==================== multicycle_ctrl
Figure 1. Met3 routing (multicycle_ctrl).
Scale: 6 px per um. Cells faint in the background.
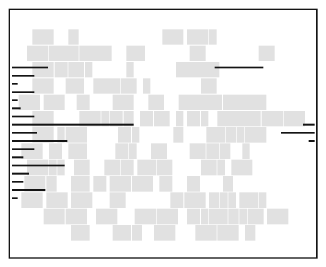

==> src/rtl/multicycle_ctrl.sv <==
// multicycle_ctrl: main control FSM for a multi-cycle RV32I core.
// Sequences the shared datapath registers (PC, IR, OldPC, Data, A/B, ALUOut)
// through their write enables and mux/ALU selects. One unified memory serves
// both fetch and data access; memory states wait on the mem_ready handshake.
//
// Ports:
//   clk, rst        clock (rising edge), synchronous active-low reset
//   opcode, funct3, funct7b5  instruction fields from the IR
//   zero            ALU zero flag (branch resolution)
//   mem_ready       memory completes the current access this cycle
//   pc_write, ir_write, mem_write, reg_write   register/memory write enables
//   adr_src, result_src, alu_src_a, alu_src_b, alu_control, imm_src  selects
//   mem_timeout     one-cycle pulse when a memory wait is aborted
//   state           current state encoding (debug)
//   illegal_instr   high while trapped (only with MULTICYCLE_CTRL_TRAP_EN)
//
// Parameters:
//   WAIT_LIMIT  max cycles to wait for mem_ready (0 = wait forever)
//   CNT_W       wait counter width (WAIT_LIMIT < 2**CNT_W)
//
// Build option: define MULTICYCLE_CTRL_TRAP_EN to trap on unrecognised opcodes.
module multicycle_ctrl #(
  parameter int unsigned WAIT_LIMIT = 0,
  parameter int unsigned CNT_W      = 8
) (
  input  logic       clk,
  input  logic       rst,
  input  logic [6:0] opcode,
  input  logic [2:0] funct3,
  input  logic       funct7b5,
  input  logic       zero,
  input  logic       mem_ready,
  output logic       pc_write,
  output logic       ir_write,
  output logic       adr_src,
  output logic       mem_write,
  output logic       reg_write,
  output logic [1:0] result_src,
  output logic [1:0] alu_src_a,
  output logic [1:0] alu_src_b,
  output logic [2:0] alu_control,
  output logic [1:0] imm_src,
  output logic       mem_timeout,
  output logic [3:0] state
`ifdef MULTICYCLE_CTRL_TRAP_EN
  ,
  output logic       illegal_instr
`endif
);

  typedef enum logic [3:0] {
    FETCH    = 4'd0,
    DECODE   = 4'd1,
    MEMADR   = 4'd2,
    MEMREAD  = 4'd3,
    MEMWB    = 4'd4,
    MEMWRITE = 4'd5,
    EXECR    = 4'd6,
    EXECI    = 4'd7,
    ALUWB    = 4'd8,
    JAL      = 4'd9,
    BEQ      = 4'd10,
    TRAP     = 4'd11
  } state_e;

  localparam logic [6:0] OP_LW  = 7'b0000011;
  localparam logic [6:0] OP_SW  = 7'b0100011;
  localparam logic [6:0] OP_R   = 7'b0110011;
  localparam logic [6:0] OP_I   = 7'b0010011;
  localparam logic [6:0] OP_JAL = 7'b1101111;
  localparam logic [6:0] OP_BEQ = 7'b1100011;

  state_e           state_q, state_d;
  logic [CNT_W-1:0] cnt_q, cnt_d;
  logic             waiting;
  logic             timeout;
  logic [2:0]       funct_alu;

  always_comb begin
    funct_alu = 3'b000;
    case (funct3)
      3'b000:  funct_alu = (opcode[5] & funct7b5) ? 3'b001 : 3'b000;
      3'b010:  funct_alu = 3'b101;
      3'b110:  funct_alu = 3'b011;
      3'b111:  funct_alu = 3'b010;
      default: funct_alu = 3'b000;
    endcase
  end

  always_comb begin
    imm_src = 2'b00;
    case (opcode)
      OP_SW:   imm_src = 2'b01;
      OP_BEQ:  imm_src = 2'b10;
      OP_JAL:  imm_src = 2'b11;
      default: imm_src = 2'b00;
    endcase
  end

  assign waiting = (state_q == FETCH) || (state_q == MEMREAD) || (state_q == MEMWRITE);
  assign timeout = (WAIT_LIMIT != 0) && waiting && (cnt_q == CNT_W'(WAIT_LIMIT));

  always_comb begin
    state_d     = state_q;
    cnt_d       = '0;
    pc_write    = 1'b0;
    ir_write    = 1'b0;
    adr_src     = 1'b0;
    mem_write   = 1'b0;
    reg_write   = 1'b0;
    result_src  = 2'b00;
    alu_src_a   = 2'b00;
    alu_src_b   = 2'b00;
    alu_control = 3'b000;
    mem_timeout = 1'b0;

    case (state_q)
      FETCH: begin
        alu_src_b  = 2'b10;
        result_src = 2'b10;
        ir_write   = mem_ready;
        pc_write   = mem_ready;
        if (mem_ready) state_d = DECODE;
      end
      DECODE: begin
        alu_src_a = 2'b01;
        alu_src_b = 2'b01;
        case (opcode)
          OP_LW, OP_SW: state_d = MEMADR;
          OP_R:         state_d = EXECR;
          OP_I:         state_d = EXECI;
          OP_JAL:       state_d = JAL;
          OP_BEQ:       state_d = BEQ;
`ifdef MULTICYCLE_CTRL_TRAP_EN
          default:      state_d = TRAP;
`else
          default:      state_d = FETCH;
`endif
        endcase
      end
      MEMADR: begin
        alu_src_a = 2'b10;
        alu_src_b = 2'b01;
        state_d   = opcode[5] ? MEMWRITE : MEMREAD;
      end
      MEMREAD: begin
        adr_src = 1'b1;
        if (mem_ready) state_d = MEMWB;
      end
      MEMWRITE: begin
        adr_src   = 1'b1;
        mem_write = 1'b1;
        if (mem_ready) state_d = FETCH;
      end
      MEMWB: begin
        result_src = 2'b01;
        reg_write  = 1'b1;
        state_d    = FETCH;
      end
      EXECR: begin
        alu_src_a   = 2'b10;
        alu_control = funct_alu;
        state_d     = ALUWB;
      end
      EXECI: begin
        alu_src_a   = 2'b10;
        alu_src_b   = 2'b01;
        alu_control = funct_alu;
        state_d     = ALUWB;
      end
      ALUWB: begin
        reg_write = 1'b1;
        state_d   = FETCH;
      end
      JAL: begin
        alu_src_a = 2'b01;
        alu_src_b = 2'b10;
        pc_write  = 1'b1;
        state_d   = ALUWB;
      end
      BEQ: begin
        alu_src_a   = 2'b10;
        alu_control = 3'b001;
        pc_write    = zero;
        state_d     = FETCH;
      end
`ifdef MULTICYCLE_CTRL_TRAP_EN
      TRAP:    state_d = TRAP;
`endif
      default: state_d = FETCH;
    endcase

    // Counter only advances while stalled in place; any exit clears it.
    if (waiting && !mem_ready && !timeout) cnt_d = cnt_q + CNT_W'(1);

    // An expired wait aborts the access: no enable may fire for it.
    if (timeout) begin
      state_d     = FETCH;
      pc_write    = 1'b0;
      ir_write    = 1'b0;
      mem_write   = 1'b0;
      reg_write   = 1'b0;
      mem_timeout = 1'b1;
    end

    if (!rst) begin
      pc_write    = 1'b0;
      ir_write    = 1'b0;
      mem_write   = 1'b0;
      reg_write   = 1'b0;
      mem_timeout = 1'b0;
    end
  end

  always_ff @(posedge clk) begin
    if (!rst) begin
      state_q <= FETCH;
      cnt_q   <= '0;
    end else begin
      state_q <= state_d;
      cnt_q   <= cnt_d;
    end
  end

  assign state = state_q;

`ifdef MULTICYCLE_CTRL_TRAP_EN
  assign illegal_instr = (state_q == TRAP);
`endif

endmodule
==> config.mk <==
export PLATFORM = sky130hd
export DESIGN_NAME = multicycle_ctrl
export DESIGN_NICKNAME = d
export VERILOG_FILES = /design/src/rtl/multicycle_ctrl.sv
export SDC_FILE = /design/constraint.sdc
export NUM_CORES = 1
export LEC_CHECK = 0
export CAP_MARGIN = 20
export CORE_ASPECT_RATIO = 0.8
export CORE_UTILIZATION = 30
export CTS_CLUSTER_DIAMETER = 80
export CTS_CLUSTER_SIZE = 10
export DETAILED_ROUTE_END_ITERATION = 8
export PLACE_DENSITY = 0.68
export SYNTH_ARGS = -nofsm -noshare
export SYNTH_HDL_FRONTEND = slang
export SYNTH_SLANG_ARGS = --single-unit
==> constraint.sdc <==
create_clock -name clk -period 3.1 [get_ports clk]
set_input_delay 0.465 -clock clk [delete_from_list [all_inputs] [get_ports clk]]
set_output_delay 0.465 -clock clk [all_outputs]
set_load 0.01 [all_outputs]
==================== radix4_seq_mult_ctrl
File: src/rtl/mult_ctrl_pkg.sv
// Shared types and constants for the radix-4 sequential multiplier controller.
package mult_ctrl_pkg;

  // Recoding schemes selectable at operand accept; 2'd3 behaves like MB.
  localparam logic [1:0] MODE_MB     = 2'd0;
  localparam logic [1:0] MODE_NR4SDM = 2'd1;
  localparam logic [1:0] MODE_NR4SDP = 2'd2;

  typedef enum logic [1:0] {
    ST_IDLE = 2'd0,
    ST_RUN  = 2'd1,
    ST_DONE = 2'd2
  } state_t;

  // One radix-4 digit in sign/magnitude one-hot form; all zero means d=0.
  typedef struct packed {
    logic one;
    logic two;
    logic neg;
  } digit_t;

  // Both non-redundant schemes share the carry chain and the special last digit.
  function automatic logic is_nr4sd(input logic [1:0] mode);
    return (mode == MODE_NR4SDM) || (mode == MODE_NR4SDP);
  endfunction

endpackage

File: src/rtl/radix4_digit_recoder.sv
// Combinational recoder: turns one multiplier bit pair (plus the previous bit
// or the running carry) into a signed radix-4 digit in {-2..2}.
module radix4_digit_recoder
  import mult_ctrl_pkg::*;
(
  input  logic [1:0] b2,        // bits 2j+1, 2j
  input  logic       b_prev,    // bit 2j-1 (0 for j=0)
  input  logic       carry_in,
  input  logic [1:0] mode,
  input  logic       last,      // j == ITER-1
  output logic       one,
  output logic       two,
  output logic       neg,
  output logic       carry_out
);

  logic signed [3:0] d;
  logic [2:0]        v;

  // Pick the digit value for the active scheme, then derive the one-hot encoding.
  always_comb begin
    // NOTE: every output of a combinational block gets a default first so no
    // path through the if/case can leave it unassigned and infer a latch.
    d         = 4'sd0;
    carry_out = 1'b0;
    v         = {1'b0, b2[1], 1'b0} + {2'b00, b2[0]} + {2'b00, carry_in};
    if (!is_nr4sd(mode)) begin
      // Modified Booth: overlapping triplet, no carry.
      d = 4'sd0 - (b2[1] ? 4'sd2 : 4'sd0) + (b2[0] ? 4'sd1 : 4'sd0)
                + (b_prev ? 4'sd1 : 4'sd0);
    end else if (last) begin
      // Top digit absorbs the sign bit and the pending carry directly.
      d = 4'sd0 - (b2[1] ? 4'sd2 : 4'sd0) + (b2[0] ? 4'sd1 : 4'sd0)
                + (carry_in ? 4'sd1 : 4'sd0);
    end else begin
      case (v)
        3'd0:    d = 4'sd0;
        3'd1:    d = 4'sd1;
        3'd2: begin
          // NR4SD+ keeps +2; NR4SD- folds it into -2 with a carry.
          if (mode == MODE_NR4SDP) begin
            d = 4'sd2;
          end else begin
            d         = -4'sd2;
            carry_out = 1'b1;
          end
        end
        3'd3: begin
          d         = -4'sd1;
          carry_out = 1'b1;
        end
        3'd4: begin
          d         = 4'sd0;
          carry_out = 1'b1;
        end
        default: d = 4'sd0;
      endcase
    end
  end

  assign one = (d == 4'sd1) || (d == -4'sd1);
  assign two = (d == 4'sd2) || (d == -4'sd2);
  assign neg = d[3];

endmodule

File: src/rtl/radix4_seq_mult_ctrl.sv
// Iterative signed WIDTH x WIDTH multiplier: one radix-4 partial-product row
// per clock, accumulated at weight 4^j over WIDTH/2 cycles.
module radix4_seq_mult_ctrl
  import mult_ctrl_pkg::*;
#(
  parameter  int WIDTH = 16,
  localparam int ITER  = WIDTH / 2
) (
  input  logic               clk,
  input  logic               rst_n,
  input  logic               in_valid,
  output logic               in_ready,
  input  logic [WIDTH-1:0]   a,
  input  logic [WIDTH-1:0]   b,
  input  logic [1:0]         mode,
  input  logic               flush,
  output logic               out_valid,
  input  logic               out_ready,
  output logic [2*WIDTH-1:0] product,
  output logic               busy,
  output logic               dbg_one,
  output logic               dbg_two,
  output logic               dbg_neg
);

  localparam int CNT_W = (ITER > 1) ? $clog2(ITER) : 1;

  state_t             state_q, state_d;
  logic [CNT_W-1:0]   j_q;
  logic               carry_q;
  logic [WIDTH-1:0]   a_q;
  logic [WIDTH-1:0]   b_q;
  logic [1:0]         mode_q;
  logic [2*WIDTH-1:0] acc_q;

  logic               accept;
  logic               last_digit;
  logic [WIDTH:0]     b_ext;
  logic [2:0]         b_win;
  logic               dig_one, dig_two, dig_neg, carry_next;
  digit_t             digit;
  logic [WIDTH+1:0]   a_ext, mag, row;
  logic [2*WIDTH-1:0] row_ext, acc_next;

  assign accept     = in_valid & in_ready & ~flush;
  assign last_digit = (j_q == CNT_W'(ITER - 1));

  // b with the implicit b[-1]=0 appended; the window for digit j starts at bit 2j.
  assign b_ext = {b_q, 1'b0};
  assign b_win = 3'(b_ext >> {j_q, 1'b0});

  radix4_digit_recoder u_recoder (
    .b2        (b_win[2:1]),
    .b_prev    (b_win[0]),
    .carry_in  (carry_q),
    .mode      (mode_q),
    .last      (last_digit),
    .one       (dig_one),
    .two       (dig_two),
    .neg       (dig_neg),
    .carry_out (carry_next)
  );

  assign digit = '{one: dig_one, two: dig_two, neg: dig_neg};

  // Row = d*A in WIDTH+2 bits (holds +/-2^WIDTH), then placed at weight 4^j.
  assign a_ext    = {{2{a_q[WIDTH-1]}}, a_q};
  assign mag      = digit.two ? {a_ext[WIDTH:0], 1'b0} : (digit.one ? a_ext : '0);
  assign row      = digit.neg ? (~mag + 1'b1) : mag;
  assign row_ext  = {{(WIDTH-2){row[WIDTH+1]}}, row};
  assign acc_next = acc_q + (row_ext << {j_q, 1'b0});

  // State register.
  always_ff @(posedge clk or negedge rst_n) begin
    // NOTE: sequential state uses non-blocking assignments so every register
    // samples pre-edge values regardless of statement order.
    if (!rst_n) state_q <= ST_IDLE;
    else        state_q <= state_d;
  end

  // Next-state logic; flush overrides accept and out_ready from any state.
  always_comb begin
    state_d = state_q;
    case (state_q)
      ST_IDLE: if (accept)     state_d = ST_RUN;
      ST_RUN:  if (last_digit) state_d = ST_DONE;
      ST_DONE: if (out_ready)  state_d = ST_IDLE;
      default:                 state_d = ST_IDLE;
    endcase
    if (flush) state_d = ST_IDLE;
  end

  // Operand latch, digit counter, recode carry and accumulator.
  always_ff @(posedge clk or negedge rst_n) begin
    // NOTE: the datapath registers are reset as well, so product and the
    // recode carry come up at zero and an interrupted operation leaves nothing
    // behind; they are few and narrow, unlike a memory array.
    if (!rst_n) begin
      a_q     <= '0;
      b_q     <= '0;
      mode_q  <= MODE_MB;
      j_q     <= '0;
      carry_q <= 1'b0;
      acc_q   <= '0;
    end else if (accept) begin
      a_q     <= a;
      b_q     <= b;
      mode_q  <= mode;
      j_q     <= '0;
      carry_q <= 1'b0;
      acc_q   <= '0;
    end else if ((state_q == ST_RUN) && !flush) begin
      acc_q   <= acc_next;
      j_q     <= j_q + CNT_W'(1);
      carry_q <= carry_next;
    end
  end

  assign in_ready  = (state_q == ST_IDLE);
  assign busy      = (state_q == ST_RUN);
  assign out_valid = (state_q == ST_DONE);
  assign product   = out_valid ? acc_q : '0;
  assign dbg_one   = busy & digit.one;
  assign dbg_two   = busy & digit.two;
  assign dbg_neg   = busy & digit.neg;

endmodule

File: config.mk
export PLATFORM = sky130hd
export DESIGN_NAME = radix4_seq_mult_ctrl
export DESIGN_NICKNAME = d
export VERILOG_FILES = /design/src/rtl/mult_ctrl_pkg.sv /design/src/rtl/radix4_digit_recoder.sv /design/src/rtl/radix4_seq_mult_ctrl.sv
export SDC_FILE = /design/constraint.sdc
export NUM_CORES = 1
export LEC_CHECK = 0
export CAP_MARGIN = 40
export CORE_MARGIN = 1
export CORE_UTILIZATION = 58
export CTS_CLUSTER_SIZE = 14
export DETAILED_ROUTE_END_ITERATION = 10
export GPL_ROUTABILITY_DRIVEN = 0
export PLACE_DENSITY = 0.92
export SETUP_SLACK_MARGIN = 0.4
export SLEW_MARGIN = 25
export SYNTH_ARGS = -nofsm -noshare
export SYNTH_HDL_FRONTEND = slang
export SYNTH_SLANG_ARGS = --single-unit
File: constraint.sdc
create_clock -name clk -period 10.8 [get_ports clk]
set_input_delay 1.62 -clock clk [delete_from_list [all_inputs] [get_ports clk]]
set_output_delay 1.62 -clock clk [all_outputs]
set_load 0.05 [all_outputs]
==================== rfdc_capture
<file path="config.mk">
export PLATFORM = sky130hd
export DESIGN_NAME = rfdc_capture
export DESIGN_NICKNAME = d
export VERILOG_FILES = /design/src/rtl/rfdc_capture.sv
export SDC_FILE = /design/constraint.sdc
export NUM_CORES = 2
export LEC_CHECK = 0
export CORE_MARGIN = 2
export CORE_UTILIZATION = 40
export DETAILED_ROUTE_END_ITERATION = 10
export PLACE_DENSITY_LB_ADDON = 0.05
export SETUP_SLACK_MARGIN = 0.4
export SLEW_MARGIN = 40
export SYNTH_ARGS = -nofsm -noshare
export SYNTH_HDL_FRONTEND = slang
export SYNTH_SLANG_ARGS = --single-unit
</file>
<file path="constraint.sdc">
create_clock -name clk -period 16.1 [get_ports clk]
set_input_delay 2.415 -clock clk [delete_from_list [all_inputs] [get_ports clk]]
set_output_delay 2.415 -clock clk [all_outputs]
set_load 0.02 [all_outputs]
</file>
<file path="src/rtl/rfdc_capture.sv">
// Captures NUM_SAMPLES signed ADC samples after arm, tracks the peak, and serves registered reads (1-cycle latency).
// The stream is never back-pressured: tready is high from the first clock after reset, and beats outside a capture are dropped.
// Optional RFDC_CAPTURE_TRIG_EN: an armed capture waits for a beat with any lane >= trig_level.
module rfdc_capture #(
    parameter int DATA_WIDTH        = 16,
    parameter int NUM_SAMPLES       = 64,
    parameter int SAMPLES_PER_CYCLE = 5,
    localparam int AW = (NUM_SAMPLES > 1) ? $clog2(NUM_SAMPLES) : 1
) (
    input  logic                                    clk,
    input  logic                                    rst_n,
    input  logic                                    arm,
    input  logic                                    abort,
`ifdef RFDC_CAPTURE_TRIG_EN
    input  logic [DATA_WIDTH-1:0]                   trig_level,
`endif
    input  logic [DATA_WIDTH*SAMPLES_PER_CYCLE-1:0] s_axis_tdata,
    input  logic                                    s_axis_tvalid,
    output logic                                    s_axis_tready,
    output logic                                    busy,
    output logic                                    done,
    output logic signed [DATA_WIDTH-1:0]            peak,
    input  logic                                    rd_en,
    input  logic [AW-1:0]                           rd_addr,
    output logic [DATA_WIDTH-1:0]                   rd_data,
    output logic                                    rd_valid
);
    localparam int CW = $clog2(NUM_SAMPLES + SAMPLES_PER_CYCLE + 1);
    localparam logic [CW-1:0] NUM_C = CW'(NUM_SAMPLES);
    localparam logic [CW-1:0] SPC_C = CW'(SAMPLES_PER_CYCLE);
    localparam logic [AW:0]   NUM_A = (AW+1)'(NUM_SAMPLES);
    localparam logic signed [DATA_WIDTH-1:0] PEAK_MIN = {1'b1, {(DATA_WIDTH-1){1'b0}}};

    typedef enum logic [1:0] {S_IDLE, S_ARMED, S_CAPTURE, S_DONE} state_t;

    state_t                       state;
    logic [CW-1:0]                wr_cnt;
    logic [DATA_WIDTH-1:0]        mem [NUM_SAMPLES];

    logic signed [DATA_WIDTH-1:0] lane     [SAMPLES_PER_CYCLE];
    logic [CW-1:0]                lane_idx [SAMPLES_PER_CYCLE];
    logic                         lane_ok  [SAMPLES_PER_CYCLE];
    logic signed [DATA_WIDTH-1:0] beat_max;
    logic                         beat_acc;
    logic                         trig_hit;
    logic                         wr_fire;
    logic [CW-1:0]                cnt_sum;
    logic [CW-1:0]                cnt_next;
    logic                         rd_addr_ok;

    // wr_cnt is cleared on arm, so the armed-start beat naturally lands at index 0.
    always_comb begin
        beat_acc = s_axis_tvalid && s_axis_tready;
        beat_max = peak;
        trig_hit = 1'b0;
        for (int i = 0; i < SAMPLES_PER_CYCLE; i++) begin
            lane[i]     = s_axis_tdata[i*DATA_WIDTH +: DATA_WIDTH];
            lane_idx[i] = wr_cnt + CW'(i);
            lane_ok[i]  = lane_idx[i] < NUM_C;
            if (lane_ok[i] && (lane[i] > beat_max))
                beat_max = lane[i];
`ifdef RFDC_CAPTURE_TRIG_EN
            if (lane[i] >= $signed(trig_level))
                trig_hit = 1'b1;
`else
            trig_hit = 1'b1;
`endif
        end
        wr_fire    = beat_acc && !abort &&
                     ((state == S_CAPTURE) || ((state == S_ARMED) && trig_hit));
        cnt_sum    = wr_cnt + SPC_C;
        cnt_next   = (cnt_sum >= NUM_C) ? NUM_C : cnt_sum;
        rd_addr_ok = {1'b0, rd_addr} < NUM_A;
    end

    always_ff @(posedge clk or negedge rst_n) begin
        if (!rst_n) begin
            state         <= S_IDLE;
            s_axis_tready <= 1'b0;
            busy          <= 1'b0;
            done          <= 1'b0;
            peak          <= PEAK_MIN;
            wr_cnt        <= '0;
        end else begin
            s_axis_tready <= 1'b1;
            case (state)
                S_IDLE, S_DONE: begin
                    if (arm && !abort) begin
                        state  <= S_ARMED;
                        busy   <= 1'b1;
                        done   <= 1'b0;
                        wr_cnt <= '0;
                        peak   <= PEAK_MIN;
                    end
                end
                S_ARMED, S_CAPTURE: begin
                    if (abort) begin
                        state <= S_IDLE;
                        busy  <= 1'b0;
                    end else if (wr_fire) begin
                        wr_cnt <= cnt_next;
                        peak   <= beat_max;
                        if (cnt_next == NUM_C) begin
                            state <= S_DONE;
                            busy  <= 1'b0;
                            done  <= 1'b1;
                        end else begin
                            state <= S_CAPTURE;
                        end
                    end
                end
                default: state <= S_IDLE;
            endcase
        end
    end

    // Buffer storage carries no reset; lanes past the end of the block are dropped.
    always_ff @(posedge clk) begin
        if (wr_fire) begin
            for (int i = 0; i < SAMPLES_PER_CYCLE; i++) begin
                if (lane_ok[i])
                    mem[lane_idx[i][AW-1:0]] <= lane[i];
            end
        end
    end

    always_ff @(posedge clk or negedge rst_n) begin
        if (!rst_n) begin
            rd_valid <= 1'b0;
            rd_data  <= '0;
        end else begin
            rd_valid <= rd_en;
            if (rd_en)
                rd_data <= rd_addr_ok ? mem[rd_addr] : '0;
        end
    end

endmodule

</file>
==================== usb_clk_reset_seq
**config.mk**
```make
export PLATFORM = sky130hd
export DESIGN_NAME = usb_clk_reset_seq
export DESIGN_NICKNAME = d
export VERILOG_FILES = /design/src/rtl/usb_clk_pkg.sv /design/src/rtl/usb_sync_bit.sv /design/src/rtl/usb_clk_reset_seq.sv
export SDC_FILE = /design/constraint.sdc
export NUM_CORES = 1
export LEC_CHECK = 0
export ABC_AREA = 1
export CAP_MARGIN = 20
export CORE_MARGIN = 2
export CORE_UTILIZATION = 50
export CTS_BUF_LIST = sky130_fd_sc_hd__clkbuf_16
export CTS_CLUSTER_SIZE = 20
export DETAILED_ROUTE_END_ITERATION = 16
export PLACE_DENSITY = 0.7
export SLEW_MARGIN = 20
export SYNTH_ARGS = -nofsm -noshare
export SYNTH_HDL_FRONTEND = slang
export SYNTH_SLANG_ARGS = --single-unit
```
**constraint.sdc**
```tcl
create_clock -name clk48mhz -period 3.25 [get_ports clk48mhz]
set_clock_uncertainty 0.1 [all_clocks]
set_input_delay 0.65 -clock clk48mhz [delete_from_list [all_inputs] [get_ports clk48mhz]]
set_output_delay 0.65 -clock clk48mhz [all_outputs]
set_load 0.03 [all_outputs]
```
**src/rtl/usb_clk_pkg.sv**
```systemverilog
// Shared types and 48 MHz timing constants for the USB clock/reset sequencer.
package usb_clk_pkg;

    typedef enum logic [1:0] {
        WAIT_LOCK   = 2'd0,
        HOLD        = 2'd1,
        PULLUP_WAIT = 2'd2,
        RUN         = 2'd3
    } seq_state_t;

    localparam int US_100 = 4800;
    localparam int MS_1   = 48000;

    function automatic int max3(input int a, input int b, input int c);
        int m;
        m = (a > b) ? a : b;
        return (m > c) ? m : c;
    endfunction

endpackage

```
**src/rtl/usb_sync_bit.sv**
```systemverilog
// Multi-flop synchroniser for one asynchronous input bit, cleared to 0 on reset.
module usb_sync_bit #(
    parameter int STAGES = 2
) (
    input  logic clk,
    input  logic rst_n,
    input  logic d,
    output logic q
);

    logic [STAGES-1:0] chain;

    always_ff @(posedge clk or negedge rst_n) begin
        if (!rst_n) begin
            chain <= '0;
        end else begin
            chain <= {chain[STAGES-2:0], d};
        end
    end

    assign q = chain[STAGES-1];

endmodule

```
**src/rtl/usb_clk_reset_seq.sv**
```systemverilog
// Qualifies PLL lock, releases the USB core reset, then enables the D+ pull-up.
module usb_clk_reset_seq
    import usb_clk_pkg::*;
#(
    parameter int SYNC_STAGES         = 2,
    parameter int STABLE_CYCLES       = US_100,
    parameter int RESET_HOLD_CYCLES   = 48,
    parameter int PULLUP_DELAY_CYCLES = MS_1
) (
    input  logic       clk48mhz,
    input  logic       rst_n,
    input  logic       clk_locked,
    output logic       sys_rst_n,
    output logic       usb_pullup_en,
    output logic       ready,
    output logic       lock_lost_pulse,
    output logic [7:0] lock_lost_cnt
);

    localparam int MAX_D =
        max3(STABLE_CYCLES, RESET_HOLD_CYCLES, PULLUP_DELAY_CYCLES);
    localparam int CNT_W = $clog2(MAX_D) + 1;

    localparam logic [CNT_W-1:0] STABLE_END = CNT_W'(STABLE_CYCLES - 1);
    localparam logic [CNT_W-1:0] HOLD_END   = CNT_W'(RESET_HOLD_CYCLES - 1);
    localparam logic [CNT_W-1:0] PULL_END   = CNT_W'(PULLUP_DELAY_CYCLES - 1);

    seq_state_t       state;
    logic [CNT_W-1:0] cnt;
    logic             lk;

    usb_sync_bit #(
        .STAGES(SYNC_STAGES)
    ) u_lock_sync (
        .clk  (clk48mhz),
        .rst_n(rst_n),
        .d    (clk_locked),
        .q    (lk)
    );

    always_ff @(posedge clk48mhz or negedge rst_n) begin
        if (!rst_n) begin
            state           <= WAIT_LOCK;
            cnt             <= '0;
            sys_rst_n       <= 1'b0;
            usb_pullup_en   <= 1'b0;
            ready           <= 1'b0;
            lock_lost_pulse <= 1'b0;
            lock_lost_cnt   <= '0;
        end else begin
            lock_lost_pulse <= 1'b0;
            if (state != WAIT_LOCK && !lk) begin
                // Loss beats any expiring count in the same cycle
                state           <= WAIT_LOCK;
                cnt             <= '0;
                sys_rst_n       <= 1'b0;
                usb_pullup_en   <= 1'b0;
                ready           <= 1'b0;
                lock_lost_pulse <= 1'b1;
                if (lock_lost_cnt != 8'hFF) begin
                    lock_lost_cnt <= lock_lost_cnt + 8'd1;
                end
            end else begin
                unique case (state)
                    WAIT_LOCK: begin
                        if (!lk) begin
                            cnt <= '0;
                        end else if (cnt == STABLE_END) begin
                            state <= HOLD;
                            cnt   <= '0;
                        end else begin
                            cnt <= cnt + 1'b1;
                        end
                    end
                    HOLD: begin
                        if (cnt == HOLD_END) begin
                            state     <= PULLUP_WAIT;
                            cnt       <= '0;
                            sys_rst_n <= 1'b1;
                        end else begin
                            cnt <= cnt + 1'b1;
                        end
                    end
                    PULLUP_WAIT: begin
                        if (cnt == PULL_END) begin
                            state         <= RUN;
                            usb_pullup_en <= 1'b1;
                            ready         <= 1'b1;
                        end else begin
                            cnt <= cnt + 1'b1;
                        end
                    end
                    RUN: begin
                        cnt <= cnt;
                    end
                    default: begin
                        state <= WAIT_LOCK;
                        cnt   <= '0;
                    end
                endcase
            end
        end
    end

endmodule

```
Figure 2. Met1 routing (rfdc_capture).
Scale: 1 px per um. Cells faint in the background.
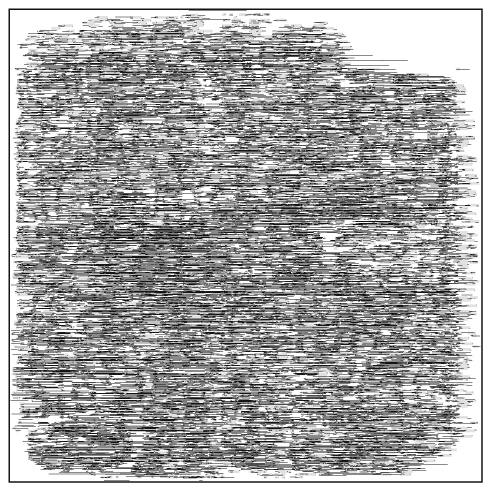
longest straight run	125 um
nets with wire on the layer	8888
share of all routed wire	38%
wire length on this layer	181 mm
main direction	horizontal
drt total wl: 473000 um
Global Route met1 Usage: 53.9%
DR vias: 84900

==> job_summary.md, rfdc_capture <==
## Implementation flow summary

| Metric | Value |
|---|---|
| Outcome | `finished clean` |
| Synth Cell Area | `87300 um2` |
| Insertion Delay late pin | `850 ps` |
| Biggest Area Class | `logic gates` |
| Period utilization | `87.6%` |
| Xor/xnor share | `0.261%` |
| Width of the die | `471 um` |
| Main synth FF type | `edfxtp_1` |
| Max FO, Critical Path | `42` |
| NumNets Final | `9536` |
| CP Capture Type | `register` |
| Total die size | `222000 um2` |
| DP Worst Slack | `1370 ps` |
| Crit path required time | `16860 ps` |
| Clock Buffer Count | `174` |
| Post-synth seq share | `36.5%` |
| Reg-to-reg endpoint | `peak[15]$_DFFE_PN1P_` |
| Worst r2r src | `peak[15]$_DFFE_PN1P_` |
| Vias/cell | `6.88` |
| Combinational fraction of the cell area | `52.8%` |
| Final setup margin | `1990 ps` |
| CTS resizes | `0` |
| Worst path max stage delay | `610 ps` |
| Syn avg cell area | `8.75 um2` |
| DR pass1 iterations | `8` |
| Complex Gates by Area | `23.0%` |
| Yosys Instances | `9983` |
| Commonest cells in the netlist | `1255 x nor2_1, 1192 x clkbuf_1, 1178 x nand2_1, 1121 x a21oi_1, 1112 x a211oi_1` |
| Largest net degree at the start of global routing | `58` |
| CP max stage cell | `mux2_4` |
| Leak | `0.0320 uW` |
| Yosys stat chip area | `87300 um2` |
| Final Slew Violations | `0` |
| Layout area overhead | `10.5%` |
| CTS tree | `done` |
| YS warnings | `0` |
| Top Layout Cells | `1146 x nand2_1, 1121 x a21oi_1, 1119 x nor2_1, 1112 x a211oi_1, 1024 x edfxtp_1` |
| Critical path origin | `s_axis_tdata[9]` |
| Vias in the first global route | `78200` |
| Top-area cell type share of the netlist area | `35.2%` |
-- rfdc_capture: metrics by stage --
step,std cells,power [uW]
after floorplan,9983,5240
after global placement,12000,6370
after detailed placement,12100,6390
after CTS,12300,9680
after global routing,12300,10100
final,12300,9790
-- rfdc_capture: logic make-up (layout without fill, tap and decap cells) --
| family | count (synthesis) | after routing |
|---|---|---|
| XOR/XNOR | 26 | 26 |
| flip-flops | 1069 | 1069 |
| other | 1 | 10 |
| buffers and inverters | 1400 | 892 |
| AND-OR/OR-AND | 3377 | 3377 |
| adder cells (fa/ha/maj) | 82 | 82 |
| multiplexers | 1389 | 1389 |
| AND/OR/NAND/NOR | 2639 | 2639 |
-- rfdc_capture: state kept, by name (all words and copies together) (netlist names) --
| register | cells |
|---|---|
| busy | 1 |
| done | 1 |
| rd_valid | 1 |
| peak | 16 |
| s_axis_tready | 1 |
| rd_data | 16 |
| wr_cnt | 7 |
| mem | 1024 |
| state | 2 |
-- rfdc_capture: where the power goes --
group          switching [uW]  internal [uW]
Sequential               94.6           3140
Combinational            2180           1050
Clock                    1430           1900
Total                    3700           6090
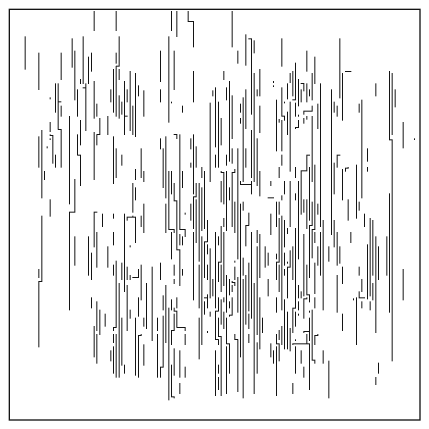
Figure 3: usb_clk_reset_seq, the metal 2 layer.
Scale: 6 px per um.
nets with wire on the layer	256
share of all routed wire	45%
longest straight run	36.9 um
wire length on this layer	2140 um
met2 Use GR: 37.3%
DR vias: 1951
drt total wl: 4780 um

==> job_summary.md, usb_clk_reset_seq <==
## Implementation flow summary

| Metric | Value |
|---|---|
| Clock share of power | `50.5%` |
| Multi-input logic cell count | `219` |
| Unique masters post-synth | `27` |
| Leading area contributor after synthesis | `dfrtp_1` |
| Worst setup path class | `register to register` |
| Leak | `0.00123 uW` |
| Largest net degree at the start of global routing | `33` |
| Biggest regs | `cnt (17), lock_lost_cnt (8)` |
| HP Start | `u_lock_sync.chain[0]$_DFF_PN0_` |
| Signal buffers | `15` |
| Die Span Y | `68.2 um` |
| Register area | `801 um2` |
| Placed cell areas | `2240 um2` |
| Reg-to-reg endpoint | `cnt[2]$_DFFE_PN0P_` |
| YS warnings | `0` |
| RD Place Congestion | `0.918` |
| Clk pin slew, worst setup/hold paths | `50 ps` |
| Top-area cell type share of the netlist area | `38.9%` |
| Fmax | `0.466 GHz` |
| Synth Cell Area | `2060 um2` |
| Cell count after synthesis | `302` |
| First-pass GRT wire length | `8110 um` |
| Reg2Reg Depth | `10` |
| FP Rows | `23` |
| Dpl hpwl | `3500 um` |
| Core Region | `3970 um2` |
| Main synth FF type | `dfrtp_1` |
| Drc violations | `0` |
| Max reg flops | `17` |
| Wire per inst | `12.9 um` |
| Initial antenna violation count | `0` |
| Outcome | `finished clean` |
| CTS sink cnt | `32` |
| OpenROAD warnings | `29` |
| Invs w/o clock | `47` |
| Final Slew Violations | `0` |
| Final ANT Viol Nets | `0` |
| Total die size | `4650 um2` |
| Max FO, Critical Path | `6` |
| Nets at Floorplan | `311` |
| CTS HTree Levels | `2` |
| Hold-fix buffers at CTS | `0` |
| Max power group | `the clock network` |
| Filler cell count | `396` |
| CTS resizes | `0` |
| DR pass1 iterations | `5` |
| Design area | `2380 um2` |
| Logic power comb | `25.5 uW` |
| Yosys stat chip area | `2060 um2` |
-- usb_clk_reset_seq: layer usage --
metal  wire, um  track usage (%)
met1       2280             32.0
met2       2140             37.3
met3        280             4.93
met4         84             8.75
met5          0                0
-- usb_clk_reset_seq: critical path, cell delays in order (launching register included) --
cell,delay [ps]
dfrtp_1,380
ha_1,260
nand3_2,160
nor2_2,270
nand3_1,180
nand2_1,90
nand2_1,140
nand2_1,200
nand2_2,120
nand2_1,90
nor2_1,40
-- usb_clk_reset_seq: stage by stage --
step / power [uW] / setup WS, ps / instances
2_1_floorplan: 426 / 1520 / 302
3_3_place_gp: 441 / 1130 / 363
3_5_place_dp: 441 / 1120 / 363
4_1_cts: 886 / 1100 / 371
5_1_grt: 903 / 909 / 371
6_report: 877 / 1110 / 371
-- usb_clk_reset_seq: cell families (layout without fill, tap and decap cells) --
logic type | count (synthesis) | in the layout | synth area share, %
buffers and inverters | 51 | 70 | 9.96
AND-OR/OR-AND | 12 | 12 | 3.34
XOR/XNOR | 7 | 7 | 2.98
AND/OR/NAND/NOR | 194 | 194 | 41.2
flip-flops | 32 | 32 | 38.9
adder cells (fa/ha/maj) | 6 | 6 | 3.64
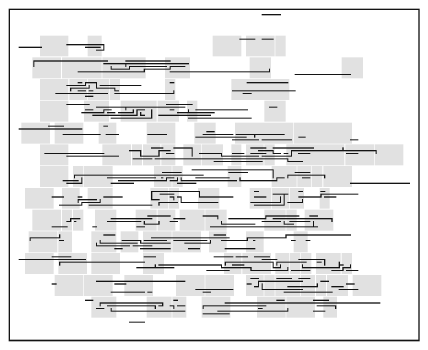
Figure 4: multicycle_ctrl, met1 routing.
Scale: 8 px per um. Cells faint in the background.
share of all routed wire	50%
longest straight run	19.3 um
wire length on this layer	852 um
nets with wire on the layer	108
main direction	horizontal
Global Route met1 Usage: 21.3%
DR vias: 713
drt total wl: 1690 um

About Figure 1:
wire length on this layer	90.7 um
nets with wire on the layer	21
longest straight run	20.0 um
main direction	horizontal
GR Layer Usage met3: 3.33%

==> job_summary.md, multicycle_ctrl <==
## Implementation flow summary

| Metric | Value |
|---|---|
| Outcome | `finished clean` |
| Simple-gate share of the synthesized area | `43.4%` |
| Max FO, Critical Path | `6` |
| I/O Buffers | `34` |
| Comb area leader | `simple AND/OR/NAND/NOR gates` |
| CTS sink cnt | `4` |
| Layout cells sized above 1 | `7.96%` |
| Clock Skew | `0.718 ps` |
| Layout area overhead | `60.1%` |
| Commonest Layout Cell | `clkdlybuf4s50_1` |
| Leading area contributor after synthesis | `dfxtp_1` |
| Max reg flops | `4` |
| Yosys stat chip area | `577 um2` |
| Worst r2r src | `state[0]$_SDFFE_PN0P_` |
| Vias in the first global route | `602` |
| Worst slew pin tran | `675 ps` |
| Worst setup SP type | `primary input` |
| Pwr Total | `199 uW` |
| Core Region | `1710 um2` |
| FP Rows | `13` |
| Relative slew slack | `54.9%` |
| Nets at Floorplan | `99` |
| Met3 wire len | `90 um` |
| WL met1 | `851 um` |
| Final core occ | `54.1%` |
| DR iter-0 viols | `2` |
| CTS tree | `done` |
| Insertion Delay late pin | `230 ps` |
| Fmax | `0.370 GHz` |
| Initial antenna violation count | `0` |
| WP data arrival | `2240 ps` |
| Hold-fix buffers at CTS | `0` |
| Unique masters post-synth | `38` |
| Top-area cell type share of the netlist area | `13.9%` |
| N_diodes | `0` |
| CTS Buffer Depth | `2` |
[multicycle_ctrl: report_power, final]
group / internal [uW] / total, uW / switching, uW
Sequential: 53.1 / 59.2 / 6.13
Combinational: 43.6 / 74.9 / 31.3
Clock: 43.3 / 65.2 / 21.8
Total: 140 / 199 / 59.2
[multicycle_ctrl: final cells by class]
| type | instances | area, um2 |
|---|---|---|
| Timing Repair Buffer | 35 | 348 |
| Tap cell | 22 | 27.5 |
| Inverter | 3 | 11.3 |
| Clock buffer | 3 | 22.5 |
| Sequential cell | 4 | 80.1 |
| Fill cell | 176 | 785 |
| Multi-Input combinational cell | 68 | 434 |
[multicycle_ctrl: worst max-delay path, delay by kind of cell]
family,cells,cell delay [ps]
AND/OR/NAND/NOR,2,490
AND-OR/OR-AND,2,180
buffers and inverters,2,1090
[multicycle_ctrl: final timing paths]
path                                         endpoint  slack [ps]  depth (start not counted)
worst max-delay path                         pc_write         400                          6
worst max register to register  state[1]$_SDFFE_PN0P_        1530                          3
worst min-delay path            state[1]$_SDFFE_PN0P_         750                          3
worst min register to register  state[1]$_SDFFE_PN0P_         750                          3
Figure 5. Signal wires on met4 (radix4_seq_mult_ctrl).
Scale: 2 px per um. Cells faint in the background.
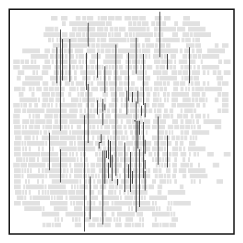
main direction	vertical
longest straight run	65.3 um
DR vias: 7307
drt total wl: 19600 um

Figure 6. The metal 2 layer (radix4_seq_mult_ctrl).
Scale: 4 px per um.
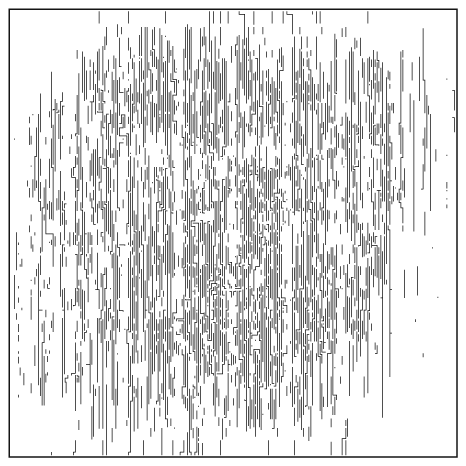
longest straight run	46.6 um
nets with wire on the layer	859
share of all routed wire	47%
main direction	vertical
met2 Use GR: 51.9%

==> job_summary.md, radix4_seq_mult_ctrl <==
## Implementation flow summary

| Metric | Value |
|---|---|
| Outcome | `complete, but fails checks` |
| Failing checks | `design-rule violations` |
| Drc violations | `3` |
| Hold Crit Class | `register to register` |
| Hold-fix buffers at CTS | `0` |
| GR peak layer | `met2` |
| Global Route Usage Sum | `32.1%` |
| Boundary pin count | `77` |
| Initial antenna violation count | `0` |
| PwrDens | `362 nW/um2` |
| Leading area contributor after synthesis | `dfrtp_1` |
| Top Layout Cells | `176 x nand2_1, 75 x clkdlybuf4s50_1, 72 x dfrtp_1, 61 x a21oi_1, 57 x nor2_1` |
| Worst r2r src | `j_q[0]$_DFFE_PN0P_` |
| Complex Gates by Area | `27.3%` |
| CTS Buf Count | `9` |
## radix4_seq_mult_ctrl: flip-flops by register name, indices dropped and copies added (netlist names)
signal	count
mode_q	2
acc_q	32
j_q	3
carry_q	1
a_q	16
state_q	2
b_q	16
## radix4_seq_mult_ctrl: layout make-up
type	instances	area share, %
repair buffers	92	11.5
flip-flops and latches	72	22.2
inverters	24	1.11
clock inverters	7	0.647
multi-input cells	744	59.6
clock buffers	9	2.77
well taps	143	2.20
## radix4_seq_mult_ctrl: stage by stage
step	setup WS, ps	instances	util, %	power, uW
floorplan	3710	900	-	2080
global placement	2840	1068	66.9	2450
detailed placement	2890	1072	67.6	2530
CTS	2710	1088	70.0	2850
global route	1960	1091	70.3	3150
finish	2410	1091	70.3	2950
## radix4_seq_mult_ctrl: power breakdown
| part | total (uW) | leakage, uW | internal (uW) | switching, uW |
|---|---|---|---|---|
| registers | 428 | 0.000924 | 340 | 88.5 |
| logic | 2230 | 0.00251 | 879 | 1350 |
| clock network | 290 | 0.000137 | 158 | 133 |
| total | 2950 | 0.00358 | 1380 | 1570 |

## Gallery

Congestion heat map.
image #1
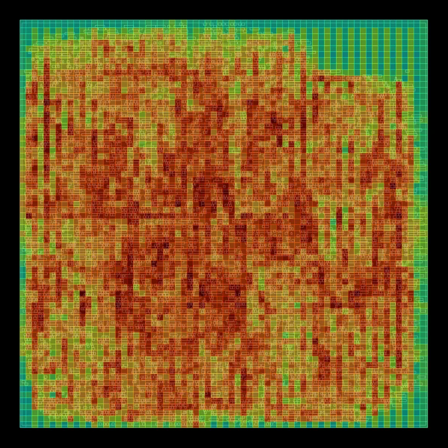
image #2
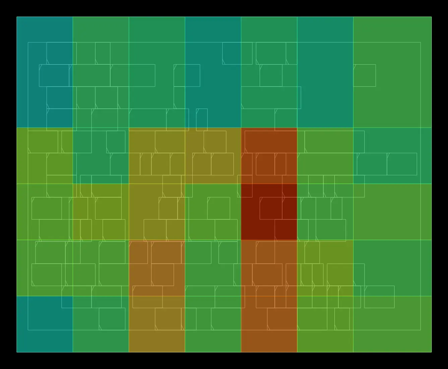
image #3
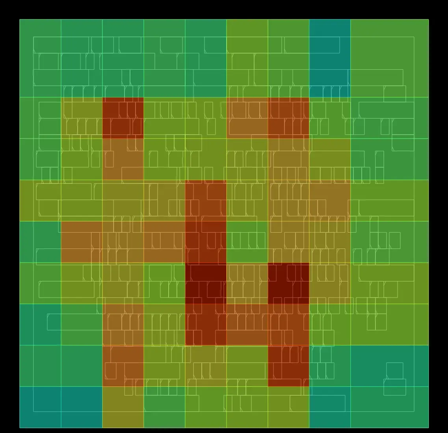
image #4
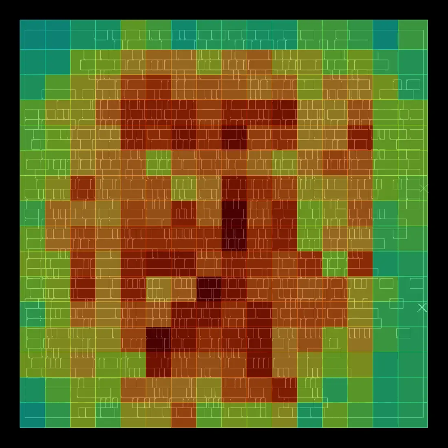
- highest utilization: image #4
- multicycle_ctrl = image #2
- usb_clk_reset_seq = image #3
- radix4_seq_mult_ctrl = image #4
- rfdc_capture = image #1


==================== sonic_vc_demultiplexer
[src/rtl/sonic_vc_pkg.sv]
// rtl/sonic_vc_pkg.sv - shared widths, FSM states and payload layout for the VC demultiplexer
//
// Purpose : common definitions imported by the demultiplexer top and its output stage.
// Contents: default DATA_W / EMPTY_W, the IDLE/PKT state enum, the packed beat payload
//           struct and its width.

package sonic_vc_pkg;

    localparam int DATA_W_DEF  = 128;
    localparam int EMPTY_W_DEF = 2;

    typedef enum logic {
        ST_IDLE = 1'b0,
        ST_PKT  = 1'b1
    } vc_state_t;

    // Field order matches the concatenation used to build stage payloads in the top.
    typedef struct packed {
        logic [DATA_W_DEF-1:0]  data;
        logic [EMPTY_W_DEF-1:0] empty;
        logic                   eop;
        logic                   error;
        logic                   sop;
    } vc_payload_t;

    localparam int PAYLOAD_W_DEF = $bits(vc_payload_t);

endpackage

[src/rtl/sonic_vc_demux_stage.sv]
// rtl/sonic_vc_demux_stage.sv - one-entry registered output stage
//
// Purpose : holds a single beat for one output channel; payload is stable while the
//           beat waits for downstream ready.
// Ports   : clk, reset_n (async, active-low)
//           load_i        - accepted beat targeted at this stage
//           payload_i     - packed beat fields
//           ready_i       - downstream ready
//           valid_o       - beat held in the stage
//           payload_o     - held beat fields
//           stage_ready_o - stage can take a beat this cycle

module sonic_vc_demux_stage #(
    parameter int W = 8
) (
    input  logic         clk,
    input  logic         reset_n,
    input  logic         load_i,
    input  logic [W-1:0] payload_i,
    input  logic         ready_i,
    output logic         valid_o,
    output logic [W-1:0] payload_o,
    output logic         stage_ready_o
);

    logic         valid_q;
    logic [W-1:0] payload_q;

    always_ff @(posedge clk or negedge reset_n) begin
        if (!reset_n) begin
            valid_q   <= 1'b0;
            payload_q <= '0;
        end else if (load_i) begin
            valid_q   <= 1'b1;
            payload_q <= payload_i;
        end else if (ready_i) begin
            valid_q   <= 1'b0;
        end
    end

    // Empty, or the held beat leaves this cycle.
    assign stage_ready_o = ready_i || !valid_q;
    assign valid_o       = valid_q;
    assign payload_o     = payload_q;

endmodule

[src/rtl/sonic_vc_demultiplexer.sv]
// rtl/sonic_vc_demultiplexer.sv - steers channel-tagged packets to two per-channel outputs
//
// Purpose : the routing channel is taken from in_channel on SOP and locked until EOP.
//           Beats outside a packet are dropped and counted (saturating). An SOP inside an
//           open packet is forwarded to the locked channel with error forced high.
// Ports   : clk, reset_n (async, active-low)
//           in_*            - input Avalon-ST beat (channel, valid/ready, data, error,
//                             sop/eop, empty)
//           out0_*, out1_*  - per-channel Avalon-ST outputs, 1-cycle latency
//           drop_count      - saturating count of dropped orphan beats

module sonic_vc_demultiplexer
    import sonic_vc_pkg::*;
#(
    parameter int DATA_W  = DATA_W_DEF,
    parameter int EMPTY_W = EMPTY_W_DEF,
    parameter int CNT_W   = 16
) (
    input  logic               clk,
    input  logic               reset_n,
    input  logic               in_channel,
    input  logic               in_valid,
    output logic               in_ready,
    input  logic [DATA_W-1:0]  in_data,
    input  logic               in_error,
    input  logic               in_startofpacket,
    input  logic               in_endofpacket,
    input  logic [EMPTY_W-1:0] in_empty,
    output logic               out0_valid,
    input  logic               out0_ready,
    output logic [DATA_W-1:0]  out0_data,
    output logic               out0_error,
    output logic               out0_startofpacket,
    output logic               out0_endofpacket,
    output logic [EMPTY_W-1:0] out0_empty,
    output logic               out1_valid,
    input  logic               out1_ready,
    output logic [DATA_W-1:0]  out1_data,
    output logic               out1_error,
    output logic               out1_startofpacket,
    output logic               out1_endofpacket,
    output logic [EMPTY_W-1:0] out1_empty,
    output logic [CNT_W-1:0]   drop_count
);

    // {data, empty, eop, error, sop} - same layout as vc_payload_t.
    localparam int PW = DATA_W + EMPTY_W + 3;

    vc_state_t        state_q;
    logic             lock_q;
    logic [CNT_W-1:0] drop_q;

    logic          orphan;
    logic          target;
    logic [1:0]    stage_ready;
    logic          accept;
    logic          bad_sop;
    logic [PW-1:0] beat_payload;
    logic [PW-1:0] out0_payload;
    logic [PW-1:0] out1_payload;

    assign orphan  = (state_q == ST_IDLE) && !in_startofpacket;
    assign bad_sop = (state_q == ST_PKT) && in_startofpacket;
    assign target  = (state_q == ST_PKT) ? lock_q : in_channel;

    // Only the target stage gates the input; the other output cannot stall or free it.
    assign in_ready = orphan ? 1'b1 : stage_ready[target];
    assign accept   = in_valid && in_ready;

    assign beat_payload = {in_data, in_empty, in_endofpacket,
                           in_error | bad_sop, in_startofpacket};

    always_ff @(posedge clk or negedge reset_n) begin
        if (!reset_n) begin
            state_q <= ST_IDLE;
            lock_q  <= 1'b0;
            drop_q  <= '0;
        end else if (accept) begin
            case (state_q)
                ST_IDLE: begin
                    if (orphan) begin
                        if (drop_q != {CNT_W{1'b1}}) begin
                            drop_q <= drop_q + 1'b1;
                        end
                    end else if (!in_endofpacket) begin
                        state_q <= ST_PKT;
                        lock_q  <= in_channel;
                    end
                end
                ST_PKT: begin
                    // A bad SOP leaves state and lock untouched unless it also closes the packet.
                    if (in_endofpacket) begin
                        state_q <= ST_IDLE;
                    end
                end
                default: state_q <= ST_IDLE;
            endcase
        end
    end

    assign drop_count = drop_q;

    sonic_vc_demux_stage #(.W(PW)) u_stage0 (
        .clk           (clk),
        .reset_n       (reset_n),
        .load_i        (accept && !orphan && (target == 1'b0)),
        .payload_i     (beat_payload),
        .ready_i       (out0_ready),
        .valid_o       (out0_valid),
        .payload_o     (out0_payload),
        .stage_ready_o (stage_ready[0])
    );

    sonic_vc_demux_stage #(.W(PW)) u_stage1 (
        .clk           (clk),
        .reset_n       (reset_n),
        .load_i        (accept && !orphan && (target == 1'b1)),
        .payload_i     (beat_payload),
        .ready_i       (out1_ready),
        .valid_o       (out1_valid),
        .payload_o     (out1_payload),
        .stage_ready_o (stage_ready[1])
    );

    assign {out0_data, out0_empty, out0_endofpacket, out0_error, out0_startofpacket} = out0_payload;
    assign {out1_data, out1_empty, out1_endofpacket, out1_error, out1_startofpacket} = out1_payload;

endmodule

[config.mk]
export PLATFORM = sky130hd
export DESIGN_NAME = sonic_vc_demultiplexer
export DESIGN_NICKNAME = d
export VERILOG_FILES = /design/src/rtl/sonic_vc_pkg.sv /design/src/rtl/sonic_vc_demux_stage.sv /design/src/rtl/sonic_vc_demultiplexer.sv
export SDC_FILE = /design/constraint.sdc
export NUM_CORES = 1
export LEC_CHECK = 0
export CAP_MARGIN = 20
export CORE_AREA = 4 4 162 164
export CTS_CLUSTER_SIZE = 25
export DETAILED_ROUTE_END_ITERATION = 10
export DIE_AREA = 0 0 166 168
export PLACE_DENSITY = 0.84
export SLEW_MARGIN = 10
export SYNTH_ARGS = -nofsm -noshare
export SYNTH_HDL_FRONTEND = slang
export SYNTH_SLANG_ARGS = --single-unit
[constraint.sdc]
create_clock -name clk -period 3.58 [get_ports clk]
set_input_delay 0.358 -clock clk [delete_from_list [all_inputs] [get_ports clk]]
set_output_delay 0.358 -clock clk [all_outputs]
set_load 0.02 [all_outputs]
==================== byte_elastic_buffer
<file path="src/rtl/byte_elastic_buffer.sv">
// Single-clock elastic byte FIFO with valid/ready on both sides, first-word-fall-through read,
// a registered fill level driving in_ready/out_valid/almost_full, and a synchronous flush.
module byte_elastic_buffer #(
    parameter int DW        = 8,
    parameter int DEPTH     = 4,
    parameter int AW        = 2,
    parameter int AFULL_LVL = 3
) (
    input  logic          clk,
    input  logic          rst,
    input  logic          flush,
    input  logic [DW-1:0] in_data,
    input  logic          in_valid,
    output logic          in_ready,
    output logic [DW-1:0] out_data,
    output logic          out_valid,
    input  logic          out_ready,
    output logic [AW:0]   level,
    output logic          almost_full
);

    localparam logic [AW:0] LVL_FULL  = (AW+1)'(DEPTH);
    localparam logic [AW:0] LVL_AFULL = (AW+1)'(AFULL_LVL);

    logic [DW-1:0] mem [DEPTH];
    logic [AW-1:0] wr_ptr;
    logic [AW-1:0] rd_ptr;
    logic          push;
    logic          pop;

    // Status comes only from the level register, so a same-cycle pop never
    // reopens in_ready and a same-cycle push is never forwarded to the output.
    assign in_ready    = (level != LVL_FULL);
    assign out_valid   = (level != '0);
    assign almost_full = (level >= LVL_AFULL);

    assign push = in_valid & in_ready;
    assign pop  = out_valid & out_ready;

    assign out_data = mem[rd_ptr];

    always_ff @(posedge clk) begin
        if (push && !flush) begin
            mem[wr_ptr] <= in_data;
        end
    end

    always_ff @(posedge clk or negedge rst) begin
        if (!rst) begin
            wr_ptr <= '0;
            rd_ptr <= '0;
            level  <= '0;
        end else if (flush) begin
            wr_ptr <= '0;
            rd_ptr <= '0;
            level  <= '0;
        end else begin
            if (push) begin
                wr_ptr <= wr_ptr + 1'b1;
            end
            if (pop) begin
                rd_ptr <= rd_ptr + 1'b1;
            end
            case ({push, pop})
                2'b10:   level <= level + 1'b1;
                2'b01:   level <= level - 1'b1;
                default: level <= level;
            endcase
        end
    end

endmodule

</file>
<file path="config.mk">
export PLATFORM = sky130hd
export DESIGN_NAME = byte_elastic_buffer
export DESIGN_NICKNAME = d
export VERILOG_FILES = /design/src/rtl/byte_elastic_buffer.sv
export SDC_FILE = /design/constraint.sdc
export NUM_CORES = 1
export LEC_CHECK = 0
export CAP_MARGIN = 30
export CORE_MARGIN = 2
export CORE_UTILIZATION = 30
export CTS_CLUSTER_SIZE = 16
export DETAILED_ROUTE_END_ITERATION = 12
export PLACE_DENSITY = 0.58
export SLEW_MARGIN = 20
export SYNTH_ARGS = -nofsm -noshare
export SYNTH_HDL_FRONTEND = slang
export SYNTH_SLANG_ARGS = --single-unit
export TNS_END_PERCENT = 30
</file>
<file path="constraint.sdc">
create_clock -name clk -period 2.4 [get_ports clk]
set_clock_uncertainty 0.2 [all_clocks]
set_input_delay 0.48 -clock clk [delete_from_list [all_inputs] [get_ports clk]]
set_output_delay 0.48 -clock clk [all_outputs]
set_load 0.1 [all_outputs]
</file>
==================== dc_loop_sequencer
`src/rtl/dc_loop_sequencer.sv`:
```
// ============================================================================
// Module   : dc_loop_sequencer
// Brief    : PID update sequencer for the BPSK DC-offset tracking loop, using
//            one time-multiplexed signed multiplier for the KP/KI/KD terms.
//            Build option DC_LOOP_SAT_EN adds an anti-windup clamp on the
//            integrator; without it the integrator wraps.
// Revision : 1.0 - initial release
// ============================================================================
`default_nettype none

module dc_loop_sequencer #(
    parameter int SYMBOL_WIDTH = 16,
    parameter int SYMBOL_FRAC  = 14,
    parameter int KP           = 1638,
    parameter int KI           = 3,
    parameter int KD           = 164
) (
    input  logic                           clk,
    input  logic                           rst,
    input  logic                           clear,
    input  logic                           err_valid,
    output logic                           err_ready,
    input  logic signed [SYMBOL_WIDTH-1:0] err_in,
    output logic                           delta_valid,
    input  logic                           delta_ready,
    output logic signed [SYMBOL_WIDTH-1:0] delta_out,
    output logic                           busy
);

    localparam int W  = SYMBOL_WIDTH;
    localparam int AW = SYMBOL_WIDTH + 3;
    localparam int PW = 2 * SYMBOL_WIDTH;

    localparam logic signed [W-1:0] c_kp = W'(KP);
    localparam logic signed [W-1:0] c_ki = W'(KI);
    localparam logic signed [W-1:0] c_kd = W'(KD);

    localparam logic signed [AW:0] c_dmax = (AW+1)'((2 ** (W - 1)) - 1);
    localparam logic signed [AW:0] c_dmin = (AW+1)'(-(2 ** (W - 1)));

    typedef enum logic [2:0] {
        S_IDLE  = 3'd0,
        S_PREP  = 3'd1,
        S_MUL_P = 3'd2,
        S_MUL_I = 3'd3,
        S_MUL_D = 3'd4,
        S_OUT   = 3'd5
    } state_t;

    state_t r_state;
    state_t w_state_next;

    logic signed [W-1:0]  r_err_reg;
    logic signed [W-1:0]  r_err_prev;
    logic signed [W-1:0]  r_sum;
    logic signed [W-1:0]  r_dif;
    logic signed [AW-1:0] r_acc;

    logic signed [W-1:0]  w_mul_a;
    logic signed [W-1:0]  w_mul_b;
    logic signed [PW-1:0] w_prod;
    logic signed [AW-1:0] w_term;
    logic signed [AW-1:0] w_acc_add;
    logic signed [AW:0]   w_fin;
    logic signed [W-1:0]  w_fin_sat;
    logic signed [W-1:0]  w_sum_next;

    assign err_ready = (r_state == S_IDLE);
    assign busy      = ~err_ready;

    // ------------------------------------------------------------------
    // State register and next-state logic
    // ------------------------------------------------------------------
    always_ff @(posedge clk or posedge rst) begin
        if (rst) begin
            r_state <= S_IDLE;
        end else begin
            r_state <= w_state_next;
        end
    end

    always_comb begin
        w_state_next = r_state;
        if (clear) begin
            w_state_next = S_IDLE;
        end else begin
            case (r_state)
                S_IDLE:  if (err_valid) w_state_next = S_PREP;
                S_PREP:  w_state_next = S_MUL_P;
                S_MUL_P: w_state_next = S_MUL_I;
                S_MUL_I: w_state_next = S_MUL_D;
                S_MUL_D: w_state_next = S_OUT;
                S_OUT:   if (delta_ready) w_state_next = S_IDLE;
                default: w_state_next = S_IDLE;
            endcase
        end
    end

    // ------------------------------------------------------------------
    // Shared multiplier: operands selected by the current phase
    // ------------------------------------------------------------------
    always_comb begin
        w_mul_a = '0;
        w_mul_b = '0;
        case (r_state)
            S_MUL_P: begin
                w_mul_a = r_err_reg;
                w_mul_b = c_kp;
            end
            S_MUL_I: begin
                w_mul_a = r_sum;
                w_mul_b = c_ki;
            end
            S_MUL_D: begin
                w_mul_a = r_dif;
                w_mul_b = c_kd;
            end
            default: begin
                w_mul_a = '0;
                w_mul_b = '0;
            end
        endcase
    end

    // Arithmetic shift floors toward minus infinity, so -1*K yields -1.
    assign w_prod    = PW'(w_mul_a) * PW'(w_mul_b);
    assign w_term    = AW'(w_prod >>> SYMBOL_FRAC);
    assign w_acc_add = r_acc + w_term;
    assign w_fin     = (AW+1)'(r_acc) + (AW+1)'(w_term);

    always_comb begin
        w_fin_sat = w_fin[W-1:0];
        if (w_fin > c_dmax) begin
            w_fin_sat = c_dmax[W-1:0];
        end else if (w_fin < c_dmin) begin
            w_fin_sat = c_dmin[W-1:0];
        end
    end

`ifdef DC_LOOP_SAT_EN
    localparam logic signed [W:0] c_smax = (W+1)'((2 ** (W - 1)) - 1);
    localparam logic signed [W:0] c_smin = (W+1)'(-(2 ** (W - 1)));

    logic signed [W:0] w_sum_wide;

    assign w_sum_wide = (W+1)'(r_sum) + (W+1)'(r_err_reg);

    always_comb begin
        w_sum_next = w_sum_wide[W-1:0];
        if (w_sum_wide > c_smax) begin
            w_sum_next = c_smax[W-1:0];
        end else if (w_sum_wide < c_smin) begin
            w_sum_next = c_smin[W-1:0];
        end
    end
`else
    assign w_sum_next = r_sum + r_err_reg;
`endif

    // ------------------------------------------------------------------
    // Datapath registers
    // ------------------------------------------------------------------
    always_ff @(posedge clk or posedge rst) begin
        if (rst) begin
            r_err_reg   <= '0;
            r_err_prev  <= '0;
            r_sum       <= '0;
            r_dif       <= '0;
            r_acc       <= '0;
            delta_out   <= '0;
            delta_valid <= 1'b0;
        end else if (clear) begin
            // delta_out deliberately keeps its last value across a clear
            r_err_prev  <= '0;
            r_sum       <= '0;
            r_acc       <= '0;
            delta_valid <= 1'b0;
        end else begin
            case (r_state)
                S_IDLE: begin
                    if (err_valid) r_err_reg <= err_in;
                end
                S_PREP: begin
                    r_sum      <= w_sum_next;
                    r_dif      <= r_err_reg - r_err_prev;
                    r_err_prev <= r_err_reg;
                end
                S_MUL_P: r_acc <= w_term;
                S_MUL_I: r_acc <= w_acc_add;
                S_MUL_D: begin
                    delta_out   <= w_fin_sat;
                    delta_valid <= 1'b1;
                end
                S_OUT: begin
                    if (delta_ready) delta_valid <= 1'b0;
                end
                default: ;
            endcase
        end
    end

endmodule

`default_nettype wire

```
`config.mk`:
```
export PLATFORM = sky130hd
export DESIGN_NAME = dc_loop_sequencer
export DESIGN_NICKNAME = d
export VERILOG_FILES = /design/src/rtl/dc_loop_sequencer.sv
export SDC_FILE = /design/constraint.sdc
export NUM_CORES = 1
export LEC_CHECK = 0
export ABC_CLOCK_PERIOD_IN_PS = 8000
export CAP_MARGIN = 20
export CORE_AREA = 3 3 174 176
export DETAILED_ROUTE_END_ITERATION = 6
export DIE_AREA = 0 0 177 179
export HOLD_SLACK_MARGIN = 0.03
export PLACE_DENSITY = 0.68
export SLEW_MARGIN = 20
export SYNTH_ARGS = -nofsm -noshare
export SYNTH_HDL_FRONTEND = slang
export SYNTH_SLANG_ARGS = --single-unit
```
`constraint.sdc`:
```
create_clock -name clk -period 8 [get_ports clk]
set_clock_uncertainty 0.05 [all_clocks]
set_input_delay 1.2 -clock clk [delete_from_list [all_inputs] [get_ports clk]]
set_output_delay 1.2 -clock clk [all_outputs]
set_load 0.01 [all_outputs]
```
==================== pulse_count_ctrl
==> src/rtl/pulse_count_ctrl.sv <==
// pulse_count_ctrl: synchronised edge-counting BCD sequencer with start/stop control, target done pulse and wrap carry
module pulse_count_ctrl #(
  parameter int DIGITS      = 2,
  parameter int SYNC_STAGES = 2
) (
  input  logic                clk,
  input  logic                rst,
  input  logic                x,
  input  logic                start,
  input  logic                stop,
  input  logic [4*DIGITS-1:0] target,
  output logic [4*DIGITS-1:0] count,
  output logic                z,
  output logic                done,
  output logic                busy,
  output logic [1:0]          state
);
  typedef enum logic [1:0] {IDLE = 2'b00, COUNT = 2'b01, HOLD = 2'b10, DONE = 2'b11} state_t;
  state_t                st, st_nx;
  logic [SYNC_STAGES-1:0] sync;
  logic                  prev, evt, carry, z_nx;
  logic [4*DIGITS-1:0]   inc, count_nx;
  assign evt = sync[SYNC_STAGES-1] & ~prev;
  always_comb begin
    carry = 1'b1;
    inc   = count;
    for (int i = 0; i < DIGITS; i++) begin
      if (carry) begin
        if (count[4*i+:4] == 4'd9) inc[4*i+:4] = 4'd0;
        else begin
          inc[4*i+:4] = count[4*i+:4] + 4'd1;
          carry = 1'b0;
        end
      end
    end
  end
  always_comb begin
    st_nx    = st;
    count_nx = count;
    z_nx     = 1'b0;
    case (st)
      IDLE: if (start && !stop) begin
        st_nx    = COUNT;
        count_nx = '0;
      end
      COUNT: if (evt) begin
        count_nx = inc;
        z_nx     = carry;
        st_nx    = (|target && inc == target) ? DONE : stop ? HOLD : COUNT;
      end else if (stop) st_nx = HOLD;
      HOLD:    st_nx = stop ? IDLE : start ? COUNT : HOLD;
      DONE:    st_nx = IDLE;
      default: st_nx = IDLE;
    endcase
  end
  always_ff @(posedge clk) begin
    if (rst) begin
      st    <= IDLE;
      count <= '0;
      z     <= 1'b0;
      sync  <= '0;
      prev  <= 1'b0;
    end else begin
      st    <= st_nx;
      count <= count_nx;
      z     <= z_nx;
      sync  <= {sync[SYNC_STAGES-2:0], x};
      prev  <= sync[SYNC_STAGES-1];
    end
  end
  assign done  = st == DONE;
  assign busy  = st == COUNT || st == HOLD;
  assign state = st;
endmodule

==> config.mk <==
export PLATFORM = sky130hd
export DESIGN_NAME = pulse_count_ctrl
export DESIGN_NICKNAME = d
export VERILOG_FILES = /design/src/rtl/pulse_count_ctrl.sv
export SDC_FILE = /design/constraint.sdc
export NUM_CORES = 1
export LEC_CHECK = 0
export CAP_MARGIN = 15
export CORE_MARGIN = 2
export CORE_UTILIZATION = 45
export CTS_BUF_LIST = sky130_fd_sc_hd__clkbuf_16
export DETAILED_ROUTE_END_ITERATION = 16
export GPL_ROUTABILITY_DRIVEN = 1
export GPL_TIMING_DRIVEN = 0
export PLACE_DENSITY_LB_ADDON = 0.25
export SLEW_MARGIN = 10
export SYNTH_ARGS = -nofsm -noshare
export SYNTH_HDL_FRONTEND = slang
export SYNTH_SLANG_ARGS = --single-unit
==> constraint.sdc <==
create_clock -name clk -period 1.9 [get_ports clk]
set_input_delay 0.57 -clock clk [delete_from_list [all_inputs] [get_ports clk]]
set_output_delay 0.57 -clock clk [all_outputs]
set_load 0.02 [all_outputs]
Figure 7. Met3 routing (pulse_count_ctrl).
Scale: 6 px per um. Cells faint in the background.
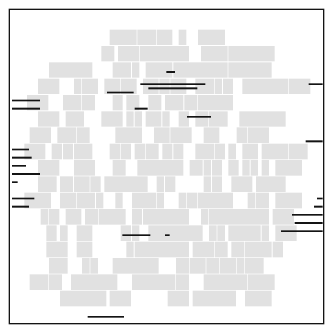
nets with wire on the layer	23
share of all routed wire	3.4%
drt total wl: 2610 um
GR Layer Usage met3: 2.59%
DR vias: 1085

Figure 8. The metal 2 layer (pulse_count_ctrl).
Scale: 10 px per um.
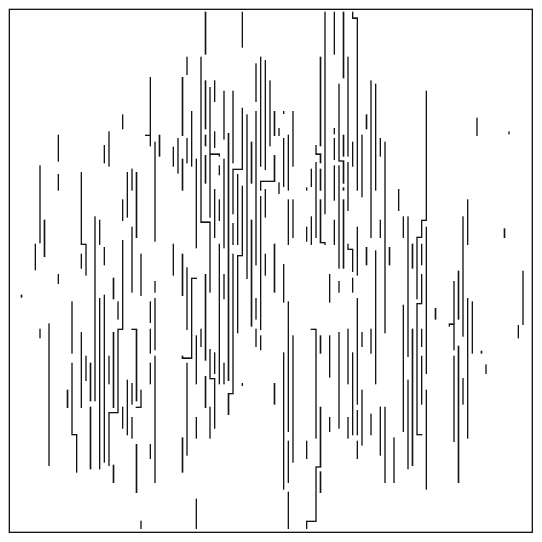
share of all routed wire	50%
main direction	vertical
longest straight run	24.6 um
wire length on this layer	1300 um
met2 Use GR: 34.8%

==> job_summary.md, pulse_count_ctrl <==
## Implementation flow summary

| Metric | Value |
|---|---|
| Outcome | `finished clean` |
| Register fraction of the total cell area | `19.4%` |
| Gate power share | `33.8%` |
| CTS tree | `done` |
| Leading area contributor after synthesis | `dfxtp_1` |
| NumNets Final | `184` |
| Main synth FF type | `dfxtp_1` |
| Largest net degree at the start of global routing | `11` |
| DR iter-0 viols | `28` |
| Initial antenna violation count | `0` |
| Hold Crit Class | `register to register` |
| Global Route Usage Sum | `20.3%` |
| FP Rows | `17` |
| Dpl hpwl | `1830 um` |
| Worst path max stage delay | `430 ps` |
| Clock share of power | `35.7%` |
| Simple-gate share of the synthesized area | `28.9%` |
| N_diodes | `0` |
| Width of the die | `52.2 um` |
| I/O Buffers | `25` |
| DP Cell Count | `184` |
| CTS resizes | `10` |
| CP max stage cell | `clkdlybuf4s50_1` |
| Signal buffers | `31` |
| Insertion Delay late pin | `240 ps` |
| Int Power | `744 uW` |
| Grt ovf | `0` |
| Asr flop ratio synth | `0%` |
| CP top delay family | `simple AND/OR/NAND/NOR gates` |
| Peak supply drop | `0.000617 V` |
## pulse_count_ctrl: per-layer routing
layer  track usage (%)  routed length (um)
met1              24.8                1180
met4              10.3                  40
met5                 0                   0
met2              34.8                1300
met3              2.59                  89
## pulse_count_ctrl: how the worst max path moves through the flow
| stage | slack, ps | end | start |
|---|---|---|---|
| CTS | -80 | count[6]$_SDFFE_PP0P_ | stop |
| global route | -40 | state[1]$_SDFFE_PP0P_ | target[2] |
| detailed placement | -460 | count[6]$_SDFFE_PP0P_ | stop |
| global placement | -430 | count[6]$_SDFFE_PP0P_ | stop |
| floorplan | 70 | state[1]$_SDFFE_PP0P_ | count[2]$_SDFFE_PP0P_ |
| finish | 10 | state[1]$_SDFFE_PP0P_ | target[2] |
## pulse_count_ctrl: power groups by stage
stage               clock, uW  combinational [uW]  sequential, uW
finish                    391                 370             334
global route              413                 409             337
detailed placement          0                 318             336
global placement            0                 315             335
floorplan                   0                 189             346
CTS                       394                 328             333
## pulse_count_ctrl: flip-flops by register name, summed over array words and instances, names as in the netlist
register	cells
count	8
state	2
sync	2
prev	1
z	1
Figure 9. Met3 routing (sonic_vc_demultiplexer).
Scale: 1.5 px per um. Cells faint in the background.
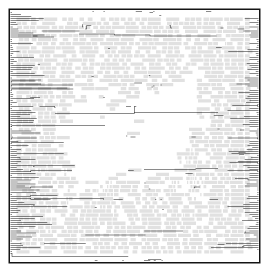
share of all routed wire	9.4%
longest straight run	77.3 um
main direction	horizontal
nets with wire on the layer	260
GR Layer Usage met3: 8.19%
DR vias: 7251
drt total wl: 30300 um

==> job_summary.md, sonic_vc_demultiplexer <==
## Implementation flow summary

| Metric | Value |
|---|---|
| Vias/cell | `5.04` |
| NumNets Final | `1228` |
| Critical path origin | `state_q$_DFFE_PN0N_` |
| First-pass GRT wire length | `46600 um` |
| Initial antenna violation count | `0` |
| OpenROAD warnings | `26` |
| Hold-fix buffers at CTS | `1` |
| Syn avg cell area | `16.6 um2` |
| CTS tree | `done` |
| Routed wl met2 | `15400 um` |
| Cell count after synthesis | `656` |
| Outcome | `finished clean` |
| Total die size | `27900 um2` |
| Yosys reg bits | `286` |
| Max-cap violation count | `0` |
| Pwr Total | `16900 uW` |
| Clock root buffer | `clkbuf_16` |
| Asr flop ratio synth | `100%` |
| Xor/xnor share | `1.04%` |
| Top Layout Cells | `422 x clkdlybuf4s50_1, 286 x dfrtp_1, 230 x mux2_2, 36 x mux2_1, 29 x clkbuf_16` |
| Worst path max stage delay | `620 ps` |
| RSZ-0062 raised after global routing | `no` |
| Main synth FF type | `dfrtp_1` |
| Adders+Majority by Area | `0.115%` |
| Drc violations | `0` |
| DR pass1 iterations | `6` |
| Peak supply drop | `0.000625 V` |
| Boundary pin count | `424` |
| Cell Chain, Critical Path | `mux2i_2 > mux2i_1 > or2_2 > clkdlybuf4s50_1` |
| Largest net degree at the start of global routing | `91` |
| Yosys Instances | `656` |
| Commonest Layout Cell | `clkdlybuf4s50_1` |
| FF-to-FF setup slack | `1420 ps` |
| DP Worst Slack | `1040 ps` |
| Fmax | `0.354 GHz` |
| Buffers plus inverters on the worst setup path | `1` |
[sonic_vc_demultiplexer: state kept, by name (all words and copies together) (netlist names)]
| name | cells |
|---|---|
| u_stage1.payload_o | 133 |
| state_q | 1 |
| drop_count | 16 |
| u_stage0.payload_o | 133 |
| u_stage1.valid_o | 1 |
| u_stage0.valid_o | 1 |
| lock_q | 1 |
[sonic_vc_demultiplexer: power breakdown]
| group | internal (uW) | total (uW) | switching [uW] | leakage (uW) |
|---|---|---|---|---|
| clock | 1910 | 3140 | 1230 | 0.000502 |
| combinational | 4180 | 8000 | 3820 | 0.00294 |
| sequential | 4830 | 5740 | 905 | 0.00339 |
| total | 10900 | 16900 | 5950 | 0.00684 |
[sonic_vc_demultiplexer: stage by stage]
step                hold WS, ps  instances
floorplan                  62.4        656
global placement            420       1386
detailed placement          423       1386
CTS                         407       1438
global route                433       1438
finish                      428       1438
[sonic_vc_demultiplexer: area by class of cell]
cell class	count	area (um2)
Multi-Input combinational cell	338	3500
Tap cell	330	413
Timing Repair Buffer	432	4380
Sequential cell	286	7160
Clock inverter	8	115
Inverter	1	3.75
Clock buffer	43	888
Fill cell	1759	8430
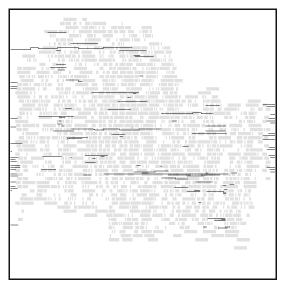
Figure 10: dc_loop_sequencer, met3 routing.
Scale: 1.5 px per um. Cells faint in the background.
main direction	horizontal
share of all routed wire	3.5%
nets with wire on the layer	84
longest straight run	82.3 um
wire length on this layer	979 um
GR Layer Usage met3: 2.33%
DR vias: 9200
drt total wl: 27900 um

Figure 11. Met1 routing (dc_loop_sequencer).
Scale: 2 px per um. Cells faint in the background.
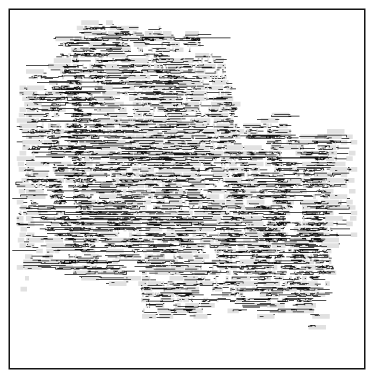
main direction	horizontal
wire length on this layer	12800 um
nets with wire on the layer	1548
share of all routed wire	46%
Global Route met1 Usage: 22.9%

==> job_summary.md, dc_loop_sequencer <==
## Implementation flow summary

| Metric | Value |
|---|---|
| Main synth FF type | `dfrtp_1` |
| FP Rows | `62` |
| Post-route minimum period | `7890 ps` |
| DR pass1 iterations | `5` |
| Xor/xnor share | `4.34%` |
| Peak supply drop | `0.000122 V` |
| NumNets Final | `1652` |
| Clock root buffer | `clkbuf_16` |
| Top-area cell type share of the netlist area | `22.4%` |
| WP data arrival | `8120 ps` |
| Core Region | `28800 um2` |
| OpenROAD warnings | `32` |
| Wire per inst | `15.7 um` |
| Tap Cells | `384` |
| Crit path required time | `8230 ps` |
| CTS sink cnt | `103` |
| Signal buffers | `127` |
| Crit path top cell by count | `fa_1` |
| Worst slew pin tran | `1000 ps` |
| Worst setup SP type | `register` |
| Yosys reg bits | `103` |
| Hold Crit Class | `register to register` |
| Post-synth EDFFs | `0` |
| Vias/cell | `5.19` |
| Int Power | `1830 uW` |
| CTS Buf Count | `9` |
| Buffers plus inverters on the worst setup path | `4` |
| FF-to-FF setup slack | `110 ps` |
| CTS Buffer Depth | `2` |
| Worst setup path class | `register to register` |
| Biggest Area Class | `logic gates` |
| Max-cap violation count | `0` |
| Logic power comb | `2100 uW` |
| Final core occ | `48.3%` |
| Leading area contributor after synthesis | `dfrtp_1` |
| RSZ-0062 raised after global routing | `yes` |
| Invs w/o clock | `202` |
| Mux area share | `2.22%` |
| Clock Buffer Count | `9` |
| Outcome | `finished clean` |
| Critical path origin | `r_state[1]$_DFFE_PP0P_` |
| YS warnings | `0` |
| Routed wl met2 | `13800 um` |
| Layout clock area frac | `2.31%` |
| Vias in the first global route | `9164` |
| N_diodes | `0` |
| Multi-input logic cell count | `942` |
==> dc_loop_sequencer: kinds of logic (layout without fill, tap and decap cells) <==
| kind of cell | after synthesis | in the layout |
|---|---|---|
| flip-flops | 103 | 103 |
| AND/OR/NAND/NOR | 349 | 350 |
| buffers and inverters | 242 | 345 |
| AND-OR/OR-AND | 266 | 266 |
| multiplexers | 23 | 23 |
| XOR/XNOR | 57 | 57 |
| adder cells (fa/ha/maj) | 246 | 246 |
==> dc_loop_sequencer: per-stage QoR <==
step / hold WS, ps / total power [uW] / setup TNS [ps] / worst slack (ps)
after detailed placement: 413 / 2610 / -3090 / -240
after global placement: 406 / 2550 / 0 / 1.02
final: 426 / 3360 / 0 / 109
after CTS: 430 / 3130 / -13.0 / -13.0
after floorplan: 390 / 2100 / 0 / 26.7
after global routing: 465 / 3660 / -2520 / -190
==> dc_loop_sequencer: worst min-delay path: stages, from the launching register on <==
cell	delay, ps
dfrtp_1	340
nand2_1	40
o21ai_0	60
==> dc_loop_sequencer: what timing repair did <==
item	4_1_cts	5_1_grt
cloned	1	2
setup endpoints to repair	15	21
gates resized	15	144
pin swaps	1	94
setup buffers	0	37
Figure 12. Met1 routing (byte_elastic_buffer).
Scale: 4 px per um. Cells faint in the background.
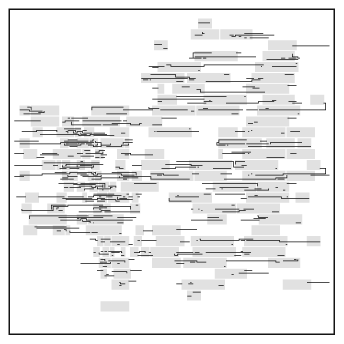
share of all routed wire	43%
longest straight run	16.6 um
Global Route met1 Usage: 13.5%
drt total wl: 3270 um
DR vias: 1045

==> job_summary.md, byte_elastic_buffer <==
## Implementation flow summary

| Metric | Value |
|---|---|
| Adders+Majority by Area | `3.95%` |
| Reg-to-reg endpoint | `level[1]$_DFFE_PN0P_` |
| Yosys stat chip area | `1770 um2` |
| Filler cell count | `563` |
| GR Layer Usage met3 | `3.67%` |
| Fmax | `0.437 GHz` |
| Met3 wire len | `213 um` |
| Largest register by flop count | `mem` |
| Period utilization | `95.3%` |
| WL met1 | `1420 um` |
| Max FO, Critical Path | `8` |
| Commonest Layout Cell | `edfxtp_1` |
| Outcome | `finished clean` |
| Clk pin slew, worst setup/hold paths | `80 ps` |
| Worst slew pin tran | `460 ps` |
| Cell Chain, Critical Path | `buf_12 > mux4_2 > buf_12` |
| Core Region | `5820 um2` |
byte_elastic_buffer: per-stage QoR:
stage | cells | total power [uW] | hold WS (ps) | worst slack, ps
2_1_floorplan | 110 | 1460 | -15.6 | 57.4
3_3_place_gp | 212 | 1770 | 374 | 189
3_5_place_dp | 212 | 1790 | 388 | 82.4
4_1_cts | 220 | 2200 | 275 | 26.4
5_1_grt | 220 | 2280 | 278 | 46.4
6_report | 220 | 2180 | 270 | 113
byte_elastic_buffer: area by class of cell:
cell class / count / share of cell area [%]
clock inverter: 2 / 0.522
tap: 75 / 3.92
inverter: 5 / 0.784
timing repair buffer: 35 / 20.6
clock buffer: 6 / 3.03
sequential: 39 / 47.6
multi-input combinational: 58 / 23.5
byte_elastic_buffer: worst max-delay path, delay by kind of cell (launching register included):
kind                   cells  cell delay [ps]
buffers and inverters      2              350
flip-flops                 1              430
multiplexers               1              540
byte_elastic_buffer: kinds of logic after synthesis:
logic type,count (synthesis)
buffers and inverters,13
AND/OR/NAND/NOR,24
multiplexers,8
XOR/XNOR,3
AND-OR/OR-AND,18
flip-flops,39
adder cells (fa/ha/maj),5

==> notes/layouts.md <==
Pictures saved along the way, in no particular order.

Congestion heat map.
(a)
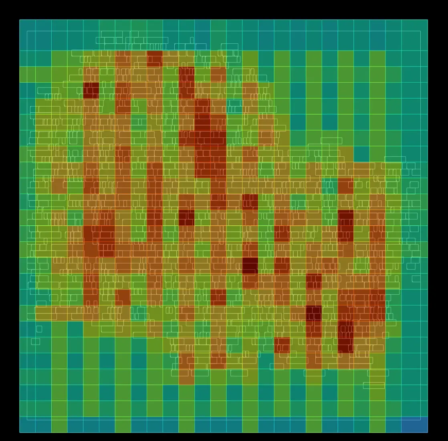
(b)
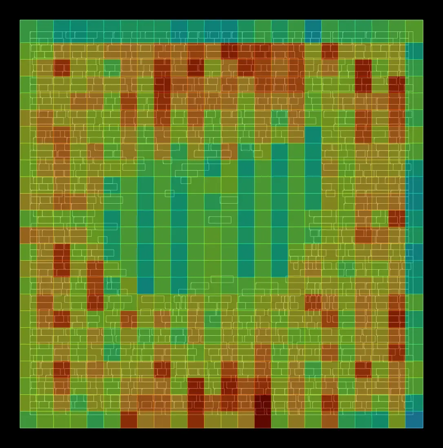
(c)
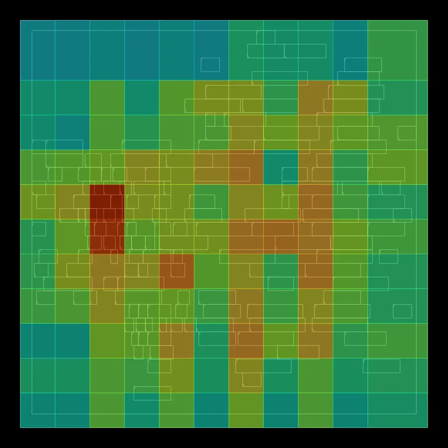
(d)
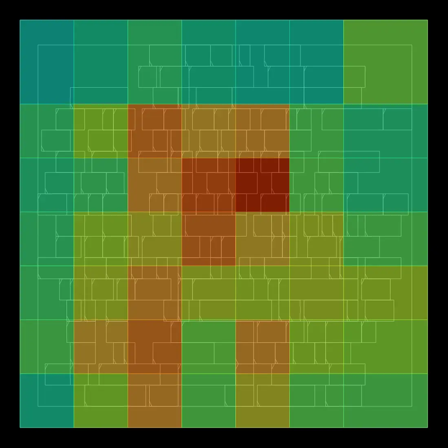
The one with the most wire per cell is (b).
The one with the lowest utilization is (c).
(b): sonic_vc_demultiplexer
(a): dc_loop_sequencer
(c): byte_elastic_buffer
(d): pulse_count_ctrl


==================== conv3x3_stage
Figure 13. Congestion heat map (conv3x3_stage).
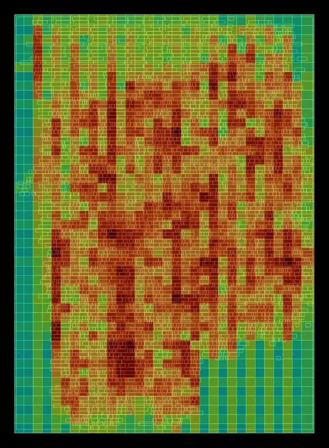

===== src/rtl/conv_pkg.sv =====
// rtl/conv_pkg.sv - shared widths, types and helpers for the 3x3 convolution stage
// Purpose: datapath widths, tap indexing, identity-kernel constant and u8 clamp.
// Ports: none (package).
package conv_pkg;

    localparam int PIX_W      = 8;
    localparam int COEF_W     = 8;
    localparam int PROD_W     = 17;
    localparam int SUM_W      = 21;
    localparam int NTAPS      = 9;
    localparam int CENTRE_TAP = 4;

    typedef logic        [PIX_W-1:0]  pix_t;
    typedef logic signed [COEF_W-1:0] coef_t;
    typedef logic signed [PROD_W-1:0] prod_t;
    typedef logic signed [SUM_W-1:0]  sum_t;

    // Identity kernel: unity gain at the centre tap once the result is
    // shifted right by 'shift'.
    function automatic coef_t identity_coef(input int tap, input int shift);
        return (tap == CENTRE_TAP) ? coef_t'(1 << shift) : '0;
    endfunction

    // Saturate a signed sum to the unsigned 8-bit pixel range.
    function automatic pix_t clamp_u8(input sum_t v);
        if (v[SUM_W-1])
            return '0;
        else if (|v[SUM_W-2:PIX_W])
            return '1;
        else
            return v[PIX_W-1:0];
    endfunction

endpackage


===== src/rtl/conv_line_buffer.sv =====
// rtl/conv_line_buffer.sv - DEPTH-deep pixel delay line with shift enable
// Purpose: returns the pixel written DEPTH enabled cycles earlier (one row up).
// Ports:
//   clk    - clock, rising edge
//   en_i   - shift enable (pixel accepted)
//   din_i  - pixel entering the line
//   dout_o - pixel leaving the line
// Contents are not reset; the consumer gates stale data by row/column.
module conv_line_buffer
    import conv_pkg::*;
#(
    parameter int DEPTH = 8
) (
    input  logic clk,
    input  logic en_i,
    input  pix_t din_i,
    output pix_t dout_o
);

    pix_t mem_q [DEPTH];

    always_ff @(posedge clk) begin
        if (en_i) begin
            mem_q[0] <= din_i;
            for (int i = 1; i < DEPTH; i++) begin
                mem_q[i] <= mem_q[i-1];
            end
        end
    end

    assign dout_o = mem_q[DEPTH-1];

endmodule


===== src/rtl/conv3x3_stage.sv =====
// rtl/conv3x3_stage.sv - 3x3 signed-kernel convolution over a raster pixel stream
// Purpose: windowing via two line buffers, 9 products, sum, shift, clamp.
// Ports:
//   clk, rst            - clock and synchronous active-high reset
//   start, pix_valid    - a pixel is accepted when both are high
//   pix_in              - unsigned 8-bit pixel, raster order
//   k_we/k_addr/k_data  - coefficient write port (taps 0..8, row-major)
//   pix_out             - clamped result, qualified by out_valid
//   out_valid           - result valid, 3 clocks after the completing accept
//   frame_done          - pulses with the last result of a frame
module conv3x3_stage
    import conv_pkg::*;
#(
    parameter int IMG_W = 8,
    parameter int IMG_H = 8,
    parameter int SHIFT = 4
) (
    input  logic       clk,
    input  logic       rst,
    input  logic       start,
    input  logic       pix_valid,
    input  logic [7:0] pix_in,
    input  logic       k_we,
    input  logic [3:0] k_addr,
    input  logic [7:0] k_data,
    output logic [7:0] pix_out,
    output logic       out_valid,
    output logic       frame_done
);

    localparam int CW = (IMG_W > 1) ? $clog2(IMG_W) : 1;
    localparam int RW = (IMG_H > 1) ? $clog2(IMG_H) : 1;

    logic          accept;
    logic [CW-1:0] col_q, col_d;
    logic [RW-1:0] row_q, row_d;
    pix_t          lb0_out, lb1_out;

    pix_t  win_q  [NTAPS];   // index = row*3 + col, row 0 / col 0 oldest
    coef_t coef_q [NTAPS];
    prod_t prod_q [NTAPS];
    sum_t  sum_q, sum_d;
    pix_t  pix_out_q;

    logic win_vld_d, win_last_d;
    logic v0_q, l0_q, v1_q, l1_q, v2_q, l2_q;
    logic out_valid_q, frame_done_q;

    // Coefficient writes land one edge late so that a window accepted on the
    // same edge as a write still multiplies by the old coefficient.
    logic       kw_q;
    logic [3:0] ka_q;
    coef_t      kd_q;

    assign accept = start & pix_valid;

    conv_line_buffer #(.DEPTH(IMG_W)) u_lb0 (
        .clk    (clk),
        .en_i   (accept),
        .din_i  (pix_in),
        .dout_o (lb0_out)
    );

    conv_line_buffer #(.DEPTH(IMG_W)) u_lb1 (
        .clk    (clk),
        .en_i   (accept),
        .din_i  (lb0_out),
        .dout_o (lb1_out)
    );

    always_comb begin
        col_d = col_q;
        row_d = row_q;
        if (accept) begin
            if (col_q == CW'(IMG_W-1)) begin
                col_d = '0;
                row_d = (row_q == RW'(IMG_H-1)) ? '0 : row_q + RW'(1);
            end else begin
                col_d = col_q + CW'(1);
            end
        end
    end

    assign win_vld_d  = accept && (row_q >= RW'(2)) && (col_q >= CW'(2));
    assign win_last_d = (row_q == RW'(IMG_H-1)) && (col_q == CW'(IMG_W-1));

    always_comb begin
        sum_d = '0;
        for (int i = 0; i < NTAPS; i++) begin
            sum_d = sum_d + sum_t'(prod_q[i]);
        end
    end

    always_ff @(posedge clk) begin
        if (rst) begin
            col_q        <= '0;
            row_q        <= '0;
            for (int i = 0; i < NTAPS; i++) begin
                win_q[i]  <= '0;
                coef_q[i] <= identity_coef(i, SHIFT);
                prod_q[i] <= '0;
            end
            sum_q        <= '0;
            pix_out_q    <= '0;
            v0_q         <= 1'b0;
            l0_q         <= 1'b0;
            v1_q         <= 1'b0;
            l1_q         <= 1'b0;
            v2_q         <= 1'b0;
            l2_q         <= 1'b0;
            out_valid_q  <= 1'b0;
            frame_done_q <= 1'b0;
            kw_q         <= 1'b0;
            ka_q         <= '0;
            kd_q         <= '0;
        end else begin
            col_q <= col_d;
            row_q <= row_d;

            if (accept) begin
                for (int r = 0; r < 3; r++) begin
                    win_q[r*3]   <= win_q[r*3+1];
                    win_q[r*3+1] <= win_q[r*3+2];
                end
                win_q[2] <= lb1_out;
                win_q[5] <= lb0_out;
                win_q[8] <= pix_in;
            end
            v0_q <= win_vld_d;
            l0_q <= win_vld_d & win_last_d;

            // S1: unsigned pixel zero-extended, then signed multiply.
            for (int i = 0; i < NTAPS; i++) begin
                prod_q[i] <= prod_t'($signed({1'b0, win_q[i]})) * prod_t'(coef_q[i]);
            end
            v1_q <= v0_q;
            l1_q <= l0_q;

            // S2
            sum_q <= sum_d;
            v2_q  <= v1_q;
            l2_q  <= l1_q;

            // S3: floor shift then saturate; hold the last result on bubbles.
            if (v2_q) begin
                pix_out_q <= clamp_u8(sum_q >>> SHIFT);
            end
            out_valid_q  <= v2_q;
            frame_done_q <= l2_q;

            kw_q <= k_we && (k_addr <= 4'd8);
            ka_q <= k_addr;
            kd_q <= coef_t'(k_data);
            for (int i = 0; i < NTAPS; i++) begin
                if (kw_q && (ka_q == 4'(i))) begin
                    coef_q[i] <= kd_q;
                end
            end
        end
    end

    assign pix_out    = pix_out_q;
    assign out_valid  = out_valid_q;
    assign frame_done = frame_done_q;

endmodule


===== config.mk =====
export PLATFORM = sky130hd
export DESIGN_NAME = conv3x3_stage
export DESIGN_NICKNAME = d
export VERILOG_FILES = /design/src/rtl/conv_pkg.sv /design/src/rtl/conv_line_buffer.sv /design/src/rtl/conv3x3_stage.sv
export SDC_FILE = /design/constraint.sdc
export NUM_CORES = 2
export LEC_CHECK = 0
export CAP_MARGIN = 10
export CORE_ASPECT_RATIO = 1.4
export CORE_UTILIZATION = 55
export CTS_BUF_LIST = sky130_fd_sc_hd__clkbuf_16
export DETAILED_ROUTE_END_ITERATION = 7
export PLACE_DENSITY = 0.75
export SYNTH_ARGS = -nofsm -noshare
export SYNTH_HDL_FRONTEND = slang
export SYNTH_HIERARCHICAL = 1
export SYNTH_SLANG_ARGS = --single-unit

===== constraint.sdc =====
create_clock -name clk -period 4.2 [get_ports clk]
set_input_delay 0.84 -clock clk [delete_from_list [all_inputs] [get_ports clk]]
set_output_delay 0.84 -clock clk [all_outputs]
set_load 0.005 [all_outputs]

==================== dlfloat_result_streamer
**src/rtl/dlfloat_pkg.sv**
```systemverilog
// Shared DLFloat16 definitions: word format constants, stream header layout
// and the result-streamer state encoding.
package dlfloat_pkg;

    localparam int DLF_W = 16;
    localparam logic [DLF_W-1:0] DLF_NAN  = 16'hFFFF;
    localparam logic [DLF_W-1:0] DLF_ZERO = 16'h0000;

    // Header byte layout: {mark, special, zero, sign, seq[3:0]}
    localparam int HDR_MARK_BIT    = 7;
    localparam int HDR_SPECIAL_BIT = 6;
    localparam int HDR_ZERO_BIT    = 5;
    localparam int HDR_SIGN_BIT    = 4;
    localparam int HDR_SEQ_LSB     = 0;
    localparam int HDR_SEQ_W       = 4;

    typedef enum logic [1:0] {
        IDLE = 2'd0,
        HDR  = 2'd1,
        MSB  = 2'd2,
        LSB  = 2'd3
    } streamer_state_e;

    function automatic logic [7:0] dlf_header(input logic [DLF_W-1:0] v,
                                              input logic [HDR_SEQ_W-1:0] seq);
        logic [7:0] h;
        h = 8'h00;
        h[HDR_MARK_BIT]    = 1'b1;
        h[HDR_SPECIAL_BIT] = (v == DLF_NAN);
        h[HDR_ZERO_BIT]    = (v == DLF_ZERO);
        h[HDR_SIGN_BIT]    = v[DLF_W-1];
        h[HDR_SEQ_LSB +: HDR_SEQ_W] = seq;
        return h;
    endfunction

endpackage

```
**src/rtl/dlfloat_sync_fifo.sv**
```systemverilog
// Single-clock FIFO with registered occupancy; full/empty derive from the
// occupancy register only, so they carry no combinational input paths.
module dlfloat_sync_fifo #(
    parameter int DEPTH = 4,
    parameter int WIDTH = 16
) (
    input  logic             clk,
    input  logic             rst_n,
    input  logic             push,
    input  logic             pop,
    input  logic [WIDTH-1:0] wdata,
    output logic [WIDTH-1:0] rdata,
    output logic             full,
    output logic             empty,
    output logic [4:0]       level
);

    localparam int AW = (DEPTH > 1) ? $clog2(DEPTH) : 1;

    logic [WIDTH-1:0] mem_r [DEPTH];
    logic [AW-1:0]    wr_ptr_r;
    logic [AW-1:0]    rd_ptr_r;
    logic [4:0]       level_r;
    logic             push_ok_s;
    logic             pop_ok_s;

    assign full      = (level_r == 5'(DEPTH));
    assign empty     = (level_r == 5'd0);
    assign level     = level_r;
    assign rdata     = mem_r[rd_ptr_r];
    assign push_ok_s = push && !full;
    assign pop_ok_s  = pop && !empty;

    // Storage array; contents are don't-care until written, so no reset.
    always_ff @(posedge clk) begin
        if (push_ok_s) begin
            mem_r[wr_ptr_r] <= wdata;
        end
    end

    // Pointers wrap naturally because DEPTH is a power of two.
    always_ff @(posedge clk or negedge rst_n) begin
        if (!rst_n) begin
            wr_ptr_r <= AW'(0);
            rd_ptr_r <= AW'(0);
            level_r  <= 5'd0;
        end else begin
            if (push_ok_s) begin
                wr_ptr_r <= wr_ptr_r + AW'(1);
            end
            if (pop_ok_s) begin
                rd_ptr_r <= rd_ptr_r + AW'(1);
            end
            case ({push_ok_s, pop_ok_s})
                2'b10:   level_r <= level_r + 5'd1;
                2'b01:   level_r <= level_r - 5'd1;
                default: level_r <= level_r;
            endcase
        end
    end

endmodule

```
**src/rtl/dlfloat_result_streamer.sv**
```systemverilog
// Buffers DLFloat16 MAC results and serialises each into an optional header
// byte followed by the MSB and LSB bytes on a valid/ready byte stream.
module dlfloat_result_streamer
    import dlfloat_pkg::*;
#(
    parameter int DEPTH = 4
) (
    input  logic             clk,
    input  logic             rst_n,
    input  logic [DLF_W-1:0] res_data,
    input  logic             res_valid,
    output logic             res_ready,
    output logic [7:0]       tx_data,
    output logic             tx_valid,
    input  logic             tx_ready,
    input  logic             frame_en,
    input  logic             clr_ovf,
    output logic             overflow,
    output logic [4:0]       level
);

    streamer_state_e  state_r, state_s;
    logic [DLF_W-1:0] hold_r, hold_s;
    logic [3:0]       seq_r, seq_s;
    logic [7:0]       tx_data_r, tx_data_s;
    logic             tx_valid_r, tx_valid_s;
    logic             overflow_r;
    logic             full_s, empty_s, pop_s, xfer_s, do_load_s;
    logic [DLF_W-1:0] fifo_rdata_s;

    dlfloat_sync_fifo #(
        .DEPTH (DEPTH),
        .WIDTH (DLF_W)
    ) u_fifo (
        .clk   (clk),
        .rst_n (rst_n),
        .push  (res_valid),
        .pop   (pop_s),
        .wdata (res_data),
        .rdata (fifo_rdata_s),
        .full  (full_s),
        .empty (empty_s),
        .level (level)
    );

    assign res_ready = !full_s;
    assign tx_data   = tx_data_r;
    assign tx_valid  = tx_valid_r;
    assign overflow  = overflow_r;
    assign xfer_s    = tx_valid_r && tx_ready;
    // A new frame loads from IDLE, or back-to-back as the previous LSB leaves.
    assign do_load_s = !empty_s && ((state_r == IDLE) || ((state_r == LSB) && xfer_s));

    // Next-state and next-byte selection for the serialiser.
    always_comb begin
        state_s    = state_r;
        hold_s     = hold_r;
        seq_s      = seq_r;
        tx_data_s  = tx_data_r;
        tx_valid_s = tx_valid_r;
        pop_s      = 1'b0;
        case (state_r)
            IDLE: begin
                tx_valid_s = 1'b0;
            end
            HDR: begin
                if (xfer_s) begin
                    state_s   = MSB;
                    tx_data_s = hold_r[15:8];
                end else begin
                    state_s = HDR;
                end
            end
            MSB: begin
                if (xfer_s) begin
                    state_s   = LSB;
                    tx_data_s = hold_r[7:0];
                end else begin
                    state_s = MSB;
                end
            end
            LSB: begin
                if (xfer_s) begin
                    seq_s      = seq_r + 4'd1;
                    state_s    = IDLE;
                    tx_valid_s = 1'b0;
                end else begin
                    state_s = LSB;
                end
            end
            default: begin
                state_s    = IDLE;
                tx_valid_s = 1'b0;
            end
        endcase
        // The header path is chosen here, so frame_en is effectively latched
        // into the state and later changes cannot reshape this frame.
        if (do_load_s) begin
            pop_s      = 1'b1;
            hold_s     = fifo_rdata_s;
            tx_valid_s = 1'b1;
            if (frame_en) begin
                state_s   = HDR;
                tx_data_s = dlf_header(fifo_rdata_s, seq_s);
            end else begin
                state_s   = MSB;
                tx_data_s = fifo_rdata_s[15:8];
            end
        end else begin
            pop_s = 1'b0;
        end
    end

    // Serialiser state and registered byte-stream outputs.
    always_ff @(posedge clk or negedge rst_n) begin
        if (!rst_n) begin
            state_r    <= IDLE;
            hold_r     <= 16'h0000;
            seq_r      <= 4'd0;
            tx_data_r  <= 8'h00;
            tx_valid_r <= 1'b0;
        end else begin
            state_r    <= state_s;
            hold_r     <= hold_s;
            seq_r      <= seq_s;
            tx_data_r  <= tx_data_s;
            tx_valid_r <= tx_valid_s;
        end
    end

    // Sticky drop flag; a drop in the same cycle as a clear keeps it set.
    always_ff @(posedge clk or negedge rst_n) begin
        if (!rst_n) begin
            overflow_r <= 1'b0;
        end else if (res_valid && full_s) begin
            overflow_r <= 1'b1;
        end else if (clr_ovf) begin
            overflow_r <= 1'b0;
        end else begin
            overflow_r <= overflow_r;
        end
    end

endmodule
```
**config.mk**
```make
export PLATFORM = sky130hd
export DESIGN_NAME = dlfloat_result_streamer
export DESIGN_NICKNAME = d
export VERILOG_FILES = /design/src/rtl/dlfloat_pkg.sv /design/src/rtl/dlfloat_sync_fifo.sv /design/src/rtl/dlfloat_result_streamer.sv
export SDC_FILE = /design/constraint.sdc
export NUM_CORES = 1
export LEC_CHECK = 0
export CORE_UTILIZATION = 58
export DETAILED_ROUTE_END_ITERATION = 10
export GPL_TIMING_DRIVEN = 0
export PLACE_DENSITY = 0.92
export SETUP_SLACK_MARGIN = 0.15
export SLEW_MARGIN = 20
export SYNTH_ARGS = -nofsm -noshare
export SYNTH_HDL_FRONTEND = slang
export SYNTH_HIERARCHICAL = 1
export SYNTH_SLANG_ARGS = --single-unit
```
**constraint.sdc**
```tcl
create_clock -name clk -period 4 [get_ports clk]
set_input_delay 0.6 -clock clk [delete_from_list [all_inputs] [get_ports clk]]
set_output_delay 0.6 -clock clk [all_outputs]
set_load 0.02 [all_outputs]
```
==================== pipeline_reg_skid
**config.mk**
```make
export PLATFORM = sky130hd
export DESIGN_NAME = pipeline_reg_skid
export DESIGN_NICKNAME = d
export VERILOG_FILES = /design/src/rtl/mips_pkg.sv /design/src/rtl/pipeline_reg_skid_snapshot.sv /design/src/rtl/pipeline_reg_skid.sv
export SDC_FILE = /design/constraint.sdc
export NUM_CORES = 1
export LEC_CHECK = 0
export CAP_MARGIN = 30
export CORE_UTILIZATION = 50
export CTS_BUF_LIST = sky130_fd_sc_hd__clkbuf_2 sky130_fd_sc_hd__clkbuf_4 sky130_fd_sc_hd__clkbuf_8
export CTS_CLUSTER_DIAMETER = 100
export DETAILED_ROUTE_END_ITERATION = 8
export DONT_BUFFER_PORTS = 1
export SETUP_SLACK_MARGIN = 0.15
export SYNTH_ARGS = -nofsm -noshare
export SYNTH_HDL_FRONTEND = slang
export SYNTH_SLANG_ARGS = --single-unit
```
**constraint.sdc**
```tcl
create_clock -name i_clk -period 3.1 [get_ports i_clk]
set_input_delay 0.62 -clock i_clk [delete_from_list [all_inputs] [get_ports i_clk]]
set_output_delay 0.62 -clock i_clk [all_outputs]
set_load 0.02 [all_outputs]
```
**src/rtl/mips_pkg.sv**
```systemverilog
// Shared definitions for the MIPS pipeline stage registers and debug readout.
// Latency: n/a (types and constants only).
// Backpressure: n/a.
// Contents: skid-register state enum, stage payload widths, debug chunk width,
// and a helper that sizes the debug chunk counter.
package mips_pkg;

  // Occupancy of a stage register: nothing held, main only, main plus skid.
  typedef enum logic [1:0] {
    EMPTY = 2'd0,
    FULL  = 2'd1,
    SKID  = 2'd2
  } skid_state_e;

  // Payload widths of each pipeline boundary.
  localparam int IF_ID_W  = 32;
  localparam int ID_EX_W  = 129;
  localparam int EX_MEM_W = 77;
  localparam int MEM_WB_W = 71;

  // Chunk width used by the UART debugger readout.
  localparam int DBG_BYTE_W = 8;

  // Number of BYTE_W chunks needed to cover a payload of the given width.
  function automatic int num_chunks(input int data_w, input int byte_w);
    return (data_w + byte_w - 1) / byte_w;
  endfunction

endpackage

```
**src/rtl/pipeline_reg_skid_snapshot.sv**
```systemverilog
// Debug shadow of a wide register, read back one BYTE_W chunk per request.
// Latency: o_rd_byte/o_rd_last registered, valid 1 cycle after i_snap/i_rd_next.
// Backpressure: none; i_snap while busy and i_rd_next while idle are ignored.
// Ports: i_clk, i_rst_n (async, active low); i_snap + i_snap_data load the shadow;
// i_rd_next advances the chunk index; o_rd_byte current chunk, o_rd_last final
// chunk flag, o_snap_busy shadow holds an unread snapshot.
module stage_snapshot
  import mips_pkg::*;
#(
  parameter int DATA_WIDTH = 129,
  parameter int BYTE_W     = 8
) (
  input  logic                  i_clk,
  input  logic                  i_rst_n,
  input  logic                  i_snap,
  input  logic [DATA_WIDTH-1:0] i_snap_data,
  input  logic                  i_rd_next,
  output logic [BYTE_W-1:0]     o_rd_byte,
  output logic                  o_rd_last,
  output logic                  o_snap_busy
);

  localparam int NUM_CHUNKS = num_chunks(DATA_WIDTH, BYTE_W);
  localparam int IDX_W      = (NUM_CHUNKS > 1) ? $clog2(NUM_CHUNKS) : 1;
  localparam int PAD_W      = NUM_CHUNKS * BYTE_W;
  localparam logic [IDX_W-1:0] LAST_IDX = IDX_W'(NUM_CHUNKS - 1);

  logic [PAD_W-1:0]  shadow_q, shadow_d;
  logic [IDX_W-1:0]  idx_q, idx_d;
  logic              busy_q, busy_d;
  logic [BYTE_W-1:0] byte_q, byte_d;
  logic              last_q, last_d;
  logic [PAD_W-1:0]  snap_pad;

  // Zero-extend the payload so the top chunk reads 0 above DATA_WIDTH.
  always_comb begin
    snap_pad                 = '0;
    snap_pad[DATA_WIDTH-1:0] = i_snap_data;
  end

  always_comb begin
    shadow_d = shadow_q;
    idx_d    = idx_q;
    busy_d   = busy_q;
    if (i_snap && !busy_q) begin
      shadow_d = snap_pad;
      idx_d    = '0;
      busy_d   = 1'b1;
    end else if (i_rd_next && busy_q) begin
      if (idx_q == LAST_IDX) begin
        idx_d  = '0;
        busy_d = 1'b0;
      end else begin
        idx_d = idx_q + 1'b1;
      end
    end
  end

  // The readout registers are computed from next-state values so the chunk
  // selected by this cycle's request is visible on the following cycle.
  always_comb begin
    byte_d = '0;
    last_d = 1'b0;
    if (busy_d) begin
      for (int c = 0; c < NUM_CHUNKS; c++) begin
        if (idx_d == IDX_W'(c)) begin
          byte_d = shadow_d[c*BYTE_W +: BYTE_W];
        end
      end
      last_d = (idx_d == LAST_IDX);
    end
  end

  always_ff @(posedge i_clk or negedge i_rst_n) begin
    if (!i_rst_n) begin
      shadow_q <= '0;
      idx_q    <= '0;
      busy_q   <= 1'b0;
      byte_q   <= '0;
      last_q   <= 1'b0;
    end else begin
      shadow_q <= shadow_d;
      idx_q    <= idx_d;
      busy_q   <= busy_d;
      byte_q   <= byte_d;
      last_q   <= last_d;
    end
  end

  assign o_rd_byte   = byte_q;
  assign o_rd_last   = last_q;
  assign o_snap_busy = busy_q;

endmodule

```
**src/rtl/pipeline_reg_skid.sv**
```systemverilog
// Pipeline stage register with valid/ready handshake, one-entry skid, flush, bubble and debug snapshot.
// Latency: 1 cycle push to o_valid/o_data; skid entry reaches o_data 1 cycle after the draining pop.
// Backpressure: o_ready low when skid is occupied or i_bubble is high; full throughput otherwise.
// Ports: i_clk, i_rst_n (async, active low); upstream i_valid/o_ready/i_data;
// downstream o_valid/i_ready/o_data; i_flush squash; i_bubble stall upstream;
// debug i_snap, i_rd_next, o_rd_byte, o_rd_last, o_snap_busy.
module pipeline_reg_skid
  import mips_pkg::*;
#(
  parameter int DATA_WIDTH     = 129,
  parameter bit CLEAR_ON_FLUSH = 1'b1,
  parameter int BYTE_W         = 8
) (
  input  logic                  i_clk,
  input  logic                  i_rst_n,
  input  logic                  i_valid,
  output logic                  o_ready,
  input  logic [DATA_WIDTH-1:0] i_data,
  output logic                  o_valid,
  input  logic                  i_ready,
  output logic [DATA_WIDTH-1:0] o_data,
  input  logic                  i_flush,
  input  logic                  i_bubble,
  input  logic                  i_snap,
  input  logic                  i_rd_next,
  output logic [BYTE_W-1:0]     o_rd_byte,
  output logic                  o_rd_last,
  output logic                  o_snap_busy
);

  skid_state_e           state_q, state_d;
  logic [DATA_WIDTH-1:0] main_q, main_d;
  logic [DATA_WIDTH-1:0] skid_q, skid_d;
  logic                  push, pop;

  // ---------------------------------------------------------------------
  // Output decode: everything except the bubble term comes from state_q.
  // ---------------------------------------------------------------------
  always_comb begin
    o_ready = (state_q != SKID) && !i_bubble;
    o_valid = (state_q != EMPTY);
  end

  assign push   = i_valid && o_ready;
  assign pop    = o_valid && i_ready;
  assign o_data = main_q;

  // ---------------------------------------------------------------------
  // Next-state logic. Flush overrides any simultaneous push/pop.
  // ---------------------------------------------------------------------
  always_comb begin
    state_d = state_q;
    if (i_flush) begin
      state_d = EMPTY;
    end else begin
      unique case (state_q)
        EMPTY: if (push) state_d = FULL;
        FULL: begin
          if (push && !pop)      state_d = SKID;
          else if (!push && pop) state_d = EMPTY;
        end
        // o_ready is low here, so only a pop can happen.
        SKID: if (pop) state_d = FULL;
        default: state_d = EMPTY;
      endcase
    end
  end

  always_ff @(posedge i_clk or negedge i_rst_n) begin
    if (!i_rst_n) begin
      state_q <= EMPTY;
    end else begin
      state_q <= state_d;
    end
  end

  // ---------------------------------------------------------------------
  // Data path. Main only reloads when it is free or being drained, so a
  // push that lands while downstream stalls is parked in skid instead.
  // ---------------------------------------------------------------------
  always_comb begin
    main_d = main_q;
    skid_d = skid_q;
    if (i_flush) begin
      if (CLEAR_ON_FLUSH) begin
        main_d = '0;
        skid_d = '0;
      end
    end else begin
      unique case (state_q)
        EMPTY: if (push) main_d = i_data;
        FULL: begin
          if (push && pop)  main_d = i_data;
          else if (push)    skid_d = i_data;
        end
        SKID: if (pop) main_d = skid_q;
        default: ;
      endcase
    end
  end

  always_ff @(posedge i_clk or negedge i_rst_n) begin
    if (!i_rst_n) begin
      main_q <= '0;
      skid_q <= '0;
    end else begin
      main_q <= main_d;
      skid_q <= skid_d;
    end
  end

  // Debug shadow samples the main register, independent of handshake/flush.
  stage_snapshot #(
    .DATA_WIDTH (DATA_WIDTH),
    .BYTE_W     (BYTE_W)
  ) u_snapshot (
    .i_clk       (i_clk),
    .i_rst_n     (i_rst_n),
    .i_snap      (i_snap),
    .i_snap_data (main_q),
    .i_rd_next   (i_rd_next),
    .o_rd_byte   (o_rd_byte),
    .o_rd_last   (o_rd_last),
    .o_snap_busy (o_snap_busy)
  );

endmodule
```
Figure 14. The metal 2 layer (conv3x3_stage).
Scale: 1.5 px per um.
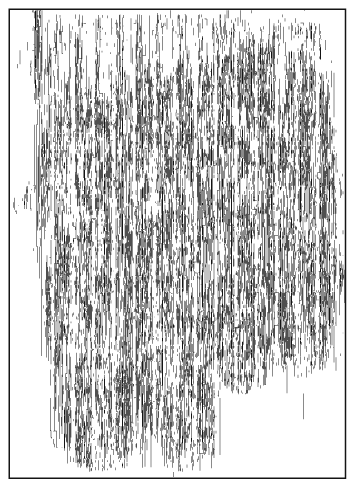
wire length on this layer	48.2 mm
nets with wire on the layer	4307
drt total wl: 92800 um
met2 Use GR: 49.0%
DR vias: 26000

About Figure 13:
Global Route Usage Sum: 26.9%
Global Route met1 Usage: 29.3%
wire per inst: 19.0 um

==> job_summary.md, conv3x3_stage <==
## Implementation flow summary

| Metric | Value |
|---|---|
| Outcome | `complete, but fails checks` |
| Asr flop ratio synth | `0%` |
| Final Setup Violations | `42` |
| Insertion Delay late pin | `640 ps` |
| Post-synth EDFFs | `272` |
| Final core occ | `67.2%` |
| HP Start | `u_lb0/mem_q[0][12]$_DFFE_PP_` |
| Complex Gates by Area | `4.63%` |
| Largest register by flop count | `prod_q` |
| Failing checks | `negative setup slack` |
| Comb area leader | `adder cells` |
| Cell count of the worst hold path | `0` |
| Final Hold Fails | `0` |
| Hold endpoint | `u_lb0/mem_q[0][20]$_DFFE_PP_` |
| Layout cells sized above 1 | `20.8%` |
| Logic area | `24200 um2` |
| DR iter-0 viols | `1348` |
| Final Slew Violations | `0` |
| Flop Count | `477` |
| Placed cell areas | `41500 um2` |
| Leading area contributor after synthesis | `fa_1` |
| Final setup margin | `-238 ps` |
| Max-cap violation count | `0` |
| CTS sink cnt | `477` |
| Vias in the first global route | `27600` |
==> conv3x3_stage: routing by layer <==
layer  part of all wire (%)  GRT usage (%)  wire [um]
met1                     37           29.3      34000
met2                     52           49.0      48200
met3                    3.7           2.88       3420
met4                    7.7           17.9       7170
met5                      0              0          0
==> conv3x3_stage: how the worst max path moves through the flow <==
stage,from,endpoint,slack (ps)
after floorplan,win_q[0][27]$_SDFFCE_PN0P_,prod_q[0][66]$_SDFF_PP0_,-60
after global placement,prod_q[0][4]$_SDFF_PP0_,sum_q[20]$_SDFF_PP0_,-240
after detailed placement,prod_q[0][109]$_SDFF_PP0_,sum_q[20]$_SDFF_PP0_,-310
after CTS,prod_q[0][4]$_SDFF_PP0_,sum_q[14]$_SDFF_PP0_,-160
after global routing,win_q[0][66]$_SDFFCE_PN0P_,prod_q[0][151]$_SDFF_PP0_,-390
final,win_q[0][66]$_SDFFCE_PN0P_,prod_q[0][151]$_SDFF_PP0_,-240
==> conv3x3_stage: where the power goes <==
group	switching (uW)	total (uW)	internal [uW]	leakage, uW
clock	2020	4700	2670	0.000860
sequential	296	5790	5490	0.00439
combinational	9040	16900	7880	0.0165
Figure 15. Signal wires on met4 (dlfloat_result_streamer).
Scale: 3 px per um. Cells faint in the background.
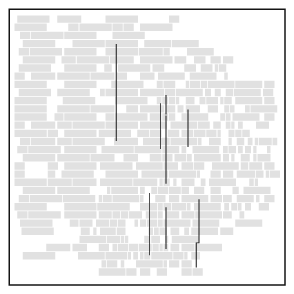
wire length on this layer	145 um
nets with wire on the layer	7
share of all routed wire	1.8%
main direction	vertical
DR vias: 2620
drt total wl: 8230 um

==> job_summary.md, dlfloat_result_streamer <==
## Implementation flow summary

| Metric | Value |
|---|---|
| Die Span Y | `91.4 um` |
| CP Depth | `11` |
| Register area | `2950 um2` |
| Placed cell areas | `5150 um2` |
| Worst setup path class | `primary input to register` |
| Hold Crit Class | `primary input to async pin` |
| Layout area overhead | `15.3%` |
| Clk pin slew, worst setup/hold paths | `110 ps` |
| Crit path required time | `4260 ps` |
| Clock share of power | `14.8%` |
| Logic area | `1570 um2` |
| Final core occ | `69.2%` |
| Comb area leader | `multiplexers` |
| WP data arrival | `3860 ps` |
| Worst r2r src | `state_r[1]$_DFFE_PN0P_` |
| Design area | `5350 um2` |
| Outcome | `finished clean` |
| Yosys reg bits | `105` |
| CTS Buffer Depth | `2` |
| Mux area share | `15.5%` |
| Cell count after synthesis | `298` |
| Relative slew slack | `63.5%` |
| Hold-fix buffers at CTS | `0` |
| Final Setup Violations | `0` |
| Max FO, Critical Path | `10` |
| Complex Gates by Area | `5.31%` |
| Worst setup SP type | `primary input` |
| Leak | `0.00199 uW` |
| Final setup margin | `392 ps` |
| NumNets Final | `383` |
| CTS resizes | `0` |
| Yosys stat chip area | `4640 um2` |
| Top-area cell type share of the netlist area | `41.4%` |
[dlfloat_result_streamer: per-layer routing]
layer | wire length, um | vias up | global-route usage (%)
met3 | 368 | 16 | 4.94
met5 | 0 | - | 0
met2 | 4160 | 63 | 36.0
li1 | - | 1233 | -
met1 | 3550 | 1308 | 26.3
met4 | 145 | 0 | 9.66
[dlfloat_result_streamer: sequential cells by signal, indices dropped and copies added, names as in the netlist]
name             flops
tx_valid             1
overflow             1
tx_data              8
u_fifo/wr_ptr_r      2
hold_r              16
u_fifo/level         5
state_r              2
u_fifo/mem_r        64
seq_r                4
u_fifo/rd_ptr_r      2
[dlfloat_result_streamer: cell type report]
type	instances	share of cell area, %
plain buffers	12	1.38
clock buffers	9	2.32
clock inverters	7	1.36
inverters	13	0.912
multi-input cells	168	29.3
flip-flops and latches	105	55.1
well taps	102	2.39
repair buffers	38	7.21
[dlfloat_result_streamer: cell usage in the layout, fill, tap and decap left out, types with 9 or more instances in the layout]
cell	count
edfxtp_1	64
nand2_1	10
o21ai_0	11
mux4_2	16
clkbuf_8	9
nor2_1	11
ha_1	13
dfrtp_1	41
mux2i_1	15
inv_1	13
mux2_1	13
clkdlybuf4s50_1	36
Figure 16. Met1 routing (pipeline_reg_skid).
Scale: 2 px per um. Cells faint in the background.
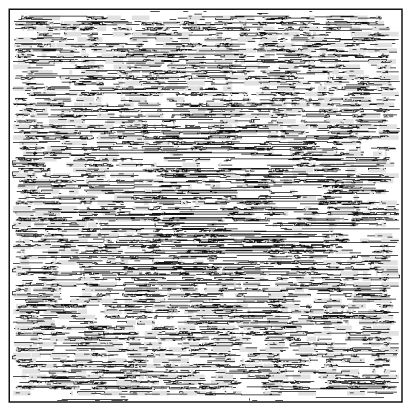
nets with wire on the layer	1996
share of all routed wire	45%
main direction	horizontal
Global Route met1 Usage: 40.4%
drt total wl: 54500 um
DR vias: 14400

Figure 17. Congestion heat map (pipeline_reg_skid).
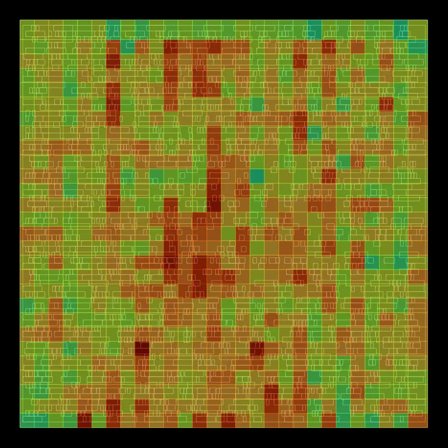
wire per inst: 21.7 um
GR Layer Usage met3: 7.43%
Global Route Usage Sum: 28.8%
GR peak layer: met2
met2 Use GR: 44.5%

==> job_summary.md, pipeline_reg_skid <==
## Implementation flow summary

| Metric | Value |
|---|---|
| CP Depth | `10` |
| Yosys stat chip area | `18800 um2` |
| DR iter-0 viols | `1056` |
| CP top delay family | `AND-OR/OR-AND gates` |
| Failing checks | `negative hold slack, max-slew violations` |
| Largest net degree at the start of global routing | `412` |
| Most used standard cell by instance count after synthesis | `nand2_1` |
| Final Hold Fails | `227` |
| Adders+Majority by Area | `0.133%` |
| Layout area overhead | `11.7%` |
| Clock Skew | `24.9 ps` |
| Xor/xnor share | `0.0467%` |
| Outcome | `complete, but fails checks` |
| Post-CTS setup buffers | `0` |
| Simple-gate share of the synthesized area | `19.9%` |
| Worst hold margin | `-286 ps` |
| Post-synth seq share | `54.8%` |
| Final Slew Violations | `164` |
| Comb area leader | `simple AND/OR/NAND/NOR gates` |
pipeline_reg_skid: per-layer routing:
| layer | wire (um) | vias to the layer above | global-route usage [%] |
|---|---|---|---|
| li1 | - | 6825 | - |
| met1 | 24500 | 7097 | 40.4 |
| met2 | 25100 | 405 | 44.5 |
| met3 | 3610 | 82 | 7.43 |
| met4 | 1200 | 0 | 8.02 |
| met5 | 0 | - | 0 |
pipeline_reg_skid: layout make-up:
| class | count | area [um2] |
|---|---|---|
| diodes | 1 | 2.50 |
| multi-input cells | 1419 | 7840 |
| clock inverters | 12 | 109 |
| clock buffers | 108 | 1380 |
| well taps | 468 | 586 |
| repair buffers | 71 | 696 |
| inverters | 15 | 56.3 |
| flip-flops and latches | 411 | 10300 |
| fillers | 3352 | 15800 |
pipeline_reg_skid: registers in the layout (all words and copies together) (netlist names):
register / flops
u_snapshot.o_rd_byte: 8
o_data: 129
u_snapshot.idx_q: 5
u_snapshot.shadow_q: 136
state_q: 2
u_snapshot.o_snap_busy: 1
u_snapshot.o_rd_last: 1
skid_q: 129
pipeline_reg_skid: power by group:
group | internal, uW | leakage (uW) | switching (uW)
clock network | 2930 | 0.000778 | 2220
registers | 6130 | 0.00550 | 701
logic | 1520 | 0.00290 | 2790


==> layout pictures side by side <==
Met3 routing.
shot_01.png
Scale: 1.5 px per um. Cells faint in the background.
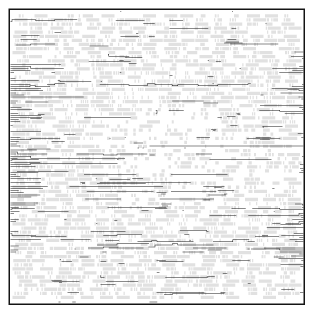
shot_02.png
Scale: 3 px per um. Cells faint in the background.
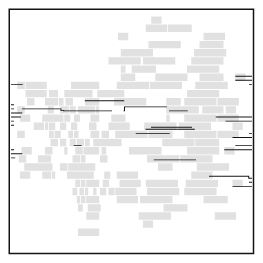
shot_03.png
Scale: 1 px per um. Cells faint in the background.
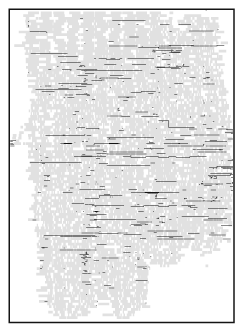
shot_04.png
Scale: 2 px per um. Cells faint in the background.
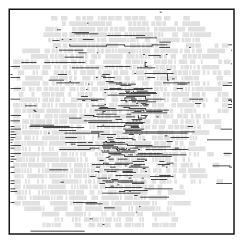
shot_05.png
Scale: 3 px per um. Cells faint in the background.
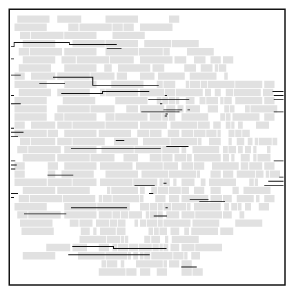
shot_06.png
Scale: 4 px per um. Cells faint in the background.
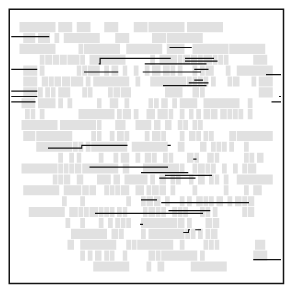
| picture | from |
|---|---|
| shot_03.png | conv3x3_stage |
| shot_01.png | pipeline_reg_skid |
| shot_05.png | dlfloat_result_streamer |
| shot_02.png | byte_elastic_buffer |
| shot_06.png | usb_clk_reset_seq |
| shot_04.png | radix4_seq_mult_ctrl |
Of these, largest die: shot_03.png
Of these, smallest die: shot_06.png

Key to shot_05.png:
main direction	horizontal
wire length on this layer	368 um
share of all routed wire	4.5%
nets with wire on the layer	37


==> screenshots <==
Pin placement.
picture 1
Scale: 10 px per um. Pins as bars across the die edge, other pins in gray.
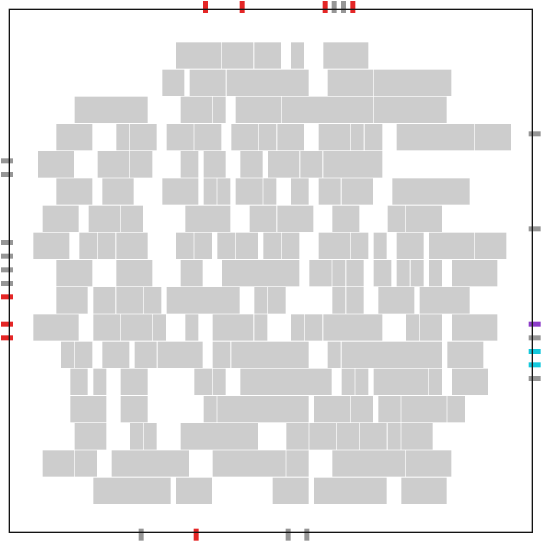
picture 2
Scale: 6 px per um. Pins as bars across the die edge, other pins in gray.
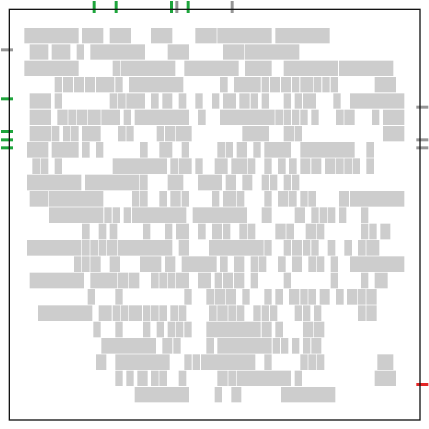
picture 3
Scale: 6 px per um. Pins as bars across the die edge, other pins in gray.
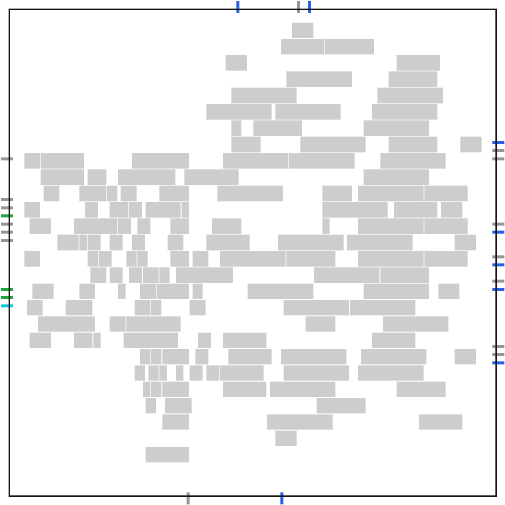
picture 4
Scale: 10 px per um. Pins as bars across the die edge, other pins in gray.
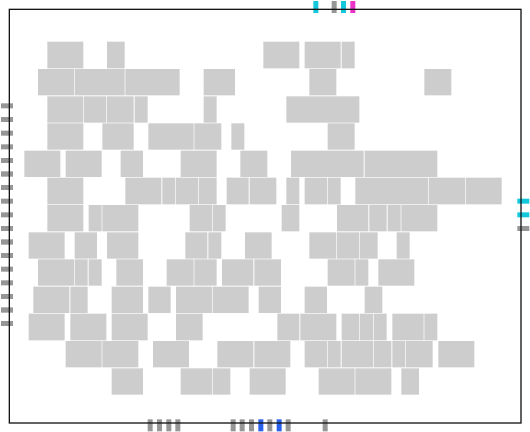
| from | picture |
|---|---|
| pulse_count_ctrl | picture 1 |
| byte_elastic_buffer | picture 3 |
| usb_clk_reset_seq | picture 2 |
| multicycle_ctrl | picture 4 |

Power figures rest on the tool's default switching activity, not on a simulated workload.
